# design 1

Figure 1. Register map, names as in the netlist (design 1).
Bar = 20 um. Other sequential cells in the stronger gray, the rest of the logic in the fainter gray.
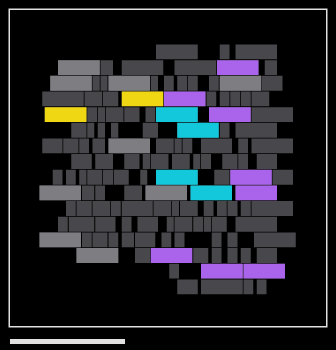

--- config.mk ---
export PLATFORM = sky130hd
export DESIGN_NAME = nibble_deframer
export DESIGN_NICKNAME = d
export VERILOG_FILES = /design/src/rtl/nibble_deframer.sv
export SDC_FILE = /design/constraint.sdc
export NUM_CORES = 1
export LEC_CHECK = 0
export ABC_CLOCK_PERIOD_IN_PS = 1450
export CORE_MARGIN = 5
export CORE_UTILIZATION = 50
export CTS_BUF_LIST = sky130_fd_sc_hd__clkbuf_2 sky130_fd_sc_hd__clkbuf_4 sky130_fd_sc_hd__clkbuf_8
export DETAILED_ROUTE_END_ITERATION = 12
export PLACE_DENSITY = 0.77
export SLEW_MARGIN = 30
export SYNTH_ARGS = -nofsm -noshare
export SYNTH_HDL_FRONTEND = slang
export SYNTH_SLANG_ARGS = --single-unit
--- constraint.sdc ---
create_clock -name clk -period 1.45 [get_ports clk]
set_input_delay 0.29 -clock clk [delete_from_list [all_inputs] [get_ports clk]]
set_output_delay 0.29 -clock clk [all_outputs]
set_load 0.05 [all_outputs]
--- src/rtl/nibble_deframer.sv ---
// Frame deframer fed by a 4-bit serial-in shift register window. It hunts for a sync
// nibble, then slices payload nibbles into words and holds them in a one-word output register.
module nibble_deframer #(
    parameter logic [3:0] SYNC     = 4'b1011,
    parameter int         N_NIB    = 2,
    parameter int         MAX_MISS = 2,
    localparam int        W        = 4 * N_NIB
) (
    input  logic         clk,
    input  logic         reset,
    input  logic [3:0]   sr_i,
    input  logic         data_ready_i,
    output logic [W-1:0] data_o,
    output logic         data_valid_o,
    output logic         locked_o,
    output logic         sync_err_o,
    output logic         overrun_o
);
    localparam int NCW = (N_NIB > 1) ? $clog2(N_NIB) : 1;
    localparam int MCW = $clog2(MAX_MISS + 1);
    localparam logic [NCW-1:0] NIB_LAST  = NCW'(N_NIB - 1);
    localparam logic [MCW-1:0] MISS_LAST = MCW'(MAX_MISS - 1);

    typedef enum logic [1:0] {
        HUNT,
        PAYLOAD,
        SYNC_CHECK
    } state_t;

    state_t         state_q, state_d;
    logic [1:0]     phase_q, phase_d;
    logic [NCW-1:0] nib_cnt_q, nib_cnt_d;
    logic [MCW-1:0] miss_cnt_q, miss_cnt_d;
    logic [W-1:0]   asm_q, asm_d;
    logic           locked_q, locked_d;
    logic           sync_err_q, sync_err_d;
    logic [W-1:0]   data_q, data_d;
    logic           valid_q, valid_d;
    logic           overrun_q, overrun_d;

    logic           boundary;
    logic           sync_hit;
    logic           word_stb;
    logic [W-1:0]   nib_shift;

    assign boundary  = (phase_q == 2'd3);
    assign sync_hit  = (sr_i == SYNC);
    // The oldest nibble falls off the top, so the first-received nibble ends in the MSBs.
    assign nib_shift = (asm_q << 4) | W'(sr_i);

    always_comb begin
        state_d    = state_q;
        phase_d    = phase_q;
        nib_cnt_d  = nib_cnt_q;
        miss_cnt_d = miss_cnt_q;
        asm_d      = asm_q;
        locked_d   = locked_q;
        sync_err_d = 1'b0;
        word_stb   = 1'b0;

        if (state_q != HUNT) begin
            phase_d = phase_q + 2'd1;
        end

        case (state_q)
            HUNT: begin
                if (sync_hit) begin
                    state_d   = PAYLOAD;
                    phase_d   = 2'd0;
                    nib_cnt_d = '0;
                    asm_d     = '0;
                end
            end
            PAYLOAD: begin
                if (boundary) begin
                    asm_d = nib_shift;
                    if (nib_cnt_q == NIB_LAST) begin
                        word_stb  = 1'b1;
                        nib_cnt_d = '0;
                        state_d   = SYNC_CHECK;
                    end else begin
                        nib_cnt_d = nib_cnt_q + NCW'(1);
                    end
                end
            end
            SYNC_CHECK: begin
                if (boundary) begin
                    if (sync_hit) begin
                        locked_d   = 1'b1;
                        miss_cnt_d = '0;
                        state_d    = PAYLOAD;
                    end else begin
                        sync_err_d = 1'b1;
                        if (!locked_q) begin
                            state_d = HUNT;
                        end else if (miss_cnt_q == MISS_LAST) begin
                            state_d    = HUNT;
                            locked_d   = 1'b0;
                            miss_cnt_d = '0;
                        end else begin
                            // Flywheel: phase keeps running, so nibble alignment is preserved.
                            miss_cnt_d = miss_cnt_q + MCW'(1);
                            state_d    = PAYLOAD;
                        end
                    end
                end
            end
            default: begin
                state_d = HUNT;
            end
        endcase
    end

    always_comb begin
        data_d    = data_q;
        valid_d   = valid_q;
        overrun_d = overrun_q;
        if (word_stb) begin
            if (!valid_q || data_ready_i) begin
                data_d  = nib_shift;
                valid_d = 1'b1;
            end else begin
                overrun_d = 1'b1;
            end
        end else if (valid_q && data_ready_i) begin
            valid_d = 1'b0;
        end
    end

    always_ff @(posedge clk) begin
        if (reset) begin
            state_q    <= HUNT;
            phase_q    <= 2'd0;
            nib_cnt_q  <= '0;
            miss_cnt_q <= '0;
            asm_q      <= '0;
            locked_q   <= 1'b0;
            sync_err_q <= 1'b0;
            data_q     <= '0;
            valid_q    <= 1'b0;
            overrun_q  <= 1'b0;
        end else begin
            state_q    <= state_d;
            phase_q    <= phase_d;
            nib_cnt_q  <= nib_cnt_d;
            miss_cnt_q <= miss_cnt_d;
            asm_q      <= asm_d;
            locked_q   <= locked_d;
            sync_err_q <= sync_err_d;
            data_q     <= data_d;
            valid_q    <= valid_d;
            overrun_q  <= overrun_d;
        end
    end

    assign data_o       = data_q;
    assign data_valid_o = valid_q;
    assign locked_o     = locked_q;
    assign sync_err_o   = sync_err_q;
    assign overrun_o    = overrun_q;

endmodule
# design 2

**src/rtl/axi_lite_arbiter_2x1.sv**
```systemverilog
// axi_lite_arbiter_2x1
// Shares one AXI4-lite slave port between two masters (m0 = PicoRV32,
// m1 = XCrypto co-processor). Read and write channels are arbitrated
// independently, round-robin on contention, one outstanding transaction
// per channel. Once a master is granted, every handshake and response is
// a combinational pass-through; the only added latency is the single
// arbitration cycle spent in IDLE.

module axi_lite_arbiter_2x1 #(
  parameter int AW = 32,
  parameter int DW = 32
) (
  input  logic            g_clk,
  input  logic            g_resetn,

  // master 0
  input  logic            m0_awvalid,
  output logic            m0_awready,
  input  logic [AW-1:0]   m0_awaddr,
  input  logic [2:0]      m0_awprot,
  input  logic            m0_wvalid,
  output logic            m0_wready,
  input  logic [DW-1:0]   m0_wdata,
  input  logic [DW/8-1:0] m0_wstrb,
  output logic            m0_bvalid,
  input  logic            m0_bready,
  input  logic            m0_arvalid,
  output logic            m0_arready,
  input  logic [AW-1:0]   m0_araddr,
  input  logic [2:0]      m0_arprot,
  output logic            m0_rvalid,
  input  logic            m0_rready,
  output logic [DW-1:0]   m0_rdata,

  // master 1
  input  logic            m1_awvalid,
  output logic            m1_awready,
  input  logic [AW-1:0]   m1_awaddr,
  input  logic [2:0]      m1_awprot,
  input  logic            m1_wvalid,
  output logic            m1_wready,
  input  logic [DW-1:0]   m1_wdata,
  input  logic [DW/8-1:0] m1_wstrb,
  output logic            m1_bvalid,
  input  logic            m1_bready,
  input  logic            m1_arvalid,
  output logic            m1_arready,
  input  logic [AW-1:0]   m1_araddr,
  input  logic [2:0]      m1_arprot,
  output logic            m1_rvalid,
  input  logic            m1_rready,
  output logic [DW-1:0]   m1_rdata,

  // shared slave
  output logic            s_awvalid,
  input  logic            s_awready,
  output logic [AW-1:0]   s_awaddr,
  output logic [2:0]      s_awprot,
  output logic            s_wvalid,
  input  logic            s_wready,
  output logic [DW-1:0]   s_wdata,
  output logic [DW/8-1:0] s_wstrb,
  input  logic            s_bvalid,
  output logic            s_bready,
  output logic            s_arvalid,
  input  logic            s_arready,
  output logic [AW-1:0]   s_araddr,
  output logic [2:0]      s_arprot,
  input  logic            s_rvalid,
  output logic            s_rready,
  input  logic [DW-1:0]   s_rdata
);

  typedef struct packed {
    logic [AW-1:0] addr;
    logic [2:0]    prot;
  } addr_req_t;

  typedef struct packed {
    logic [DW-1:0]   data;
    logic [DW/8-1:0] strb;
  } wr_data_t;

  typedef enum logic [1:0] {RD_IDLE, RD_ADDR, RD_DATA} rd_state_t;
  typedef enum logic [1:0] {WR_IDLE, WR_ADDR, WR_RESP} wr_state_t;

  // per-master views, index 0 = m0, index 1 = m1
  logic [1:0]            arvalid, rready, awvalid, wvalid, bready;
  logic [1:0]            arready, rvalid, awready, wready, bvalid;
  addr_req_t [1:0]       ar_req, aw_req;
  wr_data_t  [1:0]       w_req;
  logic [DW-1:0]         rdata_bc;

  assign arvalid = {m1_arvalid, m0_arvalid};
  assign rready  = {m1_rready,  m0_rready};
  assign awvalid = {m1_awvalid, m0_awvalid};
  assign wvalid  = {m1_wvalid,  m0_wvalid};
  assign bready  = {m1_bready,  m0_bready};

  assign ar_req[0] = '{addr: m0_araddr, prot: m0_arprot};
  assign ar_req[1] = '{addr: m1_araddr, prot: m1_arprot};
  assign aw_req[0] = '{addr: m0_awaddr, prot: m0_awprot};
  assign aw_req[1] = '{addr: m1_awaddr, prot: m1_awprot};
  assign w_req[0]  = '{data: m0_wdata,  strb: m0_wstrb};
  assign w_req[1]  = '{data: m1_wdata,  strb: m1_wstrb};

  assign m0_arready = arready[0];
  assign m1_arready = arready[1];
  assign m0_rvalid  = rvalid[0];
  assign m1_rvalid  = rvalid[1];
  assign m0_awready = awready[0];
  assign m1_awready = awready[1];
  assign m0_wready  = wready[0];
  assign m1_wready  = wready[1];
  assign m0_bvalid  = bvalid[0];
  assign m1_bvalid  = bvalid[1];
  // read data is shared by both masters; only the granted one sees rvalid
  assign m0_rdata   = rdata_bc;
  assign m1_rdata   = rdata_bc;

  // ---------------------------------------------------------------------
  // Read channel
  // ---------------------------------------------------------------------
  rd_state_t rd_state, rd_nxt;
  logic      rd_gnt;   // 0 = m0, 1 = m1
  logic      rd_last;  // master granted most recently
  logic      rd_win;

  // on contention the master not served last time wins
  assign rd_win = (&arvalid) ? ~rd_last : arvalid[1];

  // read state, grant and round-robin history
  always_ff @(posedge g_clk or negedge g_resetn) begin
    if (!g_resetn) begin
      rd_state <= RD_IDLE;
      rd_gnt   <= 1'b0;
      rd_last  <= 1'b1;
    end else begin
      rd_state <= rd_nxt;
      if (rd_state == RD_IDLE && |arvalid) begin
        rd_gnt  <= rd_win;
        rd_last <= rd_win;
      end
    end
  end

  // read next-state and slave/master routing for the granted master
  always_comb begin
    rd_nxt    = rd_state;
    s_arvalid = 1'b0;
    s_araddr  = '0;
    s_arprot  = '0;
    s_rready  = 1'b0;
    arready   = '0;
    rvalid    = '0;
    rdata_bc  = '0;
    case (rd_state)
      RD_IDLE: begin
        if (|arvalid) rd_nxt = RD_ADDR;
      end
      RD_ADDR: begin
        s_arvalid       = arvalid[rd_gnt];
        s_araddr        = ar_req[rd_gnt].addr;
        s_arprot        = ar_req[rd_gnt].prot;
        arready[rd_gnt] = s_arready;
        if (arvalid[rd_gnt] && s_arready) rd_nxt = RD_DATA;
      end
      RD_DATA: begin
        s_araddr       = ar_req[rd_gnt].addr;
        s_arprot       = ar_req[rd_gnt].prot;
        s_rready       = rready[rd_gnt];
        rvalid[rd_gnt] = s_rvalid;
        rdata_bc       = s_rdata;
        if (s_rvalid && rready[rd_gnt]) rd_nxt = RD_IDLE;
      end
      default: rd_nxt = RD_IDLE;
    endcase
  end

  // ---------------------------------------------------------------------
  // Write channel
  // ---------------------------------------------------------------------
  wr_state_t wr_state, wr_nxt;
  logic      wr_gnt;
  logic      wr_last;
  logic      wr_win;
  logic [1:0] wr_req;
  logic      aw_done, w_done;   // AW / W already accepted by the slave
  logic      aw_hs, w_hs;

  // a write is requested by either its address or its data arriving first
  assign wr_req = awvalid | wvalid;
  assign wr_win = (&wr_req) ? ~wr_last : wr_req[1];

  // write state, grant, history and per-transaction AW/W completion flags
  always_ff @(posedge g_clk or negedge g_resetn) begin
    if (!g_resetn) begin
      wr_state <= WR_IDLE;
      wr_gnt   <= 1'b0;
      wr_last  <= 1'b1;
      aw_done  <= 1'b0;
      w_done   <= 1'b0;
    end else begin
      wr_state <= wr_nxt;
      if (wr_state == WR_IDLE) begin
        aw_done <= 1'b0;
        w_done  <= 1'b0;
        if (|wr_req) begin
          wr_gnt  <= wr_win;
          wr_last <= wr_win;
        end
      end else if (wr_state == WR_ADDR) begin
        if (aw_hs) aw_done <= 1'b1;
        if (w_hs)  w_done  <= 1'b1;
      end
    end
  end

  // write next-state and routing; AW and W may complete in either order
  always_comb begin
    wr_nxt    = wr_state;
    s_awvalid = 1'b0;
    s_awaddr  = '0;
    s_awprot  = '0;
    s_wvalid  = 1'b0;
    s_wdata   = '0;
    s_wstrb   = '0;
    s_bready  = 1'b0;
    awready   = '0;
    wready    = '0;
    bvalid    = '0;
    aw_hs     = 1'b0;
    w_hs      = 1'b0;
    case (wr_state)
      WR_IDLE: begin
        if (|wr_req) wr_nxt = WR_ADDR;
      end
      WR_ADDR: begin
        s_awaddr       = aw_req[wr_gnt].addr;
        s_awprot       = aw_req[wr_gnt].prot;
        s_wdata        = w_req[wr_gnt].data;
        s_wstrb        = w_req[wr_gnt].strb;
        s_awvalid      = awvalid[wr_gnt] & ~aw_done;
        s_wvalid       = wvalid[wr_gnt] & ~w_done;
        awready[wr_gnt] = s_awready & ~aw_done;
        wready[wr_gnt]  = s_wready & ~w_done;
        aw_hs          = s_awvalid & s_awready;
        w_hs           = s_wvalid & s_wready;
        if ((aw_done || aw_hs) && (w_done || w_hs)) wr_nxt = WR_RESP;
      end
      WR_RESP: begin
        s_awaddr       = aw_req[wr_gnt].addr;
        s_awprot       = aw_req[wr_gnt].prot;
        s_wdata        = w_req[wr_gnt].data;
        s_wstrb        = w_req[wr_gnt].strb;
        s_bready       = bready[wr_gnt];
        bvalid[wr_gnt] = s_bvalid;
        if (s_bvalid && bready[wr_gnt]) wr_nxt = WR_IDLE;
      end
      default: wr_nxt = WR_IDLE;
    endcase
  end

endmodule

```
**config.mk**
```make
export PLATFORM = sky130hd
export DESIGN_NAME = axi_lite_arbiter_2x1
export DESIGN_NICKNAME = d
export VERILOG_FILES = /design/src/rtl/axi_lite_arbiter_2x1.sv
export SDC_FILE = /design/constraint.sdc
export NUM_CORES = 1
export LEC_CHECK = 0
export ABC_AREA = 0
export CAP_MARGIN = 20
export CORE_AREA = 2 2 171 173
export DETAILED_ROUTE_END_ITERATION = 7
export DIE_AREA = 0 0 173 175
export PLACE_DENSITY_LB_ADDON = 0.2
export SYNTH_ARGS = -nofsm -noshare
export SYNTH_HDL_FRONTEND = slang
export SYNTH_SLANG_ARGS = --single-unit
```
**constraint.sdc**
```tcl
create_clock -name g_clk -period 2.2 [get_ports g_clk]
set_input_delay 0.33 -clock g_clk [delete_from_list [all_inputs] [get_ports g_clk]]
set_output_delay 0.33 -clock g_clk [all_outputs]
set_load 0.05 [all_outputs]
```
Figure 2. Metal 3 (design 1).
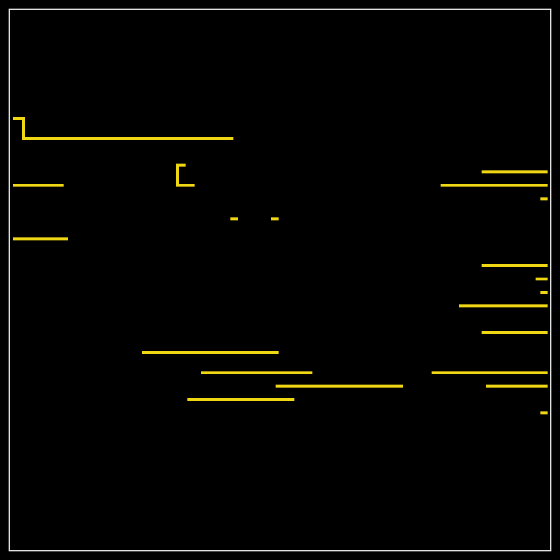
The layer holds 6.5% of the routed length. The longest straight run is 21.2 um. The wires run mostly horizontal. The layer carries 145 um of wire.

Figure 3. Met2 routing (design 1).
Bar = 20 um.
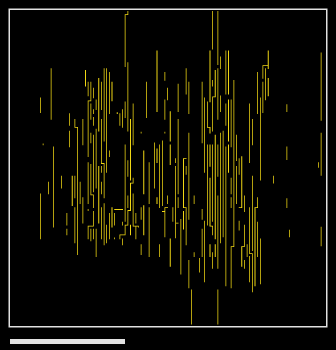
The wires run mostly vertical. The layer carries 1110 um of wire. 126 nets have wire on it.

About Figure 1:
Key: miss_cnt_q = yellow [flops 2]; data_o = purple [flops 8]; asm_q = cyan [flops 4, where center]
Another 9 sequential cells are not colored.

==> results_slide.txt, design 1 <==
Synthesis and Place & Route Summary

Detailed routing
  – 1st-iter DRT viols: 10

Placed design
  – Post-place setup slack: -136 ps
  – Input/output buffers: 18

Layout
  – Register area: 460 um^2

Timing
  – Worst-Margin Slew: 330 ps
  – Slew Viols, Final: 0
  – Clock Skew: 2.53 ps
  – Fin. Hold Viols: 0

Yosys
  – Syn Inst Count: 114

Critical path
  – Worst path top cell family by delay: flip-flops
  – Critical Path Start Type: flop
  – CP required: 1690 ps
  – Crit. End Element: flop

Clock network
  – Clk slew on worst S/H paths: 120 ps

Floorplan
  – IO Pins: 19
  – Die H: 54.9 um

Global routing
  – Grt total ovfl: 0
  – Met2 usage: 31.1%

Run status
  – Status: finished clean
design 1: per-layer routing:
| metal | wire length, um | share of wire, % |
|---|---|---|
| met5 | 0 | 0 |
| met4 | 25 | 1.1 |
| met3 | 144 | 6.4 |
| met2 | 1110 | 49 |
| met1 | 969 | 43 |
design 1: cell families (layout without fill, tap and decap cells):
logic type	after synthesis	count (layout)	share of synthesized area [%]
buffers and inverters	12	35	6.58
and+or+nand+nor	36	36	21.4
adders and majority gates	1	1	1.24
DFF	23	23	45.7
AOI/OAI and AO/OA	42	42	25.1
design 1: cells in the final DEF (no fill, tap or decap), drive strengths merged:
cell type / count
dfxtp: 23
buf: 22
a21oi: 21
o21ai: 11
nand3: 10
nand2: 7
a311oi: 6
clkdlybuf4s50: 6
nor2: 5
inv: 3
clkbuf: 3
and3b: 2
nand4b: 2
nand2b: 2
nor2b: 2
nand3b: 1
or3: 1
o32ai: 1
or2: 1
and4b: 1
nor3b: 1
and2b: 1
o2111ai: 1
a21o: 1
o211a: 1
ha: 1
clkinv: 1
design 1: sequential cells by signal, indices dropped and copies added (netlist names), 2 cells and up:
name	count
data_o	8
asm_q	4
miss_cnt_q	2
phase_q	2
state_q	2
Figure 4. Track usage over the die (design 2).
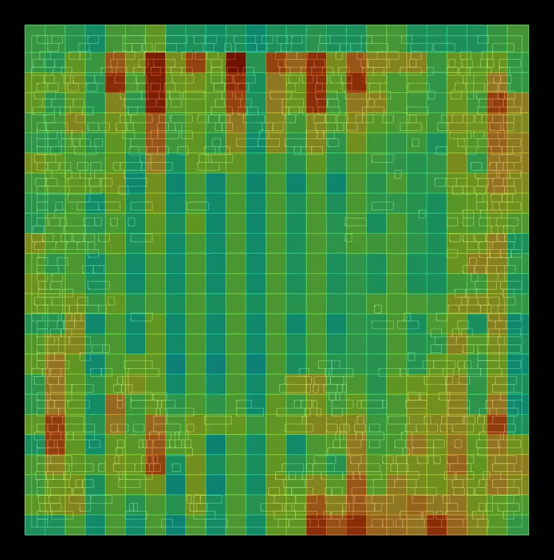
grt peak-use layer: met2
met2 usage: 22.3%
Core Util, Final: 34.5%
drt wl/cell: 16.0 um
met3 Use GR: 4.81%

==> results_slide.txt, design 2 <==
Synthesis and Place & Route Summary

Floorplan
  – Die ar.: 30300 um^2
  – IO Pins: 446
  – # rows: 62
  – Die H: 175 um

Detailed routing
  – First drt pass iteration count: 3
  – Via count: 4184
  – ANT nets after route: 0
  – Drt total wl: 18800 um
  – Met3 WL: 2050 um

Layout
  – Nonclk inv count: 7
  – Top cells excl fill/tap: clkdlybuf4s50_1 (260), buf_12 (192), mux2i_1 (111), nor2b_1 (92), and2_1 (32)
  – Filler cells: 2863
  – Non-filler instance count after layout: 1178

Clock network
  – Num CTS Buffers: 3

Timing
  – Sum of negative setup slack: 0 ps
  – Clock Skew: 0.206 ps
  – Fin. Hold Viols: 0
  – RSZ-0062 raised after global routing: true

Run status
  – Status: finished clean

Yosys
  – Synth logic family: multiplexers
  – Ys async rst share: 100%

Critical path
  – Crit. End Element: primary output
  – Critical Path AT: 1780 ps
  – Worst Setup SP: wr_state[0]

Power and ir drop
  – Leakage power figure: 4.06 nW

Placed design
  – Post-DP Area: 9640 um^2
  – Placed Instances: 1174
  – Input/output buffers: 445

Global routing
  – Initial antenna violation count: 2
-- design 2: power breakdown --
group	leakage (nW)	switching, mW	internal, mW
Clock	0.0442	0.0854	0.273
Sequential	0.120	0.181	0.294
Combinational	3.90	8.96	8.04
-- design 2: sequential cells by signal (all words and copies together) (netlist names) --
register / flops
wr_last: 1
rd_state: 2
wr_state: 2
rd_gnt: 1
w_done: 1
wr_gnt: 1
aw_done: 1
rd_last: 1
-- design 2: synthesized netlist by cell type (all sizes together) (3+ instances only) --
library cell  count
nor2b           115
mux2i           111
buf              45
and2             32
clkbuf           14
nand2            12
nor2              9
dfrtp             8
inv               7
o21ai             7
ha                6
and3              5
nor3              3
-- design 2: worst max-delay path, stage by stage (launching register included) --
cell and delay (ps):
dfrtp_1 370, inv_1 70, ha_1 320, buf_12 180, buf_12 170, nor2b_1 250, buf_12 170
-- design 2: worst min path at each step --
stage	from	to	slack (ps)	depth (start not counted)
after global routing	g_resetn	wr_state[0]	490	1
after detailed placement	wr_last	wr_last	500	2
after global placement	wr_last	wr_last	480	2
after CTS	g_resetn	w_done	470	1
after floorplan	g_resetn	aw_done	30	0
final	g_resetn	wr_state[0]	450	1

# design 3

Figure 5. Track usage over the die (design 3).
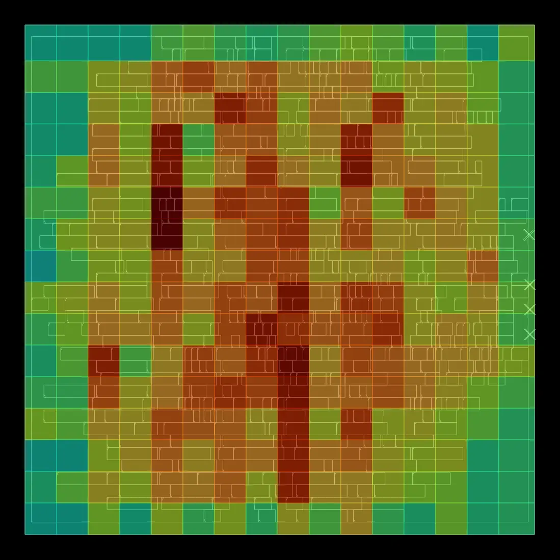

<file path="src/rtl/pc_unit_pkg.sv">
// Shared types for the program counter: operation encoding, priority decode
// and the return-stack count width. Relative branches are enabled by PC_REL_BRANCH_EN.
package pc_unit_pkg;

  typedef enum logic [2:0] {
    OP_HOLD,
    OP_INC,
    OP_LOAD,
    OP_CALL,
    OP_RET,
    OP_CONFLICT
  } op_e;

  // Priority: conflict > RET > CALL > LOAD > INC > hold.
  function automatic op_e decode_op(input logic inc, input logic load,
                                    input logic call, input logic ret);
    op_e op;
    if (call && ret) op = OP_CONFLICT;
    else if (ret)    op = OP_RET;
    else if (call)   op = OP_CALL;
    else if (load)   op = OP_LOAD;
    else if (inc)    op = OP_INC;
    else             op = OP_HOLD;
    return op;
  endfunction

  function automatic int cnt_w(input int depth);
    return $clog2(depth + 1);
  endfunction

endpackage

</file>
<file path="src/rtl/pc_unit_if.sv">
// Control/status bundle between the sequencer (master) and pc_unit (slave).
// The rel signal exists only when PC_REL_BRANCH_EN is defined.
interface pc_unit_if #(parameter int WIDTH = 16);
  logic             inc;
  logic             load;
  logic             call;
  logic             ret;
  logic             clr_err;
`ifdef PC_REL_BRANCH_EN
  logic             rel;
`endif
  logic [WIDTH-1:0] d;
  logic [WIDTH-1:0] q;
  logic             full;
  logic             empty;
  logic             err;

  modport master (
    output inc, load, call, ret, clr_err, d,
`ifdef PC_REL_BRANCH_EN
    output rel,
`endif
    input  q, full, empty, err
  );

  modport slave (
    input  inc, load, call, ret, clr_err, d,
`ifdef PC_REL_BRANCH_EN
    input  rel,
`endif
    output q, full, empty, err
  );
endinterface

</file>
<file path="src/rtl/pc_unit_ret_stack.sv">
// LIFO of return addresses with an occupancy counter; the counter clears
// asynchronously, entry contents are left untouched on reset.
module pc_unit_ret_stack
  import pc_unit_pkg::*;
#(
  parameter int WIDTH = 16,
  parameter int DEPTH = 8
) (
  input  logic             clk,
  input  logic             rst,
  input  logic             push_i,
  input  logic             pop_i,
  input  logic [WIDTH-1:0] data_i,
  output logic [WIDTH-1:0] top_o,
  output logic             full_o,
  output logic             empty_o
);
  localparam int CW = cnt_w(DEPTH);
  localparam int AW = $clog2(DEPTH);
  localparam logic [CW-1:0] CNT_ONE = CW'(1);

  logic [WIDTH-1:0] mem_q [DEPTH];
  logic [CW-1:0]    cnt_q;
  logic [CW-1:0]    cnt_d;
  logic [AW-1:0]    top_idx;

  assign top_idx = AW'(cnt_q - CNT_ONE);
  assign top_o   = mem_q[top_idx];
  assign full_o  = (cnt_q == CW'(DEPTH));
  assign empty_o = (cnt_q == '0);

  always_comb begin
    cnt_d = cnt_q;
    if (push_i)     cnt_d = cnt_q + CNT_ONE;
    else if (pop_i) cnt_d = cnt_q - CNT_ONE;
  end

  always_ff @(posedge clk or posedge rst) begin
    if (rst) cnt_q <= '0;
    else     cnt_q <= cnt_d;
  end

  // Push is only issued when not full, so cnt_q always indexes a valid slot.
  always_ff @(posedge clk) begin
    if (push_i) mem_q[AW'(cnt_q)] <= data_i;
  end

endmodule

</file>
<file path="src/rtl/pc_unit.sv">
// Program counter with return-address stack and sticky ERR flag.
// Define PC_REL_BRANCH_EN to make LOAD/CALL targets Q+D when rel is set.
module pc_unit
  import pc_unit_pkg::*;
#(
  parameter int               WIDTH     = 16,
  parameter int               DEPTH     = 8,
  parameter logic [WIDTH-1:0] RESET_VEC = '0
) (
  input logic      clk,
  input logic      rst,
  pc_unit_if.slave bus
);
  logic [WIDTH-1:0] q_q, q_d;
  logic             err_q, err_d;
  logic [WIDTH-1:0] q_plus1;
  logic [WIDTH-1:0] target;
  logic [WIDTH-1:0] top;
  logic             full, empty;
  logic             push, pop, fault;
  op_e              op;

  assign q_plus1 = q_q + WIDTH'(1);
  assign op      = decode_op(bus.inc, bus.load, bus.call, bus.ret);

`ifdef PC_REL_BRANCH_EN
  assign target = bus.rel ? (q_q + bus.d) : bus.d;
`else
  assign target = bus.d;
`endif

  always_comb begin
    q_d   = q_q;
    push  = 1'b0;
    pop   = 1'b0;
    fault = 1'b0;
    unique case (op)
      OP_CONFLICT: fault = 1'b1;
      OP_RET: begin
        if (empty) fault = 1'b1;
        else begin
          pop = 1'b1;
          q_d = top;
        end
      end
      OP_CALL: begin
        if (full) fault = 1'b1;
        else begin
          push = 1'b1;
          q_d  = target;
        end
      end
      OP_LOAD: q_d = target;
      OP_INC:  q_d = q_plus1;
      default: q_d = q_q;
    endcase
    // A fault in the same cycle as clr_err keeps the flag set.
    err_d = fault ? 1'b1 : (bus.clr_err ? 1'b0 : err_q);
  end

  always_ff @(posedge clk or posedge rst) begin
    if (rst) begin
      q_q   <= RESET_VEC;
      err_q <= 1'b0;
    end else begin
      q_q   <= q_d;
      err_q <= err_d;
    end
  end

  pc_unit_ret_stack #(
    .WIDTH(WIDTH),
    .DEPTH(DEPTH)
  ) u_stack (
    .clk     (clk),
    .rst     (rst),
    .push_i  (push),
    .pop_i   (pop),
    .data_i  (q_plus1),
    .top_o   (top),
    .full_o  (full),
    .empty_o (empty)
  );

  assign bus.q     = q_q;
  assign bus.err   = err_q;
  assign bus.full  = full;
  assign bus.empty = empty;

endmodule

</file>
<file path="src/flat_wrapper.sv">
// flat-port wrapper written by rule: the top's interface ports become plain ports
module pc_unit_flat import pc_unit_pkg::*;
#(
  parameter int               WIDTH     = 16,
  parameter int               DEPTH     = 8,
  parameter logic [WIDTH-1:0] RESET_VEC = '0
)
  (clk, rst, bus_inc, bus_load, bus_call, bus_ret, bus_clr_err, bus_d, bus_q, bus_full, bus_empty, bus_err);
  pc_unit_if #(.WIDTH(WIDTH)) bus_i ();
  input logic clk;
  input logic rst;
  input wire logic [$bits(bus_i.inc)-1:0] bus_inc;
  input wire logic [$bits(bus_i.load)-1:0] bus_load;
  input wire logic [$bits(bus_i.call)-1:0] bus_call;
  input wire logic [$bits(bus_i.ret)-1:0] bus_ret;
  input wire logic [$bits(bus_i.clr_err)-1:0] bus_clr_err;
  input wire logic [$bits(bus_i.d)-1:0] bus_d;
  output wire logic [$bits(bus_i.q)-1:0] bus_q;
  output wire logic [$bits(bus_i.full)-1:0] bus_full;
  output wire logic [$bits(bus_i.empty)-1:0] bus_empty;
  output wire logic [$bits(bus_i.err)-1:0] bus_err;
  assign bus_i.inc = bus_inc;
  assign bus_i.load = bus_load;
  assign bus_i.call = bus_call;
  assign bus_i.ret = bus_ret;
  assign bus_i.clr_err = bus_clr_err;
  assign bus_i.d = bus_d;
  assign bus_q = bus_i.q;
  assign bus_full = bus_i.full;
  assign bus_empty = bus_i.empty;
  assign bus_err = bus_i.err;
  pc_unit #(.WIDTH(WIDTH), .DEPTH(DEPTH), .RESET_VEC(RESET_VEC)) u_core (.clk(clk), .rst(rst), .bus(bus_i));
endmodule
</file>
<file path="config.mk">
export PLATFORM = sky130hd
export DESIGN_NAME = pc_unit_flat
export DESIGN_NICKNAME = d
export VERILOG_FILES = /design/src/rtl/pc_unit_pkg.sv /design/src/rtl/pc_unit_if.sv /design/src/rtl/pc_unit_ret_stack.sv /design/src/rtl/pc_unit.sv /design/src/flat_wrapper.sv
export SDC_FILE = /design/constraint.sdc
export NUM_CORES = 1
export LEC_CHECK = 0
export CORE_UTILIZATION = 53
export DETAILED_ROUTE_END_ITERATION = 10
export HOLD_SLACK_MARGIN = 0.02
export PLACE_DENSITY = 0.77
export SLEW_MARGIN = 20
export SYNTH_ARGS = -nofsm -noshare
export SYNTH_HDL_FRONTEND = slang
export SYNTH_SLANG_ARGS = --single-unit
</file>
<file path="constraint.sdc">
create_clock -name clk -period 4 [get_ports clk]
set_clock_uncertainty 0.2 [all_clocks]
set_input_delay 0.8 -clock clk [delete_from_list [all_inputs] [get_ports clk]]
set_output_delay 0.8 -clock clk [all_outputs]
set_load 0.01 [all_outputs]
</file>
# design 4

--- src/rtl/game_pkg.sv ---
// Shared types and constants for the game sequencer slice.
// Combinational helpers only, so there is no latency here.
// No flow control lives here.
package game_pkg;

    typedef enum logic [1:0] {
        SCR_START = 2'd0,
        SCR_PLAY  = 2'd1,
        SCR_OVER  = 2'd2
    } screen_t;

    localparam logic [6:0] SCORE_MAX = 7'd99;

    localparam int SCREEN_W = 1024;
    localparam int SCREEN_H = 768;
    localparam int BUG_SIZE = 64;

    // Bug parks in the middle of the reachable area until the first respawn.
    localparam logic [11:0] BUG_X_RST = 12'((SCREEN_W - BUG_SIZE) / 2);
    localparam logic [11:0] BUG_Y_RST = 12'((SCREEN_H - BUG_SIZE) / 2);

    // Fold a 10-bit random value into 0..range-1. A single subtraction is
    // enough because range is always above 512.
    function automatic logic [11:0] wrap_coord(input logic [9:0] r, input int range);
        logic [11:0] r12;
        r12 = {2'b00, r};
        if (r12 < 12'(range)) begin
            return r12;
        end
        return r12 - 12'(range);
    endfunction

endpackage

--- src/rtl/game_flow_ctl_if.sv ---
// Pointer-side inputs and drawing-side outputs of the game sequencer.
// Pure wiring, so there is no latency.
// No backpressure: every signal is a level or a single-cycle pulse.
interface game_flow_ctl_if;
    import game_pkg::*;

    logic        mouse_left;
    logic [11:0] xpos;
    logic [11:0] ypos;
    logic        hit;
    screen_t     screen;
    logic        game_active;
    logic [6:0]  score;
    logic [6:0]  seconds_left;
    logic [11:0] bug_x;
    logic [11:0] bug_y;
    logic        bug_respawn;

    // Pointer/renderer side drives the inputs and watches the game state.
    modport master (
        output mouse_left, xpos, ypos, hit,
        input  screen, game_active, score, seconds_left, bug_x, bug_y, bug_respawn
    );

    // The sequencer itself.
    modport slave (
        input  mouse_left, xpos, ypos, hit,
        output screen, game_active, score, seconds_left, bug_x, bug_y, bug_respawn
    );

endinterface

--- src/rtl/game_flow_ctl_lfsr16.sv ---
// 16-bit Fibonacci LFSR, taps 16,14,13,11, free-running every cycle.
// q is the register itself, so a new value appears one cycle after each edge.
// No backpressure: it never stalls.
module lfsr16 #(
    parameter logic [15:0] SEED = 16'hACE1
) (
    input  logic        pclk,
    input  logic        rst,
    output logic [15:0] q
);

    logic feedback;

    assign feedback = q[15] ^ q[13] ^ q[12] ^ q[10];

    // Shift toward the MSB and feed the tap XOR back in at bit 0.
    always_ff @(posedge pclk or negedge rst) begin
        if (!rst) begin
            q <= SEED;
        end else begin
            q <= {q[14:0], feedback};
        end
    end

endmodule

--- src/rtl/game_flow_ctl.sv ---
// Game sequencer: screen FSM, countdown, score and bug respawn placement.
// All outputs are registered and change on the edge that samples their cause.
// No backpressure: inputs are sampled every cycle and hit pulses are never dropped.
module game_flow_ctl
    import game_pkg::*;
#(
    parameter int          CLK_HZ       = 65000000,
    parameter int          GAME_SECONDS = 30,
    parameter int          BTN_XMIN     = 412,
    parameter int          BTN_XMAX     = 611,
    parameter int          BTN_YMIN     = 334,
    parameter int          BTN_YMAX     = 433,
    parameter int          X_RANGE      = SCREEN_W - BUG_SIZE,
    parameter int          Y_RANGE      = SCREEN_H - BUG_SIZE,
    parameter logic [15:0] LFSR_SEED    = 16'hACE1
) (
    input  logic            pclk,
    input  logic            rst,
    game_flow_ctl_if.slave  io
);

    localparam int          PW       = (CLK_HZ > 1) ? $clog2(CLK_HZ) : 1;
    localparam logic [PW-1:0] PRESC_TC = PW'(CLK_HZ - 1);
    localparam logic [6:0]  SEC_LOAD = 7'(GAME_SECONDS);
    localparam logic [11:0] BX_MIN   = 12'(BTN_XMIN);
    localparam logic [11:0] BX_MAX   = 12'(BTN_XMAX);
    localparam logic [11:0] BY_MIN   = 12'(BTN_YMIN);
    localparam logic [11:0] BY_MAX   = 12'(BTN_YMAX);

    screen_t        state_q;
    screen_t        state_d;
    logic           game_active_q;
    logic           mouse_left_d;
    logic           click;
    logic           in_button;
    logic           tick;
    logic           start_game;
    logic           to_start;
    logic           respawn_req;
    logic [PW-1:0]  presc_q;
    logic [6:0]     score_q;
    logic [6:0]     sec_q;
    logic [11:0]    bug_x_q;
    logic [11:0]    bug_y_q;
    logic           respawn_q;
    logic [15:0]    lfsr_q;

    lfsr16 #(
        .SEED (LFSR_SEED)
    ) u_lfsr (
        .pclk (pclk),
        .rst  (rst),
        .q    (lfsr_q)
    );

    assign click     = io.mouse_left & ~mouse_left_d;
    assign in_button = (io.xpos >= BX_MIN) && (io.xpos <= BX_MAX) &&
                       (io.ypos >= BY_MIN) && (io.ypos <= BY_MAX);
    // The prescaler only advances in PLAY, so a tick can only happen there.
    assign tick      = (state_q == SCR_PLAY) && (presc_q == PRESC_TC);

    // Next screen plus one-cycle strobes for the datapath registers.
    always_comb begin
        state_d     = state_q;
        start_game  = 1'b0;
        to_start    = 1'b0;
        respawn_req = 1'b0;
        case (state_q)
            SCR_START: begin
                if (click && in_button) begin
                    state_d     = SCR_PLAY;
                    start_game  = 1'b1;
                    respawn_req = 1'b1;
                end
            end
            SCR_PLAY: begin
                // A hit on the final tick still counts; the score path sees it too.
                if (io.hit) begin
                    respawn_req = 1'b1;
                end
                if (tick && (sec_q <= 7'd1)) begin
                    state_d = SCR_OVER;
                end
            end
            SCR_OVER: begin
                if (click) begin
                    state_d  = SCR_START;
                    to_start = 1'b1;
                end
            end
            default: begin
                state_d = SCR_START;
            end
        endcase
    end

    // Screen register, with game_active tracking it from the same next value.
    always_ff @(posedge pclk or negedge rst) begin
        if (!rst) begin
            state_q       <= SCR_START;
            game_active_q <= 1'b0;
        end else begin
            state_q       <= state_d;
            game_active_q <= (state_d == SCR_PLAY);
        end
    end

    // Button history for rising-edge click detection.
    always_ff @(posedge pclk or negedge rst) begin
        if (!rst) begin
            mouse_left_d <= 1'b0;
        end else begin
            mouse_left_d <= io.mouse_left;
        end
    end

    // One-second prescaler, restarted at the beginning of every game.
    always_ff @(posedge pclk or negedge rst) begin
        if (!rst) begin
            presc_q <= '0;
        end else if (start_game) begin
            presc_q <= '0;
        end else if (state_q == SCR_PLAY) begin
            presc_q <= tick ? '0 : presc_q + PW'(1);
        end
    end

    // Saturating hit counter, cleared when a game starts and held otherwise.
    always_ff @(posedge pclk or negedge rst) begin
        if (!rst) begin
            score_q <= '0;
        end else if (start_game) begin
            score_q <= '0;
        end else if ((state_q == SCR_PLAY) && io.hit && (score_q < SCORE_MAX)) begin
            score_q <= score_q + 7'd1;
        end
    end

    // Countdown: reloaded on entering PLAY or START, decremented on each tick.
    always_ff @(posedge pclk or negedge rst) begin
        if (!rst) begin
            sec_q <= SEC_LOAD;
        end else if (start_game || to_start) begin
            sec_q <= SEC_LOAD;
        end else if (tick) begin
            sec_q <= (sec_q > 7'd1) ? sec_q - 7'd1 : 7'd0;
        end
    end

    // Respawn: new position and pulse land together from the current LFSR value.
    always_ff @(posedge pclk or negedge rst) begin
        if (!rst) begin
            bug_x_q   <= BUG_X_RST;
            bug_y_q   <= BUG_Y_RST;
            respawn_q <= 1'b0;
        end else begin
            respawn_q <= respawn_req;
            if (respawn_req) begin
                bug_x_q <= wrap_coord(lfsr_q[9:0], X_RANGE);
                bug_y_q <= wrap_coord(lfsr_q[15:6], Y_RANGE);
            end
        end
    end

    assign io.screen       = state_q;
    assign io.game_active  = game_active_q;
    assign io.score        = score_q;
    assign io.seconds_left = sec_q;
    assign io.bug_x        = bug_x_q;
    assign io.bug_y        = bug_y_q;
    assign io.bug_respawn  = respawn_q;

endmodule

--- src/flat_wrapper.sv ---
// flat-port wrapper written by rule: the top's interface ports become plain ports
module game_flow_ctl_flat import game_pkg::*;
#(
    parameter int          CLK_HZ       = 65000000,
    parameter int          GAME_SECONDS = 30,
    parameter int          BTN_XMIN     = 412,
    parameter int          BTN_XMAX     = 611,
    parameter int          BTN_YMIN     = 334,
    parameter int          BTN_YMAX     = 433,
    parameter int          X_RANGE      = SCREEN_W - BUG_SIZE,
    parameter int          Y_RANGE      = SCREEN_H - BUG_SIZE,
    parameter logic [15:0] LFSR_SEED    = 16'hACE1
)
  (pclk, rst, io_mouse_left, io_xpos, io_ypos, io_hit, io_screen, io_game_active, io_score, io_seconds_left, io_bug_x, io_bug_y, io_bug_respawn);
  game_flow_ctl_if io_i ();
  input  logic pclk;
  input  logic rst;
  input wire logic [$bits(io_i.mouse_left)-1:0] io_mouse_left;
  input wire logic [$bits(io_i.xpos)-1:0] io_xpos;
  input wire logic [$bits(io_i.ypos)-1:0] io_ypos;
  input wire logic [$bits(io_i.hit)-1:0] io_hit;
  output wire logic [$bits(io_i.screen)-1:0] io_screen;
  output wire logic [$bits(io_i.game_active)-1:0] io_game_active;
  output wire logic [$bits(io_i.score)-1:0] io_score;
  output wire logic [$bits(io_i.seconds_left)-1:0] io_seconds_left;
  output wire logic [$bits(io_i.bug_x)-1:0] io_bug_x;
  output wire logic [$bits(io_i.bug_y)-1:0] io_bug_y;
  output wire logic [$bits(io_i.bug_respawn)-1:0] io_bug_respawn;
  assign io_i.mouse_left = io_mouse_left;
  assign io_i.xpos = io_xpos;
  assign io_i.ypos = io_ypos;
  assign io_i.hit = io_hit;
  assign io_screen = io_i.screen;
  assign io_game_active = io_i.game_active;
  assign io_score = io_i.score;
  assign io_seconds_left = io_i.seconds_left;
  assign io_bug_x = io_i.bug_x;
  assign io_bug_y = io_i.bug_y;
  assign io_bug_respawn = io_i.bug_respawn;
  game_flow_ctl #(.CLK_HZ(CLK_HZ), .GAME_SECONDS(GAME_SECONDS), .BTN_XMIN(BTN_XMIN), .BTN_XMAX(BTN_XMAX), .BTN_YMIN(BTN_YMIN), .BTN_YMAX(BTN_YMAX), .X_RANGE(X_RANGE), .Y_RANGE(Y_RANGE), .LFSR_SEED(LFSR_SEED)) u_core (.pclk(pclk), .rst(rst), .io(io_i));
endmodule
--- config.mk ---
export PLATFORM = sky130hd
export DESIGN_NAME = game_flow_ctl_flat
export DESIGN_NICKNAME = d
export VERILOG_FILES = /design/src/rtl/game_pkg.sv /design/src/rtl/game_flow_ctl_if.sv /design/src/rtl/game_flow_ctl_lfsr16.sv /design/src/rtl/game_flow_ctl.sv /design/src/flat_wrapper.sv
export SDC_FILE = /design/constraint.sdc
export NUM_CORES = 1
export LEC_CHECK = 0
export CAP_MARGIN = 10
export CORE_MARGIN = 4
export CORE_UTILIZATION = 30
export DETAILED_ROUTE_END_ITERATION = 12
export HOLD_SLACK_MARGIN = 0.12
export PLACE_DENSITY = 0.47
export SYNTH_ARGS = -nofsm -noshare
export SYNTH_HDL_FRONTEND = slang
export SYNTH_HIERARCHICAL = 1
export SYNTH_SLANG_ARGS = --single-unit
--- constraint.sdc ---
create_clock -name pclk -period 3.91 [get_ports pclk]
set_clock_uncertainty 0.05 [all_clocks]
set_input_delay 0.391 -clock pclk [delete_from_list [all_inputs] [get_ports pclk]]
set_output_delay 0.391 -clock pclk [all_outputs]
set_load 0.01 [all_outputs]
# design 5

File: src/rtl/controller_driver_pkg.sv
// controller_driver_pkg
// Shared definitions for the LCD 1602A control path: delay-counter flag
// indices, data-mux select codes, HD44780 command bytes, driver state
// encoding and the per-nibble strobe phase encoding.
package controller_driver_pkg;

    // Delay-counter checkpoint indices into flags_in
    localparam int F_15000US = 0;
    localparam int F_4100US  = 1;
    localparam int F_1640US  = 2;
    localparam int F_100US   = 3;
    localparam int F_42US    = 4;
    localparam int F_250NS   = 5;
    localparam int F_40NS    = 6;

    typedef logic [2:0] flag_idx_t;

    // Data-mux select codes (bit 1 doubles as the RS value)
    localparam logic [1:0] EXTERNAL_DATA = 2'b10;
    localparam logic [1:0] INTERNAL_CMD  = 2'b01;
    localparam logic [1:0] UNUSED_DATA   = 2'b00;

    // HD44780 command bytes used by the control FSM
    localparam logic [7:0] SETUP       = 8'h28;  // function set: 4-bit, 2 lines, 5x8
    localparam logic [7:0] SETUP_8BIT  = 8'h38;  // function set: 8-bit, 2 lines, 5x8
    localparam logic [7:0] DISP_ON     = 8'h0C;
    localparam logic [7:0] DISP_OFF    = 8'h08;
    localparam logic [7:0] CLEAR_CMD   = 8'h01;
    localparam logic [7:0] RETURN_HOME = 8'h02;
    localparam logic [7:0] ENTRY_MODE  = 8'h06;

    typedef enum logic [3:0] {
        IDLE,
        SETUP_H,
        EHI_H,
        ELO_H,
        SETUP_L,
        EHI_L,
        ELO_L,
        EXEC,
        DONE,
        RELEASE
    } drv_state_t;

    // Phase of a single nibble strobe; both nibbles share the same phases
    typedef enum logic [1:0] {
        PH_NONE,
        PH_SETUP,
        PH_EHI,
        PH_ELO
    } strobe_phase_t;

    function automatic strobe_phase_t phase_of(drv_state_t s);
        case (s)
            SETUP_H, SETUP_L: return PH_SETUP;
            EHI_H, EHI_L:     return PH_EHI;
            ELO_H, ELO_L:     return PH_ELO;
            default:          return PH_NONE;
        endcase
    endfunction

endpackage

File: src/rtl/controller_nibble_strobe.sv
// controller_nibble_strobe
// Timing for one nibble transfer (setup -> E high -> E low). The top FSM
// walks through these phases twice in 4-bit mode, once in 8-bit mode.
// Ports:
//   phase      in  phase of the current driver state
//   phase_next in  phase of the state being entered next cycle
//   flags      in  delay-counter checkpoint flags
//   cnt_clear  in  registered counter clear; blocks the entry cycle
//   advance    out current phase's wait has elapsed
//   e_next     out E level for the state being entered
module controller_nibble_strobe
    import controller_driver_pkg::*;
#(
    parameter int NFLAGS = 7
) (
    input  strobe_phase_t     phase,
    input  strobe_phase_t     phase_next,
    input  logic [NFLAGS-1:0] flags,
    input  logic              cnt_clear,
    output logic              advance,
    output logic              e_next
);

    flag_idx_t wait_sel;

    always_comb begin
        // Setup waits for address/data setup time, both E phases for 250ns
        wait_sel = flag_idx_t'(F_250NS);
        if (phase == PH_SETUP) begin
            wait_sel = flag_idx_t'(F_40NS);
        end
        // The counter was being cleared on the entry cycle, so its flags
        // still reflect the previous state and must be ignored.
        advance = (phase != PH_NONE) && !cnt_clear && flags[wait_sel];
        e_next  = (phase_next == PH_EHI);
    end

endmodule

File: src/rtl/controller_driver.sv
// controller_driver
// Physical-interface stage for the LCD 1602A: takes one byte per handshake
// and serialises it onto the HD44780 bus (two nibbles when MODE=1, one
// 8-bit strobe when MODE=0), then waits out the 42us execution time.
// Ports:
//   clk, rst    clock and synchronous active-high reset
//   enable      transfer request from control
//   sel_data    2'b10 data (RS=1), 2'b01 command (RS=0), 2'b00 ignored
//   data_in     byte to send
//   flags_in    delay-counter checkpoints
//   ndrv_count  1 holds the shared delay counter at 0
//   drv_rdy     one-cycle pulse: byte complete
//   drv_abort   one-cycle pulse: enable dropped during the transfer
//   lcd_e/lcd_rs/lcd_rw/lcd_db  HD44780 bus (all registered)
module controller_driver
    import controller_driver_pkg::*;
#(
    parameter int NFLAGS = 7,
    parameter int MODE   = 1
) (
    input  logic              clk,
    input  logic              rst,
    input  logic              enable,
    input  logic [1:0]        sel_data,
    input  logic [7:0]        data_in,
    input  logic [NFLAGS-1:0] flags_in,
    output logic              ndrv_count,
    output logic              drv_rdy,
    output logic              drv_abort,
    output logic              lcd_e,
    output logic              lcd_rs,
    output logic              lcd_rw,
    output logic [7:0]        lcd_db
);

    drv_state_t    state_reg, state_next;
    logic [7:0]    byte_reg, byte_next;
    logic          rs_reg, rs_next;
    logic          abort_reg, abort_next;
    logic          ndrv_count_reg, ndrv_count_next;
    logic          drv_rdy_reg, drv_rdy_next;
    logic          drv_abort_reg, drv_abort_next;
    logic          lcd_e_reg, lcd_e_next;
    logic          lcd_rs_reg, lcd_rs_next;
    logic          lcd_rw_reg;
    logic [7:0]    lcd_db_reg, lcd_db_next;
    strobe_phase_t phase_cur, phase_nxt;
    logic          nib_advance, nib_e_next;

    assign phase_cur = phase_of(state_reg);
    assign phase_nxt = phase_of(state_next);

    controller_nibble_strobe #(
        .NFLAGS (NFLAGS)
    ) u_strobe (
        .phase      (phase_cur),
        .phase_next (phase_nxt),
        .flags      (flags_in),
        .cnt_clear  (ndrv_count_reg),
        .advance    (nib_advance),
        .e_next     (nib_e_next)
    );

    // State and output registers
    always_ff @(posedge clk) begin
        if (rst) begin
            state_reg      <= IDLE;
            byte_reg       <= 8'h00;
            rs_reg         <= 1'b0;
            abort_reg      <= 1'b0;
            ndrv_count_reg <= 1'b1;
            drv_rdy_reg    <= 1'b0;
            drv_abort_reg  <= 1'b0;
            lcd_e_reg      <= 1'b0;
            lcd_rs_reg     <= 1'b0;
            lcd_rw_reg     <= 1'b0;
            lcd_db_reg     <= 8'h00;
        end else begin
            state_reg      <= state_next;
            byte_reg       <= byte_next;
            rs_reg         <= rs_next;
            abort_reg      <= abort_next;
            ndrv_count_reg <= ndrv_count_next;
            drv_rdy_reg    <= drv_rdy_next;
            drv_abort_reg  <= drv_abort_next;
            lcd_e_reg      <= lcd_e_next;
            lcd_rs_reg     <= lcd_rs_next;
            lcd_rw_reg     <= 1'b0;
            lcd_db_reg     <= lcd_db_next;
        end
    end

    // Next state, byte latch and abort flag
    always_comb begin
        state_next = state_reg;
        byte_next  = byte_reg;
        rs_next    = rs_reg;
        abort_next = abort_reg;
        case (state_reg)
            IDLE: begin
                if (enable && sel_data != UNUSED_DATA) begin
                    state_next = SETUP_H;
                    byte_next  = data_in;
                    rs_next    = sel_data[1];
                end
            end
            SETUP_H: if (nib_advance) state_next = EHI_H;
            EHI_H:   if (nib_advance) state_next = ELO_H;
            ELO_H:   if (nib_advance) state_next = (MODE == 1) ? SETUP_L : EXEC;
            SETUP_L: if (nib_advance) state_next = EHI_L;
            EHI_L:   if (nib_advance) state_next = ELO_L;
            ELO_L:   if (nib_advance) state_next = EXEC;
            EXEC:    if (flags_in[F_42US] && !ndrv_count_reg) state_next = DONE;
            DONE:    state_next = RELEASE;
            RELEASE: begin
                // Parking here until enable falls keeps a held enable from
                // resending the same byte.
                if (!enable) begin
                    state_next = IDLE;
                    abort_next = 1'b0;
                end
            end
            default: state_next = IDLE;
        endcase
        // A lost enable is remembered but the transfer is completed so the
        // LCD never stays half-way through a byte.
        if (!enable && (state_reg inside {SETUP_H, EHI_H, ELO_H, SETUP_L,
                                          EHI_L, ELO_L, EXEC})) begin
            abort_next = 1'b1;
        end
    end

    // Registered output values for the state being entered
    always_comb begin
        // Clear the counter on every state change and in untimed states
        ndrv_count_next = (state_next != state_reg) ||
                          (state_next inside {IDLE, DONE, RELEASE});
        drv_rdy_next    = (state_next == DONE) && !abort_next;
        drv_abort_next  = (state_next == DONE) && abort_next;
        lcd_e_next      = nib_e_next;
        lcd_rs_next     = rs_next;
        lcd_db_next     = lcd_db_reg;
        if (state_reg == IDLE && state_next == SETUP_H) begin
            lcd_db_next = (MODE == 1) ? {byte_next[7:4], 4'h0} : byte_next;
        end else if (state_reg == ELO_H && state_next == SETUP_L) begin
            lcd_db_next = {byte_reg[3:0], 4'h0};
        end
    end

    assign ndrv_count = ndrv_count_reg;
    assign drv_rdy    = drv_rdy_reg;
    assign drv_abort  = drv_abort_reg;
    assign lcd_e      = lcd_e_reg;
    assign lcd_rs     = lcd_rs_reg;
    assign lcd_rw     = lcd_rw_reg;
    assign lcd_db     = lcd_db_reg;

endmodule

File: config.mk
export PLATFORM = sky130hd
export DESIGN_NAME = controller_driver
export DESIGN_NICKNAME = d
export VERILOG_FILES = /design/src/rtl/controller_driver_pkg.sv /design/src/rtl/controller_nibble_strobe.sv /design/src/rtl/controller_driver.sv
export SDC_FILE = /design/constraint.sdc
export NUM_CORES = 1
export LEC_CHECK = 0
export CORE_AREA = 5 5 57 59
export DETAILED_ROUTE_END_ITERATION = 6
export DIE_AREA = 0 0 62 64
export HOLD_SLACK_MARGIN = 0.1
export PLACE_DENSITY_LB_ADDON = 0.12
export SYNTH_ARGS = -nofsm -noshare
export SYNTH_HDL_FRONTEND = slang
export SYNTH_SLANG_ARGS = --single-unit
File: constraint.sdc
create_clock -name clk -period 1.75 [get_ports clk]
set_input_delay 0.175 -clock clk [delete_from_list [all_inputs] [get_ports clk]]
set_output_delay 0.175 -clock clk [all_outputs]
set_load 0.005 [all_outputs]
Figure 6. Register map, names as in the netlist (design 4).
Bar = 20 um. Other sequential cells in the stronger gray, the rest of the logic in the fainter gray.
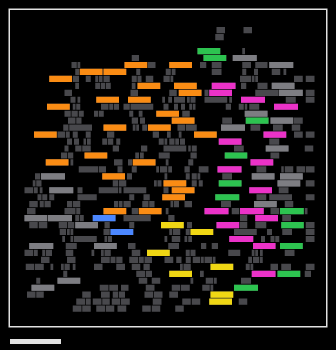
Key: u_core/io.screen = blue [flops 2]; u_core/io.score = yellow [flops 7, where bottom center]; u_core/io.bug_y = green [flops 11]; u_core/presc_q = orange [flops 26]; u_core/u_lfsr/q = magenta [flops 16]

==> results_slide.txt, design 4 <==
Synthesis and Place & Route Summary

Run status
  – Status: finished clean

Critical path
  – R2R setup slack: 1210 ps
  – Critical path class: reg -> reg
  – CP required: 4090 ps
  – Launch point of the worst reg-to-reg path: u_core/presc_q[0]

Detailed routing
  – ANT nets after route: 0
  – 1st-iter DRT viols: 168
  – Drc violations: 0

Yosys
  – Basic Gates by Area: 19.5%
  – Top cells by count: dfrtp_1 (64), nor2_1 (22), nand2_1 (20), dfstp_2 (19), inv_1 (18)
  – Number of synthesis warnings: 6
  – Synthesized registers: 83
  – Synth Seq Share: 52.5%
  – Ao+oa area frac: 13.3%

Placed design
  – Post-DP Area: 4850 um^2
  – Input/output buffers: 66

Power and ir drop
  – Max IR drop VDD: 0.183 mV
  – Fraction of power spent switching nets: 25.0%
  – Clk pwr share: 41.6%
  – Logic pwr share: 10.6%

Layout
  – NumNets Final: 471
  – Layout clock area frac: 6.05%
  – Flop Count: 83
  – Non-filler instance count after layout: 614
  – Register area: 2100 um^2
  – Non-CTS buffers: 71
  – ANT cells: 0
  – Buffering overhead: 13.5%

Clock network
  – CTS Root Cell: clkbuf_16
  – Hold-fix buffer count after cts: 0
  – Postcts setup bufs: 0

Run
  – Maxcap violations: 0
  – Log Warnings: 30

Floorplan
  – Die X: 123 um
## design 4: logic make-up (layout without fill, tap and decap cells)
group	after synthesis	in the layout
xor+xnor	14	14
compound gates	75	75
flops	83	83
buf+inv	30	105
simple gates	135	135
fa+ha+maj	6	6
mux	24	24
## design 4: routing by layer
metal  vias up  track usage, %  routed length (um)
li1       1493               -                   -
met1      1512            16.7                4310
met2        53            21.8                4440
met3        14            3.43                 376
met4         0            4.36                 146
met5         -               0                   0
## design 4: state kept, by name (all words and copies together), names as in the netlist
name	flops
u_core/io.score	7
u_core/io.bug_y	11
u_core/mouse_left_d	1
u_core/io.bug_respawn	1
u_core/io.game_active	1
u_core/io.seconds_left	7
u_core/presc_q	26
u_core/u_lfsr/q	16
u_core/io.bug_x	11
u_core/io.screen	2
## design 4: critical path, delay by kind of cell (launching register included)
| kind | cells | cell delay, ps |
|---|---|---|
| AOI/OAI and AO/OA | 2 | 780 |
| adders and majority gates | 1 | 240 |
| buffers and inverters | 1 | 310 |
| DFF | 1 | 400 |
| and+or+nand+nor | 3 | 800 |
Figure 7. Track usage over the die (design 5).
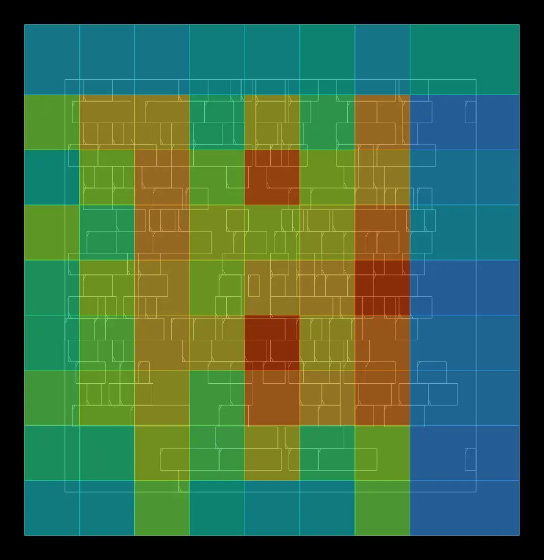
met2 usage: 23.3%
Core Util, Final: 54.1%
GR Util met1: 18.0%
drt wl/cell: 13.2 um
met3 Use GR: 2.21%

==> results_slide.txt, design 5 <==
Synthesis and Place & Route Summary

Detailed routing
  – 1st-iter DRT viols: 24
  – Drc violations: 0

Floorplan
  – Core ar.: 2660 um^2
  – Pre-Place Util: 36.7%

Clock network
  – Clk slew on worst S/H paths: 100 ps
  – H-tree depth: 1
  – Postcts setup bufs: 0

Global routing
  – First-pass GRT wire length: 4320 um
  – Initial antenna violation count: 0

Layout
  – Top cell excl fill/tap: buf_4
  – Layout cells sized above 1: 25.2%
  – ANT cells: 0
  – Top cells excl fill/tap: buf_4 (25), clkdlybuf4s50_1 (24), nand2_1 (16), nor2_1 (14), dfxtp_1 (14)
  – Design Area, Final: 1440 um^2
  – NumNets Final: 185

Power and ir drop
  – Pwr/cell area: 631 nW/um^2
  – Clk pwr share: 21.9%
  – Max IR drop VDD: 0.483 mV
  – Total chip power: 910 uW

Critical path
  – Worst r2r path cells: 6
  – Critical path class: reg -> reg
  – Launch point of the worst reg-to-reg path: state_reg[2]
  – Worst R2R End: lcd_e
  – Critical Path Start Type: flop
  – CP required: 1960 ps
  – Slowest CP cell: dfxtp_2

Run status
  – Failing checks: setup timing
  – Status: complete, but fails checks

Placed design
  – Input/output buffers: 24
  – Dpl hpwl: 2030 um
  – RePlAce Congestion: 0.900
  – Post-place setup slack: -223 ps

Timing
  – PnR worst setup slack: -15.9 ps
  – Final period utilization: 101%
  – Min Clock Period, post-route: 1770 ps
  – Fmax: 0.566 GHz
  – Final setup viols: 1

Yosys
  – Unique cell types: 42
  – Post-synth EDFFs: 0
  – Synth Seq Share: 36.9%
  – Ys async rst share: 0%
[design 5: metal layers]
layer	track usage (%)	vias to the layer above	wire length, um
met1	18.0	453	1160
met4	4.77	0	17
met5	0	-	0
met3	2.21	2	117
met2	23.3	22	1270
li1	-	502	-
[design 5: area by class of cell]
type                            instances  area, um^2  area share, %
Multi-Input combinational cell         89         556           38.5
Clock buffer                            3        22.5           1.56
Inverter                                3        11.3          0.781
Tap cell                               31        38.8           2.69
Timing Repair Buffer                   50         448           31.1
Sequential cell                        18         365           25.3
[design 5: power by group through the flow]
| stage | Clock [mW] | Combinational, mW | Sequential (mW) |
|---|---|---|---|
| 2_1_floorplan | 0 | 0.124 | 0.461 |
| 3_3_place_gp | 0 | 0.230 | 0.469 |
| 3_5_place_dp | 0 | 0.231 | 0.471 |
| 4_1_cts | 0.211 | 0.235 | 0.463 |
| 5_1_grt | 0.227 | 0.274 | 0.468 |
| 6_report | 0.199 | 0.248 | 0.463 |
[design 5: logic make-up after synthesis]
| family | synth area share [%] |
|---|---|
| buf+inv | 9.47 |
| mux | 6.27 |
| simple gates | 26.4 |
| flops | 36.9 |
| compound gates | 20.6 |
| other cells | 0.384 |
Figure 8. Metal 3 (design 3).
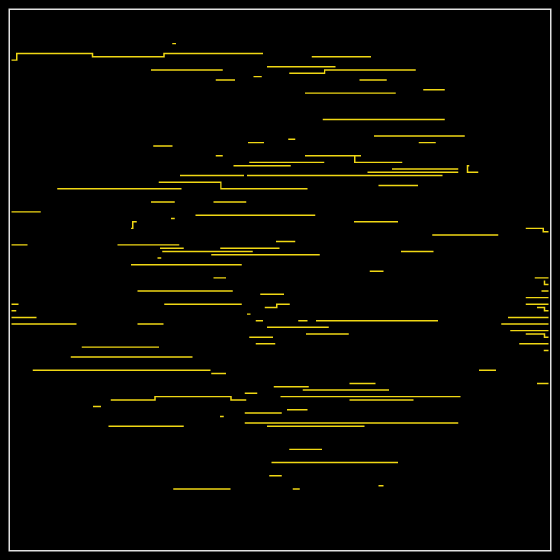
70 nets have wire on it. The longest straight run is 43.7 um. The layer carries 1110 um of wire. The layer holds 7.6% of the routed length. The wires run mostly horizontal.

Notes on Figure 5 above:
all-layer global routing usage: 25.5%
drt wl/cell: 23.8 um

==> results_slide.txt, design 3 <==
Synthesis and Place & Route Summary

Layout
  – Register area: 4370 um^2
  – Filler cells: 778
  – Multi-input combinational area share: 24.4%
  – Layout clock area frac: 7.41%
  – Area Overhead vs Synth: 19.8%
  – #MultiIn Comb: 212
  – Seq/total area: 57.6%
  – Core Util, Final: 65.9%

Clock network
  – CTS max path bufs: 2
  – Hold-fix buffer count after cts: 0

Detailed routing
  – ANT nets after route: 0
  – Drc violations: 8
  – First drt pass iteration count: 8

Global routing
  – Vias in the first global route: 3917
  – First-pass GRT wire length: 22800 um

Run status
  – Status: complete, but fails checks
  – Failing checks: DRC

Floorplan
  – Die ar.: 12400 um^2

Critical path
  – Worst r2r path cells: 6
  – Crit. End Element: primary output
  – Worst Setup SP: u_core.u_stack.cnt_q[1]

Yosys
  – Syn Inst Count: 390
  – Synthesized registers: 149
  – Synth Net Count: 416

Timing
  – Min Clock Period, post-route: 3560 ps
  – WHS: 335 ps
  – Worst-Margin Slew: 940 ps
==> design 3: critical path: stages, from the launching register on <==
cell             delay [ps]
dfrtp_1                 520
inv_1                   150
ha_1                    320
or3b_2                  530
inv_1                   100
clkdlybuf4s50_1         530
==> design 3: cell usage in the layout, fill, tap and decap left out, types with 5 or more instances in the layout <==
cell type        instances
a21oi_1                 24
a221oi_1                10
a31oi_1                  5
buf_4                   24
clkbuf_16               17
clkdlybuf4s50_1         41
dfrtp_1                 20
edfxtp_1               128
inv_1                    9
mux4_2                  32
nand2_1                 40
nand3_1                  7
nor2_1                  23
xnor2_1                  7
xor2_1                  10
==> design 3: state kept, by name, summed over array words and instances (netlist names) <==
| signal | cells |
|---|---|
| u_core.u_stack.cnt_q | 4 |
| u_core.u_stack.mem_q | 128 |
| u_core.bus.err | 1 |
| u_core.bus.q | 16 |
==> design 3: where the power goes <==
part,internal [mW],switching (mW),leakage [nW]
Combinational,0.946,1.23,0.949
Clock,0.885,0.610,0.266
Sequential,2.18,0.225,1.40
Total,4.01,2.07,2.61
==> design 3: per-layer routing <==
layer,vias up,global-route usage [%]
li1,1668,-
met1,1983,35.1
met2,186,40.5
met3,28,4.81
met4,0,10.5
met5,-,0

==> screenshots <==
Gate-type map.
shot_01.png
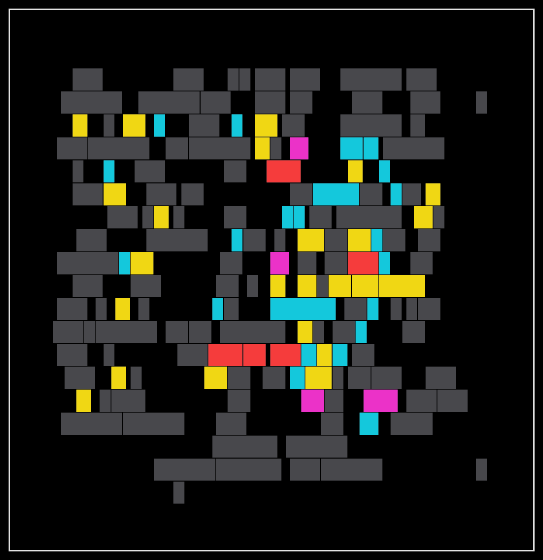
shot_02.png
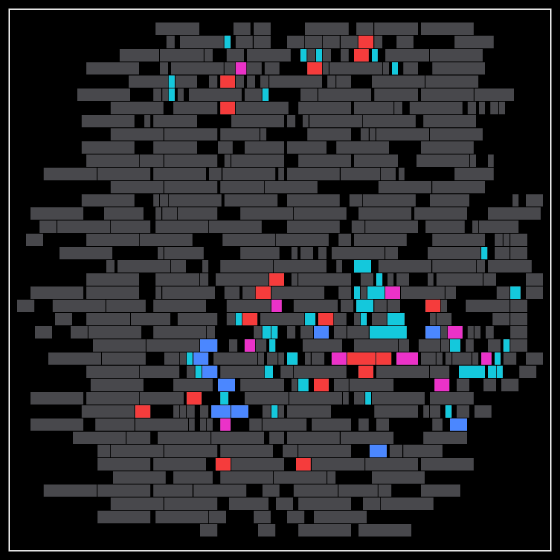
shot_03.png
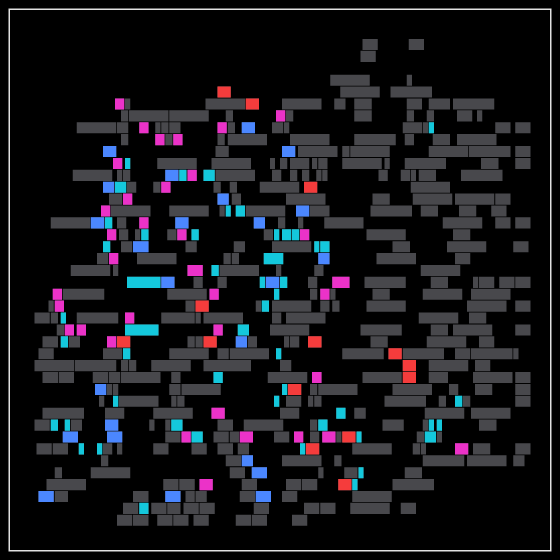
The one with the fewest cells is shot_01.png.
For design 4, see shot_03.png.
For design 3, see shot_02.png.
For design 5, see shot_01.png.

Key to shot_01.png:
Key: NOR gates = cyan [cells 22, most used nor2_1]; inverting AOI/OAI gates = yellow [cells 24, most used a21oi_1]; AND and OR gates = magenta [cells 4]; AND-OR and OR-AND gates = red [cells 5]


# design 6

===== config.mk =====
export PLATFORM = sky130hd
export DESIGN_NAME = uart_tx_fifo
export DESIGN_NICKNAME = d
export VERILOG_FILES = /design/src/rtl/uart_tx_fifo.sv
export SDC_FILE = /design/constraint.sdc
export NUM_CORES = 1
export LEC_CHECK = 0
export CAP_MARGIN = 0
export CORE_UTILIZATION = 30
export DETAILED_ROUTE_END_ITERATION = 10
export GPL_TIMING_DRIVEN = 0
export PLACE_DENSITY = 0.44
export SYNTH_ARGS = -nofsm -noshare
export SYNTH_HDL_FRONTEND = slang
export SYNTH_SLANG_ARGS = --single-unit

===== constraint.sdc =====
create_clock -name clk -period 6.65 [get_ports clk]
set_clock_uncertainty 0.15 [all_clocks]
set_input_delay 1.33 -clock clk [delete_from_list [all_inputs] [get_ports clk]]
set_output_delay 1.33 -clock clk [all_outputs]
set_load 0.01 [all_outputs]

===== src/rtl/uart_tx_fifo.sv =====
// Transmit FIFO and hand-off sequencer in front of a UART transmitter.
// Bytes are queued by the producer and issued one frame at a time, gated by tx_done_tick.
module uart_tx_fifo #(
  parameter int unsigned DATA_WIDTH = 8,
  parameter int unsigned ADDR_WIDTH = 4
) (
  input  logic                  clk,
  input  logic                  reset,
  input  logic                  wr_en,
  input  logic [DATA_WIDTH-1:0] wr_data,
  output logic                  full,
  output logic                  empty,
  output logic [ADDR_WIDTH:0]   count,
  output logic                  overflow,
  output logic                  tx_start,
  output logic [DATA_WIDTH-1:0] tx_data,
  input  logic                  tx_done_tick,
  output logic                  busy
);

  localparam int unsigned DEPTH = 2 ** ADDR_WIDTH;
  localparam int unsigned CW    = ADDR_WIDTH + 1;

  typedef enum logic [1:0] {
    S_IDLE  = 2'd0,
    S_START = 2'd1,
    S_WAIT  = 2'd2
  } state_t;

  logic [DATA_WIDTH-1:0] r_mem [DEPTH];
  logic [ADDR_WIDTH-1:0] r_wr_ptr;
  logic [ADDR_WIDTH-1:0] r_rd_ptr;
  logic [CW-1:0]         r_count;
  logic                  r_overflow;
  logic                  r_tx_start;
  logic [DATA_WIDTH-1:0] r_tx_data;
  state_t                r_state;
  state_t                w_state_next;
  logic                  w_full;
  logic                  w_empty;
  logic                  w_push;
  logic                  w_pop;

  // Flags come from the registered count only, so wr_en never reaches them combinationally.
  assign w_full  = (r_count == CW'(DEPTH));
  assign w_empty = (r_count == '0);
  assign w_push  = wr_en && !w_full;

  always_comb begin
    w_state_next = r_state;
    w_pop        = 1'b0;
    case (r_state)
      S_IDLE: begin
        if (!w_empty) begin
          w_pop        = 1'b1;
          w_state_next = S_START;
        end
      end
      S_START: w_state_next = S_WAIT;
      S_WAIT: begin
        if (tx_done_tick) w_state_next = S_IDLE;
      end
      default: w_state_next = S_IDLE;
    endcase
  end

  always_ff @(posedge clk) begin
    if (!reset) begin
      r_state    <= S_IDLE;
      r_wr_ptr   <= '0;
      r_rd_ptr   <= '0;
      r_count    <= '0;
      r_overflow <= 1'b0;
      r_tx_start <= 1'b0;
      r_tx_data  <= '0;
    end else begin
      r_state    <= w_state_next;
      r_overflow <= wr_en && w_full;
      r_tx_start <= (r_state == S_START);
      if (w_push) r_wr_ptr <= r_wr_ptr + ADDR_WIDTH'(1);
      if (w_pop) begin
        r_rd_ptr  <= r_rd_ptr + ADDR_WIDTH'(1);
        r_tx_data <= r_mem[r_rd_ptr];
      end
      case ({w_push, w_pop})
        2'b10:   r_count <= r_count + CW'(1);
        2'b01:   r_count <= r_count - CW'(1);
        default: r_count <= r_count;
      endcase
    end
  end

  // Storage array carries no reset; only pointers and count define validity.
  always_ff @(posedge clk) begin
    if (w_push) r_mem[r_wr_ptr] <= wr_data;
  end

  assign full     = w_full;
  assign empty    = w_empty;
  assign count    = r_count;
  assign overflow = r_overflow;
  assign tx_start = r_tx_start;
  assign tx_data  = r_tx_data;
  assign busy     = (r_state != S_IDLE);

endmodule


# design 7

File: config.mk
export PLATFORM = sky130hd
export DESIGN_NAME = uart_mem_loader
export DESIGN_NICKNAME = d
export VERILOG_FILES = /design/src/rtl/uart_mem_loader_pkg.sv /design/src/rtl/loader_timeout_cnt.sv /design/src/rtl/uart_mem_loader.sv
export SDC_FILE = /design/constraint.sdc
export NUM_CORES = 1
export LEC_CHECK = 0
export CAP_MARGIN = 20
export CORE_ASPECT_RATIO = 1.2
export CORE_MARGIN = 8
export CORE_UTILIZATION = 51
export DETAILED_ROUTE_END_ITERATION = 12
export PLACE_DENSITY = 0.76
export SLEW_MARGIN = 10
export SYNTH_ARGS = -nofsm -noshare
export SYNTH_HDL_FRONTEND = slang
export SYNTH_HIERARCHICAL = 1
export SYNTH_SLANG_ARGS = --single-unit
File: constraint.sdc
create_clock -name clk -period 2.1 [get_ports clk]
set_input_delay 0.21 -clock clk [delete_from_list [all_inputs] [get_ports clk]]
set_output_delay 0.21 -clock clk [all_outputs]
set_load 0.005 [all_outputs]
File: src/rtl/uart_mem_loader_pkg.sv
// rtl/uart_mem_loader_pkg.sv - shared state encoding and error codes for the UART memory loader
package uart_mem_loader_pkg;

   typedef enum logic [2:0] {
      IDLE      = 3'd0,
      WAIT_SYNC = 3'd1,
      LEN_LO    = 3'd2,
      LEN_HI    = 3'd3,
      DATA      = 3'd4,
      CSUM      = 3'd5,
      DONE      = 3'd6,
      ERR       = 3'd7
   } state_t;

   localparam logic [1:0] ERR_NONE = 2'b00;
   localparam logic [1:0] ERR_LEN  = 2'b01;
   localparam logic [1:0] ERR_CSUM = 2'b10;
   localparam logic [1:0] ERR_TMO  = 2'b11;

   localparam logic [7:0] SYNC_BYTE_DEFAULT = 8'hA5;

endpackage

File: src/rtl/loader_timeout_cnt.sv
// rtl/loader_timeout_cnt.sv - idle cycle counter that flags expiry after TIMEOUT cycles without a byte
module loader_timeout_cnt #(
   parameter int TIMEOUT = 1_000_000
) (
   input  logic clk,
   input  logic rst,
   input  logic clr,
   input  logic en,
   output logic expire
);

   localparam int W = $clog2(TIMEOUT + 1);

   logic [W-1:0] cnt;

   assign expire = (cnt == W'(TIMEOUT));

   // Saturates at TIMEOUT so expire stays asserted until the owner clears it.
   always_ff @(posedge clk or negedge rst) begin
      if (!rst) begin
         cnt <= '0;
      end else if (clr) begin
         cnt <= '0;
      end else if (en && !expire) begin
         cnt <= cnt + W'(1);
      end
   end

endmodule

File: src/rtl/uart_mem_loader.sv
// rtl/uart_mem_loader.sv - bootloader that turns a framed UART byte stream into 32-bit memory writes
module uart_mem_loader
   import uart_mem_loader_pkg::*;
#(
   parameter logic [31:0] BASE_ADDR = 32'h0000_0000,
   parameter logic [7:0]  SYNC_BYTE = SYNC_BYTE_DEFAULT,
   parameter int          MAX_WORDS = 256,
   parameter int          TIMEOUT   = 1_000_000
) (
   input  logic        clk,
   input  logic        rst,
   input  logic [7:0]  rx_data,
   input  logic        rx_valid,
   input  logic        start,
   output logic        MemWrite,
   output logic [31:0] addr,
   output logic [31:0] wdata,
   output logic        busy,
   output logic        hold,
   output logic        done,
   output logic        err,
   output logic [1:0]  err_code
);

   state_t      state;
   logic [7:0]  len_lo;
   logic [7:0]  csum;
   logic [15:0] words_left;
   logic [1:0]  byte_idx;
   logic [23:0] asm_q;

   logic        tmo_en;
   logic        tmo_clr;
   logic        tmo_expire;
   logic [15:0] len_cnt;
   logic        len_bad;
   logic        last_pulse;
   logic        csum_byte;

   assign tmo_en  = (state == LEN_LO) || (state == LEN_HI) || (state == DATA) || (state == CSUM);
   assign tmo_clr = rx_valid || !tmo_en;

   assign len_cnt = {rx_data, len_lo};
   assign len_bad = (len_cnt == 16'd0) || ({1'b0, len_cnt} > 17'(MAX_WORDS));

   // The checksum byte may arrive while the final word is still being strobed out.
   assign last_pulse = (state == DATA) && MemWrite && (words_left == 16'd1);
   assign csum_byte  = rx_valid && ((state == CSUM) || last_pulse);

   assign hold = busy;

   loader_timeout_cnt #(
      .TIMEOUT (TIMEOUT)
   ) u_tmo (
      .clk    (clk),
      .rst    (rst),
      .clr    (tmo_clr),
      .en     (tmo_en),
      .expire (tmo_expire)
   );

   always_ff @(posedge clk or negedge rst) begin
      if (!rst) begin
         state      <= IDLE;
         MemWrite   <= 1'b0;
         addr       <= 32'd0;
         wdata      <= 32'd0;
         busy       <= 1'b0;
         done       <= 1'b0;
         err        <= 1'b0;
         err_code   <= ERR_NONE;
         len_lo     <= 8'd0;
         csum       <= 8'd0;
         words_left <= 16'd0;
         byte_idx   <= 2'd0;
         asm_q      <= 24'd0;
      end else begin
         MemWrite <= 1'b0;
         case (state)
            IDLE, DONE, ERR: begin
               if (start) begin
                  state    <= WAIT_SYNC;
                  done     <= 1'b0;
                  err      <= 1'b0;
                  err_code <= ERR_NONE;
                  csum     <= 8'd0;
                  busy     <= 1'b1;
               end
            end
            WAIT_SYNC: begin
               if (rx_valid && (rx_data == SYNC_BYTE)) begin
                  state <= LEN_LO;
               end
            end
            LEN_LO: begin
               if (rx_valid) begin
                  len_lo <= rx_data;
                  csum   <= csum ^ rx_data;
                  state  <= LEN_HI;
               end
            end
            LEN_HI: begin
               if (rx_valid) begin
                  csum <= csum ^ rx_data;
                  if (len_bad) begin
                     state    <= ERR;
                     err      <= 1'b1;
                     err_code <= ERR_LEN;
                     busy     <= 1'b0;
                  end else begin
                     state      <= DATA;
                     words_left <= len_cnt;
                     addr       <= BASE_ADDR;
                     byte_idx   <= 2'd0;
                  end
               end
            end
            DATA: begin
               if (MemWrite) begin
                  addr       <= addr + 32'd4;
                  words_left <= words_left - 16'd1;
                  if (words_left == 16'd1) begin
                     state <= CSUM;
                  end
               end
               if (rx_valid && !last_pulse) begin
                  csum     <= csum ^ rx_data;
                  byte_idx <= byte_idx + 2'd1;
                  case (byte_idx)
                     2'd0:    asm_q[7:0]   <= rx_data;
                     2'd1:    asm_q[15:8]  <= rx_data;
                     2'd2:    asm_q[23:16] <= rx_data;
                     default: begin
                        wdata    <= {rx_data, asm_q};
                        MemWrite <= 1'b1;
                     end
                  endcase
               end
            end
            default: begin
            end
         endcase

         if (csum_byte) begin
            busy <= 1'b0;
            if (rx_data == csum) begin
               state <= DONE;
               done  <= 1'b1;
            end else begin
               state    <= ERR;
               err      <= 1'b1;
               err_code <= ERR_CSUM;
            end
         end

         if (tmo_en && tmo_expire && !rx_valid) begin
            state    <= ERR;
            err      <= 1'b1;
            err_code <= ERR_TMO;
            busy     <= 1'b0;
         end
      end
   end

endmodule

# design 8

**config.mk**
```make
export PLATFORM = sky130hd
export DESIGN_NAME = store_ctrl_ram
export DESIGN_NICKNAME = d
export VERILOG_FILES = /design/src/rtl/store_ctrl_ram.sv
export SDC_FILE = /design/constraint.sdc
export NUM_CORES = 1
export LEC_CHECK = 0
export CAP_MARGIN = 20
export CORE_MARGIN = 5
export CORE_UTILIZATION = 45
export DETAILED_ROUTE_END_ITERATION = 8
export PLACE_DENSITY = 0.85
export SYNTH_ARGS = -nofsm -noshare
export SYNTH_HDL_FRONTEND = slang
export SYNTH_SLANG_ARGS = --single-unit
```
**constraint.sdc**
```tcl
create_clock -name clk -period 5.7 [get_ports clk]
set_input_delay 0.57 -clock clk [delete_from_list [all_inputs] [get_ports clk]]
set_output_delay 0.57 -clock clk [all_outputs]
set_load 0.02 [all_outputs]
```
**src/rtl/store_ctrl_ram.sv**
```systemverilog
// Store controller for a word-wide RAM with no byte enables: word stores write in one cycle,
// byte and halfword stores run read-modify-write. Optional trap build: define MISALIGN_TRAP_EN.
module store_ctrl_ram #(
    parameter int unsigned ADDR_W = 32
) (
    input  logic              clk,
    input  logic              rst,
    input  logic              req,
    input  logic              TYPE_B,
    input  logic              TYPE_HB,
    input  logic [ADDR_W-1:0] addr,
    input  logic [31:0]       wd,
    output logic [ADDR_W-3:0] ram_addr,
    output logic              ram_we,
    output logic [31:0]       ram_wd,
    input  logic [31:0]       ram_rd,
    output logic              busy,
    output logic              done,
    output logic              misalign
);

    typedef enum logic [1:0] {StIdle, StRd, StWr} state_e;

    state_e            state_q, state_d;
    logic [ADDR_W-3:0] waddr_q;
    logic [1:0]        low_q;
    logic [31:0]       data_q;
    logic              byte_q;
    logic              done_q, done_d;
    logic              mis_q, mis_d;

    logic        is_byte, is_half, is_word, bad, sub_accept;
    logic [1:0]  low_in;
    logic [31:0] merged;

    assign is_byte = TYPE_B;
    assign is_half = ~TYPE_B & TYPE_HB;
    assign is_word = ~TYPE_B & ~TYPE_HB;

`ifdef MISALIGN_TRAP_EN
    assign bad = (is_half & addr[0]) | (is_word & (addr[1:0] != 2'b00));
`else
    assign bad = 1'b0;
`endif

    // Halfword lane is chosen by addr[1] alone; a stray addr[0] is dropped.
    assign low_in     = is_half ? {addr[1], 1'b0} : addr[1:0];
    assign sub_accept = (state_q == StIdle) & req & ~is_word & ~bad;

    always_ff @(posedge clk) begin
        if (rst) begin
            state_q <= StIdle;
        end else begin
            state_q <= state_d;
        end
    end

    always_comb begin
        state_d = state_q;
        unique case (state_q)
            StIdle:  if (sub_accept) state_d = StRd;
            StRd:    state_d = StWr;
            StWr:    state_d = StIdle;
            default: state_d = StIdle;
        endcase
    end

    always_ff @(posedge clk) begin
        if (rst) begin
            waddr_q <= '0;
            low_q   <= '0;
            data_q  <= '0;
            byte_q  <= 1'b0;
            done_q  <= 1'b0;
            mis_q   <= 1'b0;
        end else begin
            if (sub_accept) begin
                waddr_q <= addr[ADDR_W-1:2];
                low_q   <= low_in;
                data_q  <= wd;
                byte_q  <= is_byte;
            end
            done_q <= done_d;
            mis_q  <= mis_d;
        end
    end

    always_comb begin
        merged = ram_rd;
        if (byte_q) begin
            merged[{low_q, 3'b000} +: 8] = data_q[7:0];
        end else begin
            merged[{low_q[1], 4'b0000} +: 16] = data_q[15:0];
        end
    end

    always_comb begin
        ram_we   = 1'b0;
        ram_addr = '0;
        ram_wd   = '0;
        unique case (state_q)
            StIdle: begin
                ram_addr = addr[ADDR_W-1:2];
                if (req && is_word && !bad) begin
                    ram_we = 1'b1;
                    ram_wd = wd;
                end
            end
            StRd: ram_addr = waddr_q;
            StWr: begin
                ram_addr = waddr_q;
                ram_we   = 1'b1;
                ram_wd   = merged;
            end
            default: ram_we = 1'b0;
        endcase
        // Reset wins over any in-flight write, including the combinational word path.
        if (rst) begin
            ram_we   = 1'b0;
            ram_addr = '0;
            ram_wd   = '0;
        end
    end

    assign done_d   = ram_we;
    assign mis_d    = (state_q == StIdle) & req & bad & ~rst;
    assign busy     = (state_q != StIdle) & ~rst;
    assign done     = done_q;
    assign misalign = mis_q;

endmodule
```

==> layout pictures side by side <==
Register map, names as in the netlist.
Plate I
Bar = 50 um. Other sequential cells in the stronger gray, the rest of the logic in the fainter gray.
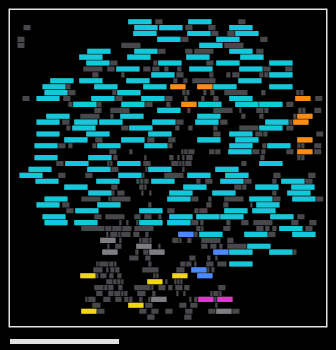
Plate II
Bar = 50 um. Other sequential cells in the stronger gray, the rest of the logic in the fainter gray.
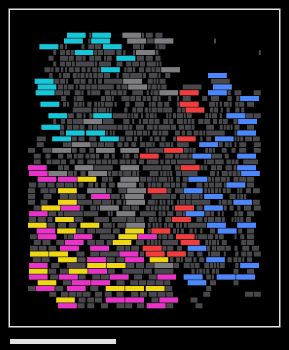
Plate III
Bar = 20 um. Other sequential cells in the stronger gray, the rest of the logic in the fainter gray.
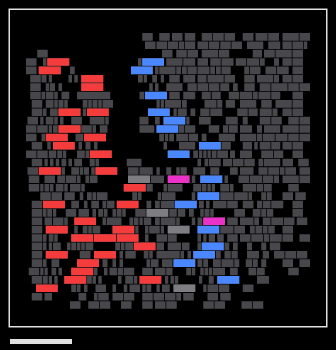
For design 8, see Plate III.
For design 6, see Plate I.
For design 7, see Plate II.
Of these, fewest sequential cells: Plate III

Figure 9. Track usage over the die (design 7).
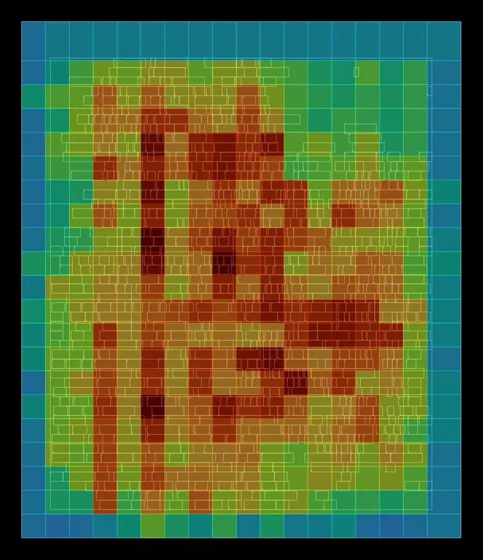
all-layer global routing usage: 22.2%
drt wl/cell: 18.7 um
met3 Use GR: 5.44%
Core Util, Final: 70.4%

Figure 10. Met2 routing (design 7).
Bar = 50 um.
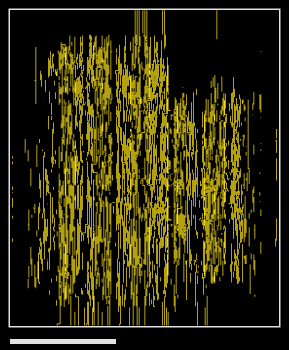
The layer holds 52% of the routed length. 867 nets have wire on it. The wires run mostly vertical. The layer carries 10800 um of wire.

==> results_slide.txt, design 7 <==
Synthesis and Place & Route Summary

Power and ir drop
  – P_seq: 4.36 mW
  – Fraction of power spent switching nets: 33.8%
  – NetSw: 3.77 mW
  – Leakage power figure: 4.55 nW

Timing
  – Final setup viols: 0

Layout
  – NumNets Final: 942
  – Non-filler instance count after layout: 1108
  – Clkbuf count: 17
  – Design Area, Final: 10100 um^2
  – Nonclk inv count: 21
  – Seq/total area: 36.8%

Global routing
  – Grt total ovfl: 0
  – Met2 usage: 39.3%
  – Pin count of the biggest net entering global routing: 52
  – Initial antenna violation count: 0

Yosys
  – Count leader, synth: dfrtp_1
  – Post-synthesis adder-cell area fraction: 1.49%
  – Cell area leaders: dfrtp_1 (49%), mux2_2 (10%), o21ai_0 (3.9%)
  – Cell Area, Synth: 7550 um^2
  – Top cells by count: dfrtp_1 (149), nand2_1 (69), mux2_2 (67), o21ai_0 (59), nor2_1 (53)
  – Area fraction in mux cells: 11.0%

Clock network
  – Later-pin clock latency in the skew report: 430 ps
  – Clk slew on worst S/H paths: 60 ps

Critical path
  – Crit. path cell count: 8
  – Crit path max fanout: 13

Detailed routing
  – Max Used Layer: met4

Floorplan
  – Tap cells: 175

Run status
  – Status: finished clean
## design 7: cell usage in the layout, fill, tap and decap left out, drive strengths merged, types with 14 or more instances in the layout
| cell type | n |
|---|---|
| a21oi | 36 |
| buf | 118 |
| clkbuf | 17 |
| clkdlybuf4s50 | 77 |
| dfrtp | 149 |
| inv | 29 |
| mux2 | 70 |
| nand2 | 70 |
| nand3 | 26 |
| nand4 | 14 |
| nor2 | 54 |
| nor3 | 17 |
| o21ai | 61 |
## design 7: kinds of logic (layout without fill, tap and decap cells)
| kind of cell | count (synthesis) | in the layout |
|---|---|---|
| simple gates | 266 | 266 |
| compound gates | 170 | 170 |
| flops | 149 | 149 |
| mux | 74 | 74 |
| buf+inv | 60 | 250 |
| xor+xnor | 13 | 13 |
| fa+ha+maj | 9 | 9 |
| other cells | 1 | 2 |
## design 7: repair_timing
item / in CTS / in global routing
endpoints found under the setup margin: 66 / 77
pin swaps: 11 / 10
hold buffers: 1 / 0
setup buffers: 6 / 1
gates cloned: 1 / 0
resized: 20 / 33
endpoints found under the hold margin: 47 / 0
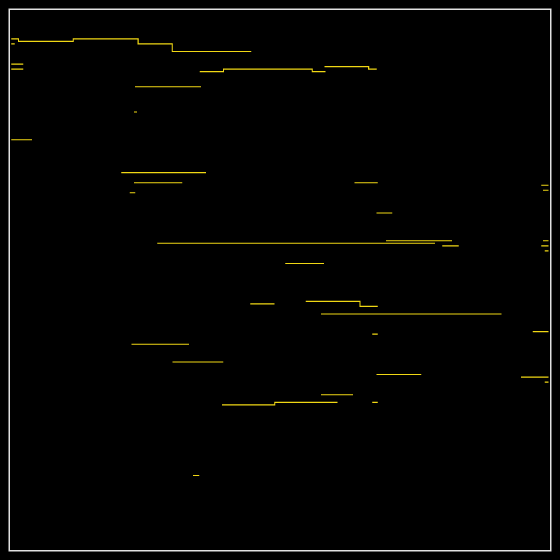
Figure 11: design 6, metal 3.
The layer holds 3.4% of the routed length. 22 nets have wire on it. The layer carries 477 um of wire.

==> results_slide.txt, design 6 <==
Synthesis and Place & Route Summary

Power and ir drop
  – NetSw: 821 uW
  – Pwr/cell area: 378 nW/um^2
  – Logic pwr share: 24.0%
  – Clk pwr: 982 uW

Timing
  – Fmax: 0.250 GHz
  – Worst-Margin Slew: 1240 ps
  – Fin. Hold Viols: 0
  – Min Clock Period, post-route: 4000 ps

Placed design
  – Post-place setup slack: 2200 ps
  – Dpl hpwl: 9610 um
  – RePlAce Congestion: 0.724

Critical path
  – Critical path class: in -> reg
  – CP required: 6850 ps
  – Worst r2r path cells: 12
  – Crit path max fanout: 9

Clock network
  – Hold-fix buffer count after cts: 0
  – CTS Root Cell: clkbuf_16

Detailed routing
  – ANT nets after route: 0
  – Max Used Layer: met4
  – First drt pass iteration count: 4
  – Drt wl/cell: 19.3 um
  – Via count: 3422

Floorplan
  – Core ar.: 20200 um^2
  – Die ar.: 21200 um^2
  – Tap cells: 270

Layout
  – Non-CTS buffers: 54
  – Top cell excl fill/tap: edfxtp_1
  – Top cells excl fill/tap: edfxtp_1 (128), mux2i_1 (70), o22ai_1 (33), clkdlybuf4s50_1 (29), nor2_1 (27)

Worst hold path
  – HP Class: reg -> reg

Global routing
  – All-layer global routing usage: 14.4%
  – Met3 Use GR: 3.70%
  – Grt total ovfl: 0

Yosys
  – Synth Seq Share: 70.4%
  – Ys async rst share: 0%

Run status
  – Status: finished clean
design 6: cell families (layout without fill, tap and decap cells):
| family | Yosys count | in the layout | synth area share (%) |
|---|---|---|---|
| AND-OR/OR-AND | 64 | 64 | 6.50 |
| XOR/XNOR | 9 | 9 | 1.28 |
| adder cells (fa/ha/maj) | 8 | 8 | 1.62 |
| buffers and inverters | 33 | 94 | 2.65 |
| flip-flops | 153 | 153 | 70.4 |
| multiplexers | 70 | 70 | 11.3 |
| AND/OR/NAND/NOR | 72 | 72 | 6.24 |
design 6: stage by stage:
step,cells,hold slack [ps]
6_report,740,335
2_1_floorplan,409,292
5_1_grt,740,366
4_1_cts,740,334
3_5_place_dp,708,324
3_3_place_gp,708,306
design 6: critical path: cells and delay by family:
| family | cells | cell delay (ps) |
|---|---|---|
| buffers and inverters | 4 | 960 |
| adders and majority gates | 2 | 410 |
| xor gates and xnor gates | 1 | 180 |
| muxes | 1 | 210 |
| AOI/OAI and AO/OA | 4 | 1100 |
design 6: sequential cells by signal, indices dropped and copies added, names as in the netlist:
register  flops
count         5
overflow      1
r_mem       128
r_rd_ptr      4
r_state       2
r_wr_ptr      4
tx_data       8
tx_start      1
Figure 12. Track usage over the die (design 8).
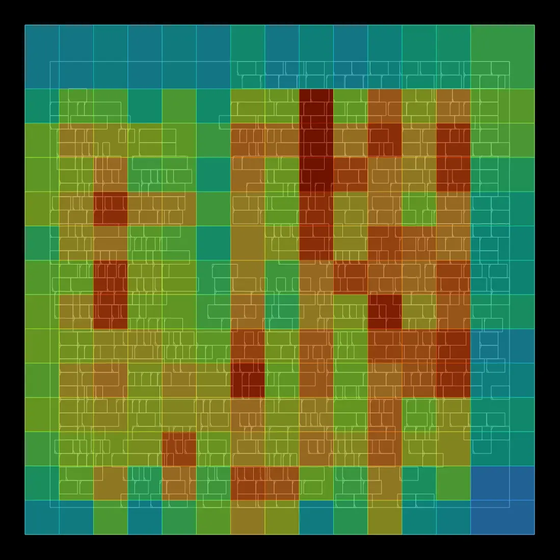
drt wl/cell: 18.0 um
met2 usage: 39.6%
GR Util met1: 30.8%
all-layer global routing usage: 23.9%
met3 Use GR: 5.68%

==> results_slide.txt, design 8 <==
Synthesis and Place & Route Summary

Run status
  – Status: finished clean

Floorplan
  – Core ar.: 8300 um^2

Detailed routing
  – Vias/cell: 5.87
  – M1 WL: 5270 um
  – Via count: 4270
  – Met3 WL: 1330 um

Critical path
  – Crit path cell chain: clkdlybuf4s50_1, and4bb_1, nor2b_4, o2bb2ai_1, clkdlybuf4s50_1
  – Crit. End Element: primary output
  – Critical path class: in -> out
  – Crit path capture: ram_wd[10]

Timing
  – Fmax: 0.257 GHz
  – Worst-Margin Slew: 1050 ps
  – Final setup viols: 0
  – PnR worst setup slack: 1810 ps

Layout
  – Comb area: 2530 um^2
  – Area Overhead vs Synth: 43.9%
  – Register area: 1040 um^2
  – Largest cell class by area: combinational gates
  – Core Util, Final: 66.8%

Global routing
  – First-pass GRT wire length: 20500 um
  – Grt total ovfl: 0

Yosys
  – Ao+oa area frac: 34.4%
  – Area fraction in mux cells: 9.35%
  – Number of synthesis warnings: 0
  – Syn_area_per_cell: 7.84 um^2
  – Syn Inst Count: 492

Power and ir drop
  – Internal power: 710 uW
  – Logic power comb: 386 uW
  – Fraction of power spent switching nets: 32.9%

Clock network
  – CTS Root Cell: clkbuf_8

Worst hold path
  – Hold path endpoint: waddr_q[22]

Placed design
  – Dpl hpwl: 9380 um
[design 8: sequential cells by signal, summed over array words and instances (netlist names)]
| name | flops |
|---|---|
| waddr_q | 30 |
| byte_q | 1 |
| low_q | 2 |
| state_q | 2 |
| done | 1 |
| data_q | 16 |
[design 8: through the flow]
stage / instances / total power, mW / hold WS, ps
6_report: 727 / 1.06 / 463
3_3_place_gp: 717 / 0.798 / 441
5_1_grt: 727 / 1.11 / 484
2_1_floorplan: 492 / 0.635 / 436
4_1_cts: 727 / 1.06 / 462
3_5_place_dp: 719 / 0.808 / 448
[design 8: cells in the mapped netlist]
cell type,count
nand2_1,96
a221oi_1,24
clkbuf_2,2
dfxtp_1,52
and2_1,1
and4bb_1,1
a32oi_1,1
buf_6,2
buf_12,2
nor2b_1,10
inv_1,9
a22oi_1,38
mux2_2,32
o2bb2ai_1,4
conb_1,1
nand3_1,1
and4b_1,1
or2_2,1
clkbuf_1,27
nand4_1,1
and4bb_2,2
o2bb2ai_2,20
nor4bb_1,8
ha_1,9
a21oi_1,58
buf_4,1
o211a_1,1
nor2b_4,1
o21bai_1,1
nor2_1,35
buf_1,2
buf_2,14
o21ai_0,33
o211ai_2,1

# design 9

Figure 13. Gate-type map (design 9).
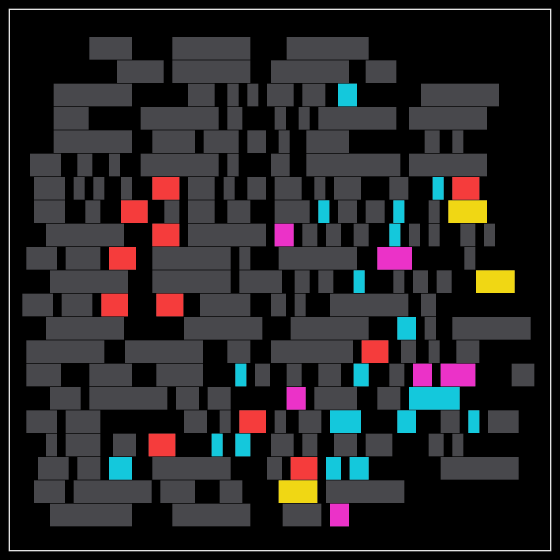

--- src/rtl/uart_pkg.sv ---
// Shared UART definitions: one-hot transmitter states, parity modes and a parity helper.
package uart_pkg;

    localparam logic [4:0] TX_IDLE   = 5'b00001;
    localparam logic [4:0] TX_START  = 5'b00010;
    localparam logic [4:0] TX_DATA   = 5'b00100;
    localparam logic [4:0] TX_PARITY = 5'b01000;
    localparam logic [4:0] TX_STOP   = 5'b10000;

    localparam int PAR_NONE = 0;
    localparam int PAR_ODD  = 1;
    localparam int PAR_EVEN = 2;

    // Even parity is the plain XOR; odd parity inverts it.
    function automatic logic parity_bit(input logic [7:0] data, input int mode);
        return (mode == PAR_ODD) ? ~^data : ^data;
    endfunction

endpackage

--- src/rtl/uart_baud_tick.sv ---
// Modulo-OVERSAMPLE counter with synchronous clear; tick marks the last count of each bit.
module uart_baud_tick #(
    parameter int OVERSAMPLE = 16
) (
    input  logic clk_sample,
    input  logic rst,
    input  logic clr,
    output logic tick
);

    localparam int            CW   = $clog2(OVERSAMPLE);
    localparam logic [CW-1:0] LAST = CW'(OVERSAMPLE - 1);

    logic [CW-1:0] cnt;

    always_ff @(posedge clk_sample or posedge rst) begin
        if (rst) begin
            cnt <= '0;
        end else if (clr || (cnt == LAST)) begin
            cnt <= '0;
        end else begin
            cnt <= cnt + CW'(1);
        end
    end

    assign tick = (cnt == LAST);

endmodule

--- src/rtl/uart_transmit.sv ---
// UART transmitter: write detect, one-deep holding register, shifter and framing FSM.
module uart_transmit
    import uart_pkg::*;
#(
    parameter int OVERSAMPLE = 16,
    parameter int PARITY     = 0,
    parameter int STOP_BITS  = 1
) (
    input  logic       clk_sample,
    input  logic       rst,
    input  logic [7:0] din,
    input  logic       wrn,
    output logic       txd,
    output logic       tx_ready,
    output logic       busy,
    output logic       tx_done
);

    localparam logic STOP_LAST = 1'(STOP_BITS - 1);

    logic [4:0] state, state_nxt;
    logic       tick;
    logic       wrn_d;
    logic       hold_full;
    logic [7:0] hold_q;
    logic [7:0] shift_q;
    logic       par_q;
    logic [2:0] bit_cnt;
    logic       stop_cnt;
    logic       txd_nxt;
    logic       write_evt;
    logic       frame_end;
    logic       load_shift;

    // A write is one falling edge of wrn while the holding register is empty.
    assign write_evt  = ~wrn & wrn_d & ~hold_full;
    assign frame_end  = (state == TX_STOP) && tick && (stop_cnt == STOP_LAST);
    assign load_shift = hold_full && ((state == TX_IDLE) || frame_end);
    assign tx_ready   = ~hold_full;

    uart_baud_tick #(
        .OVERSAMPLE(OVERSAMPLE)
    ) u_baud_tick (
        .clk_sample(clk_sample),
        .rst       (rst),
        .clr       (state == TX_IDLE),
        .tick      (tick)
    );

    always_ff @(posedge clk_sample or posedge rst) begin
        if (rst) begin
            state <= TX_IDLE;
        end else begin
            state <= state_nxt;
        end
    end

    always_comb begin
        state_nxt = state;
        case (state)
            TX_IDLE:   if (hold_full) state_nxt = TX_START;
            TX_START:  if (tick) state_nxt = TX_DATA;
            TX_DATA:   if (tick && (bit_cnt == 3'd7))
                           state_nxt = (PARITY != PAR_NONE) ? TX_PARITY : TX_STOP;
            TX_PARITY: if (tick) state_nxt = TX_STOP;
            TX_STOP:   if (frame_end) state_nxt = hold_full ? TX_START : TX_IDLE;
            default:   state_nxt = TX_IDLE;
        endcase
    end

    // txd is registered, so its next value is chosen from the state being entered.
    always_comb begin
        busy    = (state != TX_IDLE);
        tx_done = frame_end;
        case (state_nxt)
            TX_START:  txd_nxt = 1'b0;
            TX_DATA:   txd_nxt = ((state == TX_DATA) && tick) ? shift_q[1] : shift_q[0];
            TX_PARITY: txd_nxt = par_q;
            default:   txd_nxt = 1'b1;
        endcase
    end

    always_ff @(posedge clk_sample or posedge rst) begin
        if (rst) begin
            wrn_d     <= 1'b1;
            txd       <= 1'b1;
            hold_full <= 1'b0;
            hold_q    <= '0;
            shift_q   <= '0;
            par_q     <= 1'b0;
            bit_cnt   <= '0;
            stop_cnt  <= 1'b0;
        end else begin
            wrn_d <= wrn;
            txd   <= txd_nxt;

            if (write_evt) begin
                hold_q    <= din;
                hold_full <= 1'b1;
            end else if (load_shift) begin
                hold_full <= 1'b0;
            end

            if (load_shift) begin
                shift_q <= hold_q;
                par_q   <= parity_bit(hold_q, PARITY);
            end else if ((state == TX_DATA) && tick) begin
                shift_q <= {1'b0, shift_q[7:1]};
            end

            if (state != TX_DATA) begin
                bit_cnt <= '0;
            end else if (tick) begin
                bit_cnt <= bit_cnt + 3'd1;
            end

            if (state != TX_STOP) begin
                stop_cnt <= 1'b0;
            end else if (tick) begin
                stop_cnt <= ~stop_cnt;
            end
        end
    end

endmodule

--- config.mk ---
export PLATFORM = sky130hd
export DESIGN_NAME = uart_transmit
export DESIGN_NICKNAME = d
export VERILOG_FILES = /design/src/rtl/uart_pkg.sv /design/src/rtl/uart_baud_tick.sv /design/src/rtl/uart_transmit.sv
export SDC_FILE = /design/constraint.sdc
export NUM_CORES = 1
export LEC_CHECK = 0
export CELL_PAD_IN_SITES_DETAIL_PLACEMENT = 1
export CELL_PAD_IN_SITES_GLOBAL_PLACEMENT = 1
export CORE_MARGIN = 1
export CORE_UTILIZATION = 44
export DETAILED_ROUTE_END_ITERATION = 8
export PLACE_DENSITY = 0.84
export SKIP_CTS_REPAIR_TIMING = 1
export SYNTH_ARGS = -nofsm -noshare
export SYNTH_HDL_FRONTEND = slang
export SYNTH_SLANG_ARGS = --single-unit
--- constraint.sdc ---
create_clock -name clk_sample -period 2.4 [get_ports clk_sample]
set_clock_uncertainty 0.2 [all_clocks]
set_input_delay 0.36 -clock clk_sample [delete_from_list [all_inputs] [get_ports clk_sample]]
set_output_delay 0.36 -clock clk_sample [all_outputs]
set_load 0.03 [all_outputs]
# design 10

<file path="src/rtl/mem_port_arbiter_if.sv">
// rtl/mem_port_arbiter_if.sv - fetch, data and shared-memory bus signals of mem_port_arbiter
// Port summary (directions as seen by the arbiter, i.e. the slave modport):
//   imem_req_i/imem_addr_i                           fetch request in
//   imem_rdata_o/imem_ack_o/imem_err_o               fetch response out
//   dmem_req_i/dmem_we_i/dmem_addr_i/dmem_wdata_i    data request in
//   dmem_rdata_o/dmem_ack_o/dmem_err_o               data response out
//   mem_req_o/mem_we_o/mem_addr_o/mem_wdata_o        shared-memory request out
//   mem_rdata_i/mem_ack_i                            shared-memory response in
// The master modport is the surrounding system: processor ports plus memory.
`timescale 1ns/1ps
interface mem_port_arbiter_if #(
  parameter int ADDR_WIDTH = 32,
  parameter int DATA_WIDTH = 32
);
  logic                  imem_req_i;
  logic [ADDR_WIDTH-1:0] imem_addr_i;
  logic [DATA_WIDTH-1:0] imem_rdata_o;
  logic                  imem_ack_o;
  logic                  imem_err_o;
  logic                  dmem_req_i;
  logic                  dmem_we_i;
  logic [ADDR_WIDTH-1:0] dmem_addr_i;
  logic [DATA_WIDTH-1:0] dmem_wdata_i;
  logic [DATA_WIDTH-1:0] dmem_rdata_o;
  logic                  dmem_ack_o;
  logic                  dmem_err_o;
  logic                  mem_req_o;
  logic                  mem_we_o;
  logic [ADDR_WIDTH-1:0] mem_addr_o;
  logic [DATA_WIDTH-1:0] mem_wdata_o;
  logic [DATA_WIDTH-1:0] mem_rdata_i;
  logic                  mem_ack_i;

  modport slave (
    input  imem_req_i, imem_addr_i,
    input  dmem_req_i, dmem_we_i, dmem_addr_i, dmem_wdata_i,
    input  mem_rdata_i, mem_ack_i,
    output imem_rdata_o, imem_ack_o, imem_err_o,
    output dmem_rdata_o, dmem_ack_o, dmem_err_o,
    output mem_req_o, mem_we_o, mem_addr_o, mem_wdata_o
  );

  modport master (
    output imem_req_i, imem_addr_i,
    output dmem_req_i, dmem_we_i, dmem_addr_i, dmem_wdata_i,
    output mem_rdata_i, mem_ack_i,
    input  imem_rdata_o, imem_ack_o, imem_err_o,
    input  dmem_rdata_o, dmem_ack_o, dmem_err_o,
    input  mem_req_o, mem_we_o, mem_addr_o, mem_wdata_o
  );
endinterface

</file>
<file path="src/rtl/mem_port_arbiter.sv">
// rtl/mem_port_arbiter.sv - shares one single-port memory between fetch and data ports
// Ports:
//   clk_i  single clock
//   rst_i  synchronous active-high reset; aborts any access in flight without an ack
//   bus    mem_port_arbiter_if.slave: fetch/data request+response ports and the
//          registered shared-memory request with its rdata/ack return
// Build option: MEM_ARB_RR_EN selects round-robin between simultaneous requests;
// without it data always beats fetch.
// Access flow: IDLE (arbitrate, register request) -> BUSY (wait ack or timeout)
// -> RESP (one-cycle ack to the owner) -> IDLE.
`timescale 1ns/1ps
module mem_port_arbiter #(
  parameter int ADDR_WIDTH     = 32,
  parameter int DATA_WIDTH     = 32,
  parameter int TIMEOUT_CYCLES = 16
) (
  input  logic               clk_i,
  input  logic               rst_i,
  mem_port_arbiter_if.slave  bus
);

  typedef enum logic [1:0] {ST_IDLE, ST_BUSY, ST_RESP} state_e;
  typedef enum logic [1:0] {OWN_NONE, OWN_IMEM, OWN_DMEM} owner_e;

  localparam logic [7:0] CNT_LAST = 8'(TIMEOUT_CYCLES - 1);

  state_e                state_q, state_d;
  owner_e                owner_q, owner_d;
  logic [7:0]            cnt_q, cnt_d;
  logic                  mem_req_q, mem_req_d;
  logic                  mem_we_q, mem_we_d;
  logic [ADDR_WIDTH-1:0] mem_addr_q, mem_addr_d;
  logic [DATA_WIDTH-1:0] mem_wdata_q, mem_wdata_d;
  logic [DATA_WIDTH-1:0] imem_rdata_q, imem_rdata_d;
  logic                  imem_ack_q, imem_ack_d;
  logic                  imem_err_q, imem_err_d;
  logic [DATA_WIDTH-1:0] dmem_rdata_q, dmem_rdata_d;
  logic                  dmem_ack_q, dmem_ack_d;
  logic                  dmem_err_q, dmem_err_d;
  logic                  grant_dmem;

`ifdef MEM_ARB_RR_EN
  // 1 = the data port won the most recent grant; reset value points at fetch
  logic rr_last_dmem_q, rr_last_dmem_d;
  // On contention the port that did not win last time gets the grant.
  assign grant_dmem = bus.dmem_req_i & (~bus.imem_req_i | ~rr_last_dmem_q);
`else
  assign grant_dmem = bus.dmem_req_i;
`endif

  always_comb begin
    state_d      = state_q;
    owner_d      = owner_q;
    cnt_d        = cnt_q;
    mem_req_d    = mem_req_q;
    mem_we_d     = mem_we_q;
    mem_addr_d   = mem_addr_q;
    mem_wdata_d  = mem_wdata_q;
    imem_rdata_d = imem_rdata_q;
    imem_err_d   = imem_err_q;
    dmem_rdata_d = dmem_rdata_q;
    dmem_err_d   = dmem_err_q;
    imem_ack_d   = 1'b0;
    dmem_ack_d   = 1'b0;
`ifdef MEM_ARB_RR_EN
    rr_last_dmem_d = rr_last_dmem_q;
`endif
    case (state_q)
      ST_IDLE: begin
        if (bus.imem_req_i || bus.dmem_req_i) begin
          state_d   = ST_BUSY;
          mem_req_d = 1'b1;
          cnt_d     = 8'd0;
          if (grant_dmem) begin
            owner_d     = OWN_DMEM;
            mem_we_d    = bus.dmem_we_i;
            mem_addr_d  = bus.dmem_addr_i;
            mem_wdata_d = bus.dmem_wdata_i;
          end else begin
            owner_d     = OWN_IMEM;
            mem_we_d    = 1'b0;
            mem_addr_d  = bus.imem_addr_i;
            mem_wdata_d = '0;
          end
`ifdef MEM_ARB_RR_EN
          rr_last_dmem_d = grant_dmem;
`endif
        end
      end
      ST_BUSY: begin
        // Ack is tested first so it wins over a timeout firing in the same cycle.
        if (bus.mem_ack_i || cnt_q == CNT_LAST) begin
          state_d   = ST_RESP;
          mem_req_d = 1'b0;
          if (owner_q == OWN_DMEM) begin
            dmem_ack_d   = 1'b1;
            dmem_rdata_d = bus.mem_ack_i ? bus.mem_rdata_i : '0;
            dmem_err_d   = ~bus.mem_ack_i;
          end else begin
            imem_ack_d   = 1'b1;
            imem_rdata_d = bus.mem_ack_i ? bus.mem_rdata_i : '0;
            imem_err_d   = ~bus.mem_ack_i;
          end
        end else begin
          cnt_d = cnt_q + 8'd1;
        end
      end
      ST_RESP: begin
        // The ack flop is high during this state; it drops on the way back to IDLE.
        state_d = ST_IDLE;
        owner_d = OWN_NONE;
      end
      default: state_d = ST_IDLE;
    endcase
  end

  always_ff @(posedge clk_i) begin
    if (rst_i) begin
      state_q      <= ST_IDLE;
      owner_q      <= OWN_NONE;
      cnt_q        <= 8'd0;
      mem_req_q    <= 1'b0;
      mem_we_q     <= 1'b0;
      mem_addr_q   <= '0;
      mem_wdata_q  <= '0;
      imem_rdata_q <= '0;
      imem_ack_q   <= 1'b0;
      imem_err_q   <= 1'b0;
      dmem_rdata_q <= '0;
      dmem_ack_q   <= 1'b0;
      dmem_err_q   <= 1'b0;
`ifdef MEM_ARB_RR_EN
      rr_last_dmem_q <= 1'b0;
`endif
    end else begin
      state_q      <= state_d;
      owner_q      <= owner_d;
      cnt_q        <= cnt_d;
      mem_req_q    <= mem_req_d;
      mem_we_q     <= mem_we_d;
      mem_addr_q   <= mem_addr_d;
      mem_wdata_q  <= mem_wdata_d;
      imem_rdata_q <= imem_rdata_d;
      imem_ack_q   <= imem_ack_d;
      imem_err_q   <= imem_err_d;
      dmem_rdata_q <= dmem_rdata_d;
      dmem_ack_q   <= dmem_ack_d;
      dmem_err_q   <= dmem_err_d;
`ifdef MEM_ARB_RR_EN
      rr_last_dmem_q <= rr_last_dmem_d;
`endif
    end
  end

  assign bus.mem_req_o    = mem_req_q;
  assign bus.mem_we_o     = mem_we_q;
  assign bus.mem_addr_o   = mem_addr_q;
  assign bus.mem_wdata_o  = mem_wdata_q;
  assign bus.imem_rdata_o = imem_rdata_q;
  assign bus.imem_ack_o   = imem_ack_q;
  assign bus.imem_err_o   = imem_err_q;
  assign bus.dmem_rdata_o = dmem_rdata_q;
  assign bus.dmem_ack_o   = dmem_ack_q;
  assign bus.dmem_err_o   = dmem_err_q;

endmodule

</file>
<file path="src/flat_wrapper.sv">
// flat-port wrapper written by rule: the top's interface ports become plain ports
module mem_port_arbiter_flat 
#(
  parameter int ADDR_WIDTH     = 32,
  parameter int DATA_WIDTH     = 32,
  parameter int TIMEOUT_CYCLES = 16
)
  (clk_i, rst_i, bus_imem_req_i, bus_imem_addr_i, bus_dmem_req_i, bus_dmem_we_i, bus_dmem_addr_i, bus_dmem_wdata_i, bus_mem_rdata_i, bus_mem_ack_i, bus_imem_rdata_o, bus_imem_ack_o, bus_imem_err_o, bus_dmem_rdata_o, bus_dmem_ack_o, bus_dmem_err_o, bus_mem_req_o, bus_mem_we_o, bus_mem_addr_o, bus_mem_wdata_o);
  mem_port_arbiter_if #(.ADDR_WIDTH(ADDR_WIDTH), .DATA_WIDTH(DATA_WIDTH)) bus_i ();
  input  logic clk_i;
  input  logic rst_i;
  input wire logic [$bits(bus_i.imem_req_i)-1:0] bus_imem_req_i;
  input wire logic [$bits(bus_i.imem_addr_i)-1:0] bus_imem_addr_i;
  input wire logic [$bits(bus_i.dmem_req_i)-1:0] bus_dmem_req_i;
  input wire logic [$bits(bus_i.dmem_we_i)-1:0] bus_dmem_we_i;
  input wire logic [$bits(bus_i.dmem_addr_i)-1:0] bus_dmem_addr_i;
  input wire logic [$bits(bus_i.dmem_wdata_i)-1:0] bus_dmem_wdata_i;
  input wire logic [$bits(bus_i.mem_rdata_i)-1:0] bus_mem_rdata_i;
  input wire logic [$bits(bus_i.mem_ack_i)-1:0] bus_mem_ack_i;
  output wire logic [$bits(bus_i.imem_rdata_o)-1:0] bus_imem_rdata_o;
  output wire logic [$bits(bus_i.imem_ack_o)-1:0] bus_imem_ack_o;
  output wire logic [$bits(bus_i.imem_err_o)-1:0] bus_imem_err_o;
  output wire logic [$bits(bus_i.dmem_rdata_o)-1:0] bus_dmem_rdata_o;
  output wire logic [$bits(bus_i.dmem_ack_o)-1:0] bus_dmem_ack_o;
  output wire logic [$bits(bus_i.dmem_err_o)-1:0] bus_dmem_err_o;
  output wire logic [$bits(bus_i.mem_req_o)-1:0] bus_mem_req_o;
  output wire logic [$bits(bus_i.mem_we_o)-1:0] bus_mem_we_o;
  output wire logic [$bits(bus_i.mem_addr_o)-1:0] bus_mem_addr_o;
  output wire logic [$bits(bus_i.mem_wdata_o)-1:0] bus_mem_wdata_o;
  assign bus_i.imem_req_i = bus_imem_req_i;
  assign bus_i.imem_addr_i = bus_imem_addr_i;
  assign bus_i.dmem_req_i = bus_dmem_req_i;
  assign bus_i.dmem_we_i = bus_dmem_we_i;
  assign bus_i.dmem_addr_i = bus_dmem_addr_i;
  assign bus_i.dmem_wdata_i = bus_dmem_wdata_i;
  assign bus_i.mem_rdata_i = bus_mem_rdata_i;
  assign bus_i.mem_ack_i = bus_mem_ack_i;
  assign bus_imem_rdata_o = bus_i.imem_rdata_o;
  assign bus_imem_ack_o = bus_i.imem_ack_o;
  assign bus_imem_err_o = bus_i.imem_err_o;
  assign bus_dmem_rdata_o = bus_i.dmem_rdata_o;
  assign bus_dmem_ack_o = bus_i.dmem_ack_o;
  assign bus_dmem_err_o = bus_i.dmem_err_o;
  assign bus_mem_req_o = bus_i.mem_req_o;
  assign bus_mem_we_o = bus_i.mem_we_o;
  assign bus_mem_addr_o = bus_i.mem_addr_o;
  assign bus_mem_wdata_o = bus_i.mem_wdata_o;
  mem_port_arbiter #(.ADDR_WIDTH(ADDR_WIDTH), .DATA_WIDTH(DATA_WIDTH), .TIMEOUT_CYCLES(TIMEOUT_CYCLES)) u_core (.clk_i(clk_i), .rst_i(rst_i), .bus(bus_i));
endmodule
</file>
<file path="config.mk">
export PLATFORM = sky130hd
export DESIGN_NAME = mem_port_arbiter_flat
export DESIGN_NICKNAME = d
export VERILOG_FILES = /design/src/rtl/mem_port_arbiter_if.sv /design/src/rtl/mem_port_arbiter.sv /design/src/flat_wrapper.sv
export SDC_FILE = /design/constraint.sdc
export NUM_CORES = 1
export LEC_CHECK = 0
export CAP_MARGIN = 20
export CORE_MARGIN = 4
export CORE_UTILIZATION = 40
export DETAILED_ROUTE_END_ITERATION = 10
export HOLD_SLACK_MARGIN = 0.02
export PLACE_DENSITY = 0.8
export SYNTH_ARGS = -nofsm -noshare
export SYNTH_HDL_FRONTEND = slang
export SYNTH_SLANG_ARGS = --single-unit
</file>
<file path="constraint.sdc">
create_clock -name clk_i -period 1.9 [get_ports clk_i]
set_input_delay 0.38 -clock clk_i [delete_from_list [all_inputs] [get_ports clk_i]]
set_output_delay 0.38 -clock clk_i [all_outputs]
set_load 0.02 [all_outputs]
</file>
Figure 14. Met2 routing (design 10).
Bar = 20 um.
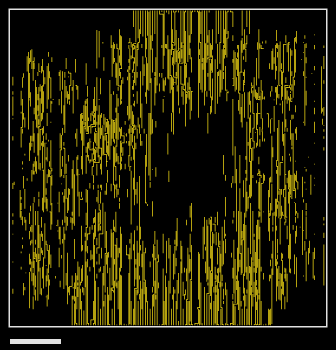
The layer holds 51% of the routed length. 811 nets have wire on it.

==> results_slide.txt, design 10 <==
Synthesis and Place & Route Summary

Global routing
  – First-pass GRT wire length: 25600 um
  – Grt peak-use layer: met2

Placed design
  – RePlAce Congestion: 0.853

Power and ir drop
  – Seq pwr share: 41.1%
  – Logic pwr share: 17.9%
  – Internal power: 6.04 mW

Layout
  – Design Area, Final: 8780 um^2
  – Register area: 2920 um^2
  – Largest cell class by area: registers

Yosys
  – Count leader, synth: dfxtp_1
  – Ys async rst share: 0%
  – Top cells by count: dfxtp_1 (146), nor2_1 (72), a32o_1 (64), a211oi_1 (34), a22oi_1 (33)

Run status
  – Status: finished clean

Detailed routing
  – M1 WL: 6070 um

Critical path
  – Critical Path AT: 1410 ps
## design 10: path summary, 6_finish.rpt
check / slack [ps] / cells past startpoint / endpoint / start
max: 110 / 1 / bus_imem_rdata_o[8] / u_core.bus.imem_rdata_o[8]
min: 430 / 4 / u_core.owner_q[0] / bus_dmem_req_i
max reg2reg: 140 / 4 / u_core.cnt_q[2] / u_core.cnt_q[5]
min reg2reg: 470 / 1 / u_core.bus.dmem_rdata_o[21] / u_core.bus.dmem_rdata_o[21]
## design 10: layout by cell type, fill, tap and decap left out, drive strengths merged
cell type / n
a211oi: 34
a21o: 2
a21oi: 11
a22oi: 33
a31oi: 5
a32o: 64
and2b: 1
and3: 1
buf: 21
bufinv: 3
clkbuf: 19
clkdlybuf4s50: 265
clkinv: 7
clkinvlp: 1
dfxtp: 146
ha: 1
inv: 2
mux2i: 32
nand2: 5
nand2b: 3
nand3: 9
nand4: 1
nand4b: 1
nor2: 72
nor2b: 3
nor3: 2
nor3b: 2
nor4: 3
o211ai: 5
o21a: 1
o21ai: 3
o22ai: 1
o31ai: 1
or3: 2
or3b: 1
or4: 3
Figure 15. Met2 routing (design 9).
Bar = 20 um.
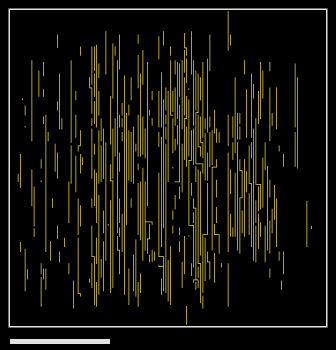
The layer holds 53% of the routed length. 176 nets have wire on it. The wires run mostly vertical. The layer carries 2080 um of wire.

Figure 16. Metal 3 (design 9).
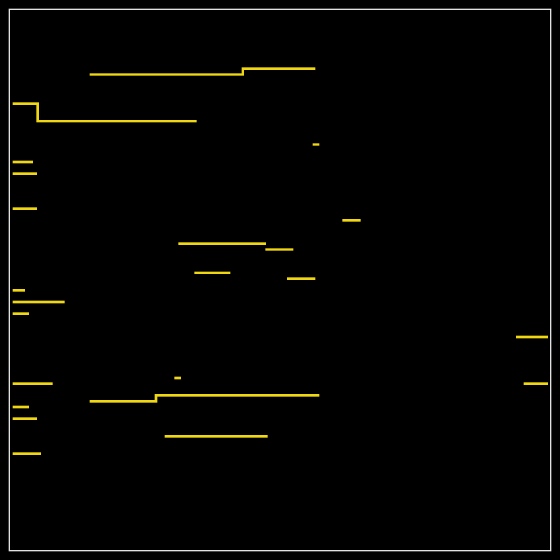
The longest straight run is 18.9 um. 17 nets have wire on it. The wires run mostly horizontal.

Notes on Figure 13 above:
Key: AND and OR gates = magenta [cells 6]; adder and majority cells = yellow [cells 3, most used ha_1]; NOR gates = cyan [cells 18, most used nor2_1]; XOR/XNOR gates = red [cells 11, most used xnor2_1]

==> results_slide.txt, design 9 <==
Synthesis and Place & Route Summary

Yosys
  – Basic Gates by Area: 16.9%
  – Largest area contributor in the netlist: dfrtp_1

Timing
  – Final setup viols: 0
  – PnR worst setup slack: 139 ps
  – Min Clock Period, post-route: 2260 ps

Floorplan
  – # rows: 21
  – Tap cells: 46

Detailed routing
  – Drt total wl: 3930 um
  – 1st-iter DRT viols: 36
  – M1 WL: 1620 um

Layout
  – Flop Count: 33
  – Layout cells sized above 1: 20.4%
  – Clkbuf count: 6

Placed design
  – Input/output buffers: 14
  – Placed Instances: 218

Critical path
  – Worst R2R End: shift_q[1]

Power and ir drop
  – Pwr/cell area: 1210 nW/um^2
  – Fraction of power spent switching nets: 35.8%

Run status
  – Status: finished clean

Clock network
  – Clock sinks: 33
-- design 9: routing by layer --
metal  global-route usage [%]  up-vias
li1                         -      595
met1                     24.9      642
met2                     40.6       24
met3                     7.30       10
met4                     10.2        0
met5                        0        -
-- design 9: power groups by stage --
stage               registers [mW]  logic (mW)  clock network (mW)
detailed placement           0.926       0.935                   0
global placement             0.904       0.861                   0
global route                 0.947        1.02               0.584
CTS                          0.919       0.948               0.561
floorplan                    0.886       0.666                   0
finish                       0.920       0.940               0.553
-- design 9: cells in the final DEF, fill, tap and decap left out, drive strengths merged, types with 3 or more instances in the layout --
cell | Yosys | routed
xnor2 | 9 | 9
nand2 | 14 | 14
clkdlybuf4s50 | 0 | 12
o21ai | 10 | 10
mux2 | 10 | 10
nor3 | 5 | 5
o22ai | 3 | 3
o211ai | 5 | 5
a21oi | 5 | 5
inv | 14 | 14
nor2b | 3 | 3
buf | 2 | 9
nor2 | 8 | 8
clkbuf | 3 | 6
ha | 3 | 3
dfstp | 3 | 3
dfrtp | 30 | 30
nand3 | 8 | 8
o221ai | 5 | 5


==> gallery <==
Track usage over the die.
(a)
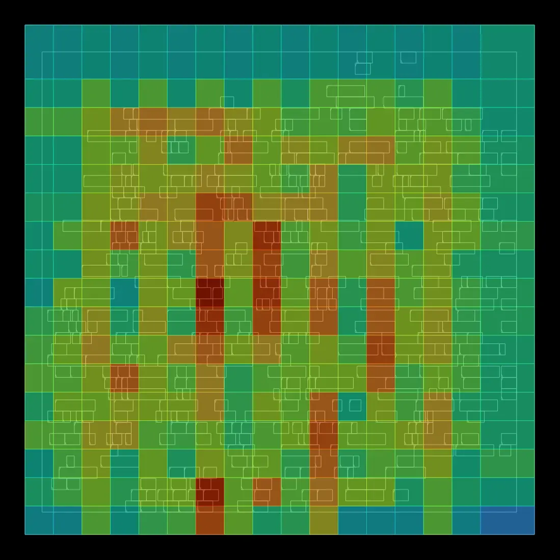
(b)
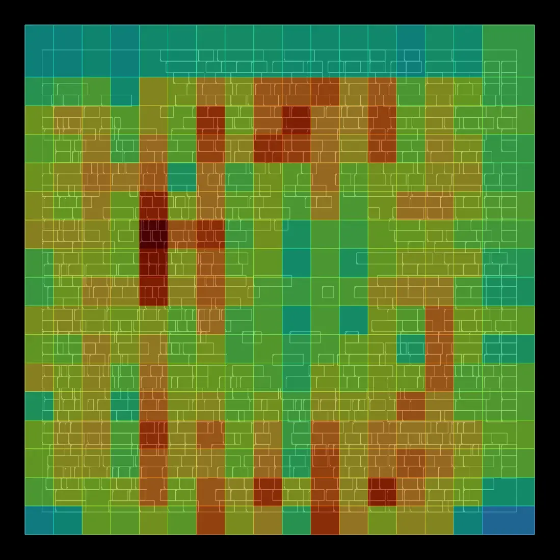
(c)
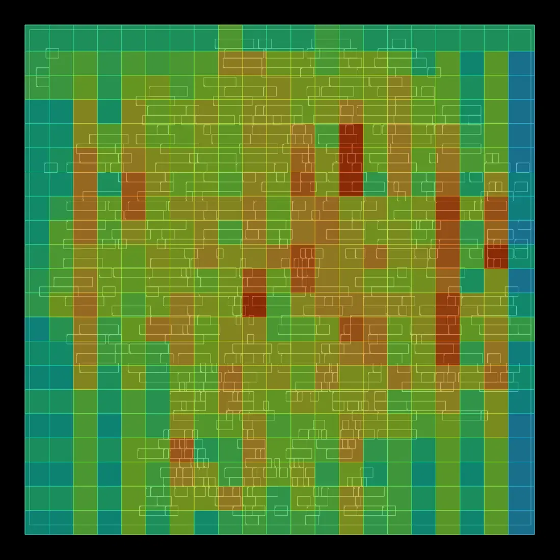
(d)
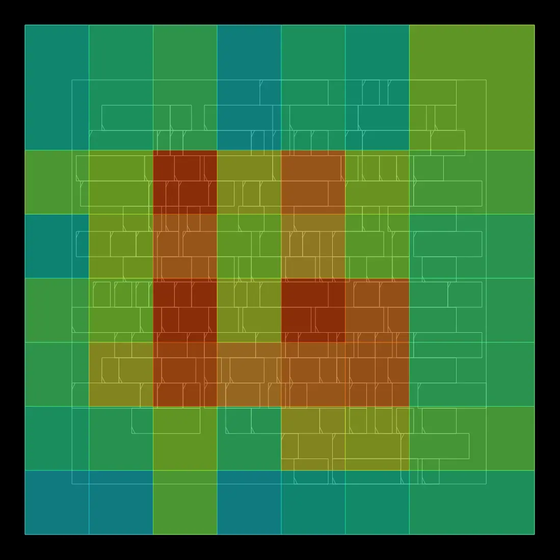
(e)
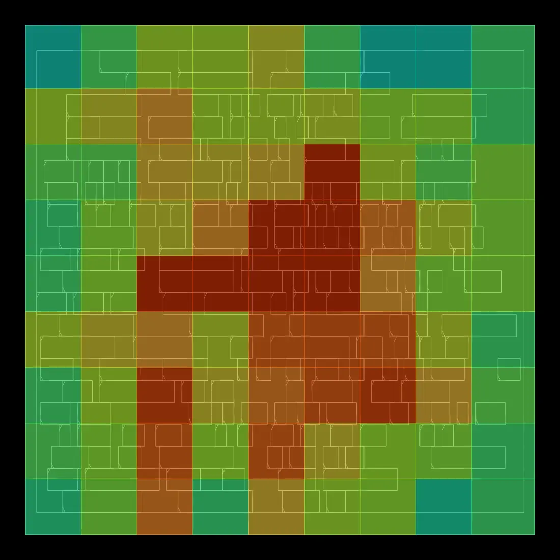
| from | picture |
|---|---|
| design 6 | (c) |
| design 9 | (e) |
| design 10 | (b) |
| design 4 | (a) |
| design 1 | (d) |


==> gallery <==
Metal 3.
image #1
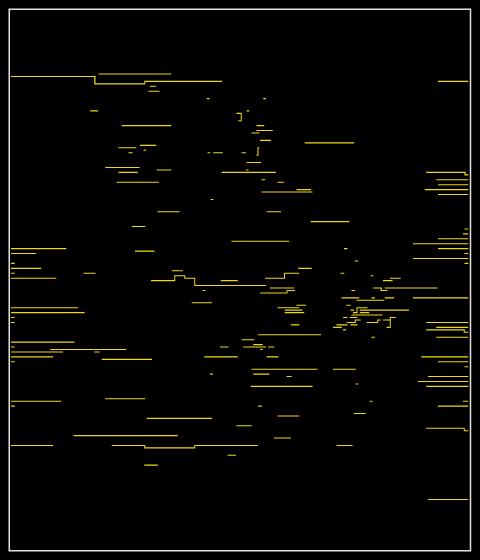
image #2
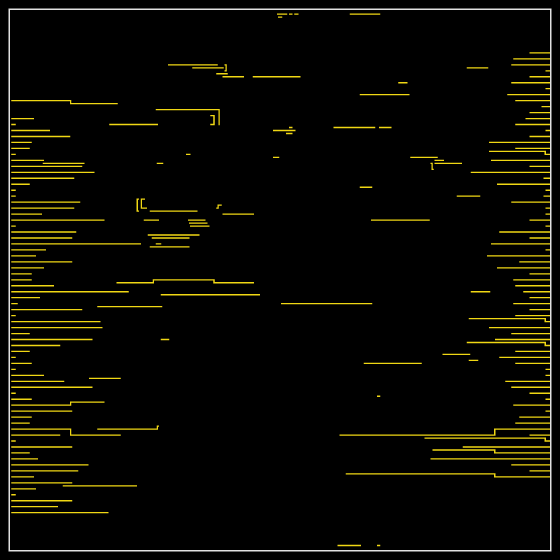
image #3
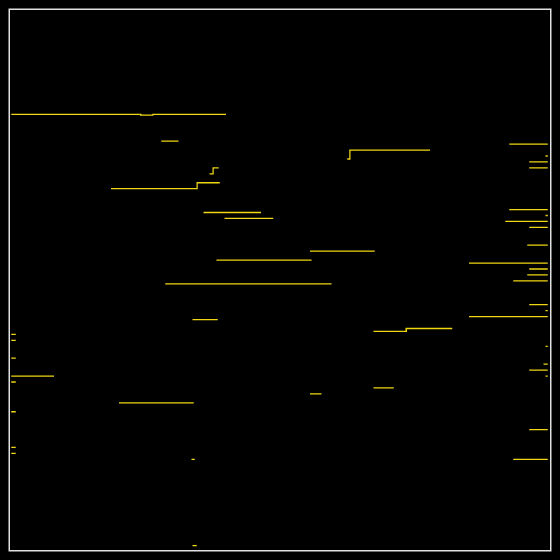
image #4
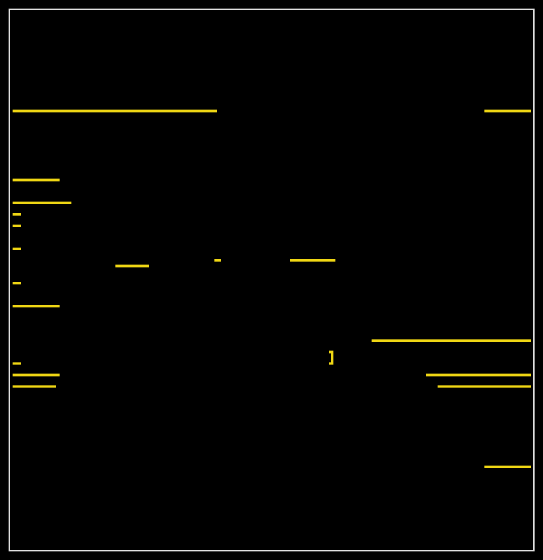
image #5
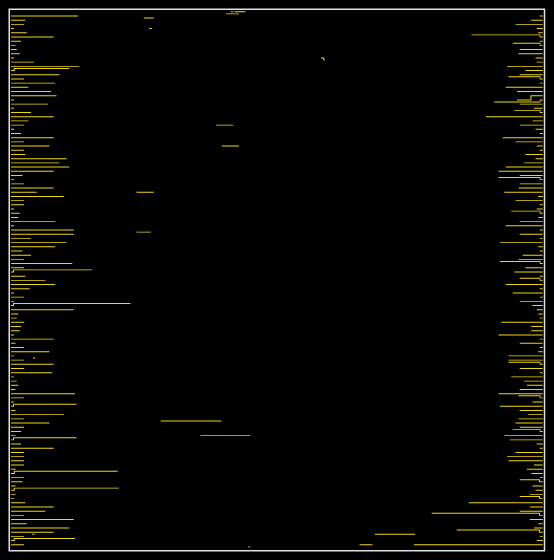
image #6
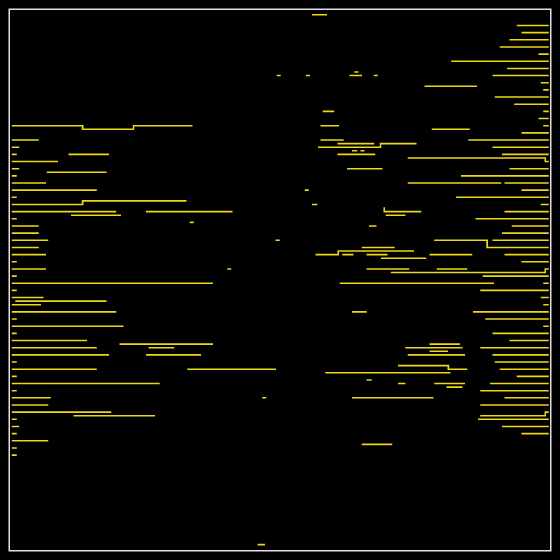
design 10: image #2
design 5: image #4
design 4: image #3
design 8: image #6
design 2: image #5
design 7: image #1

Power and IR drop assume default switching activity.
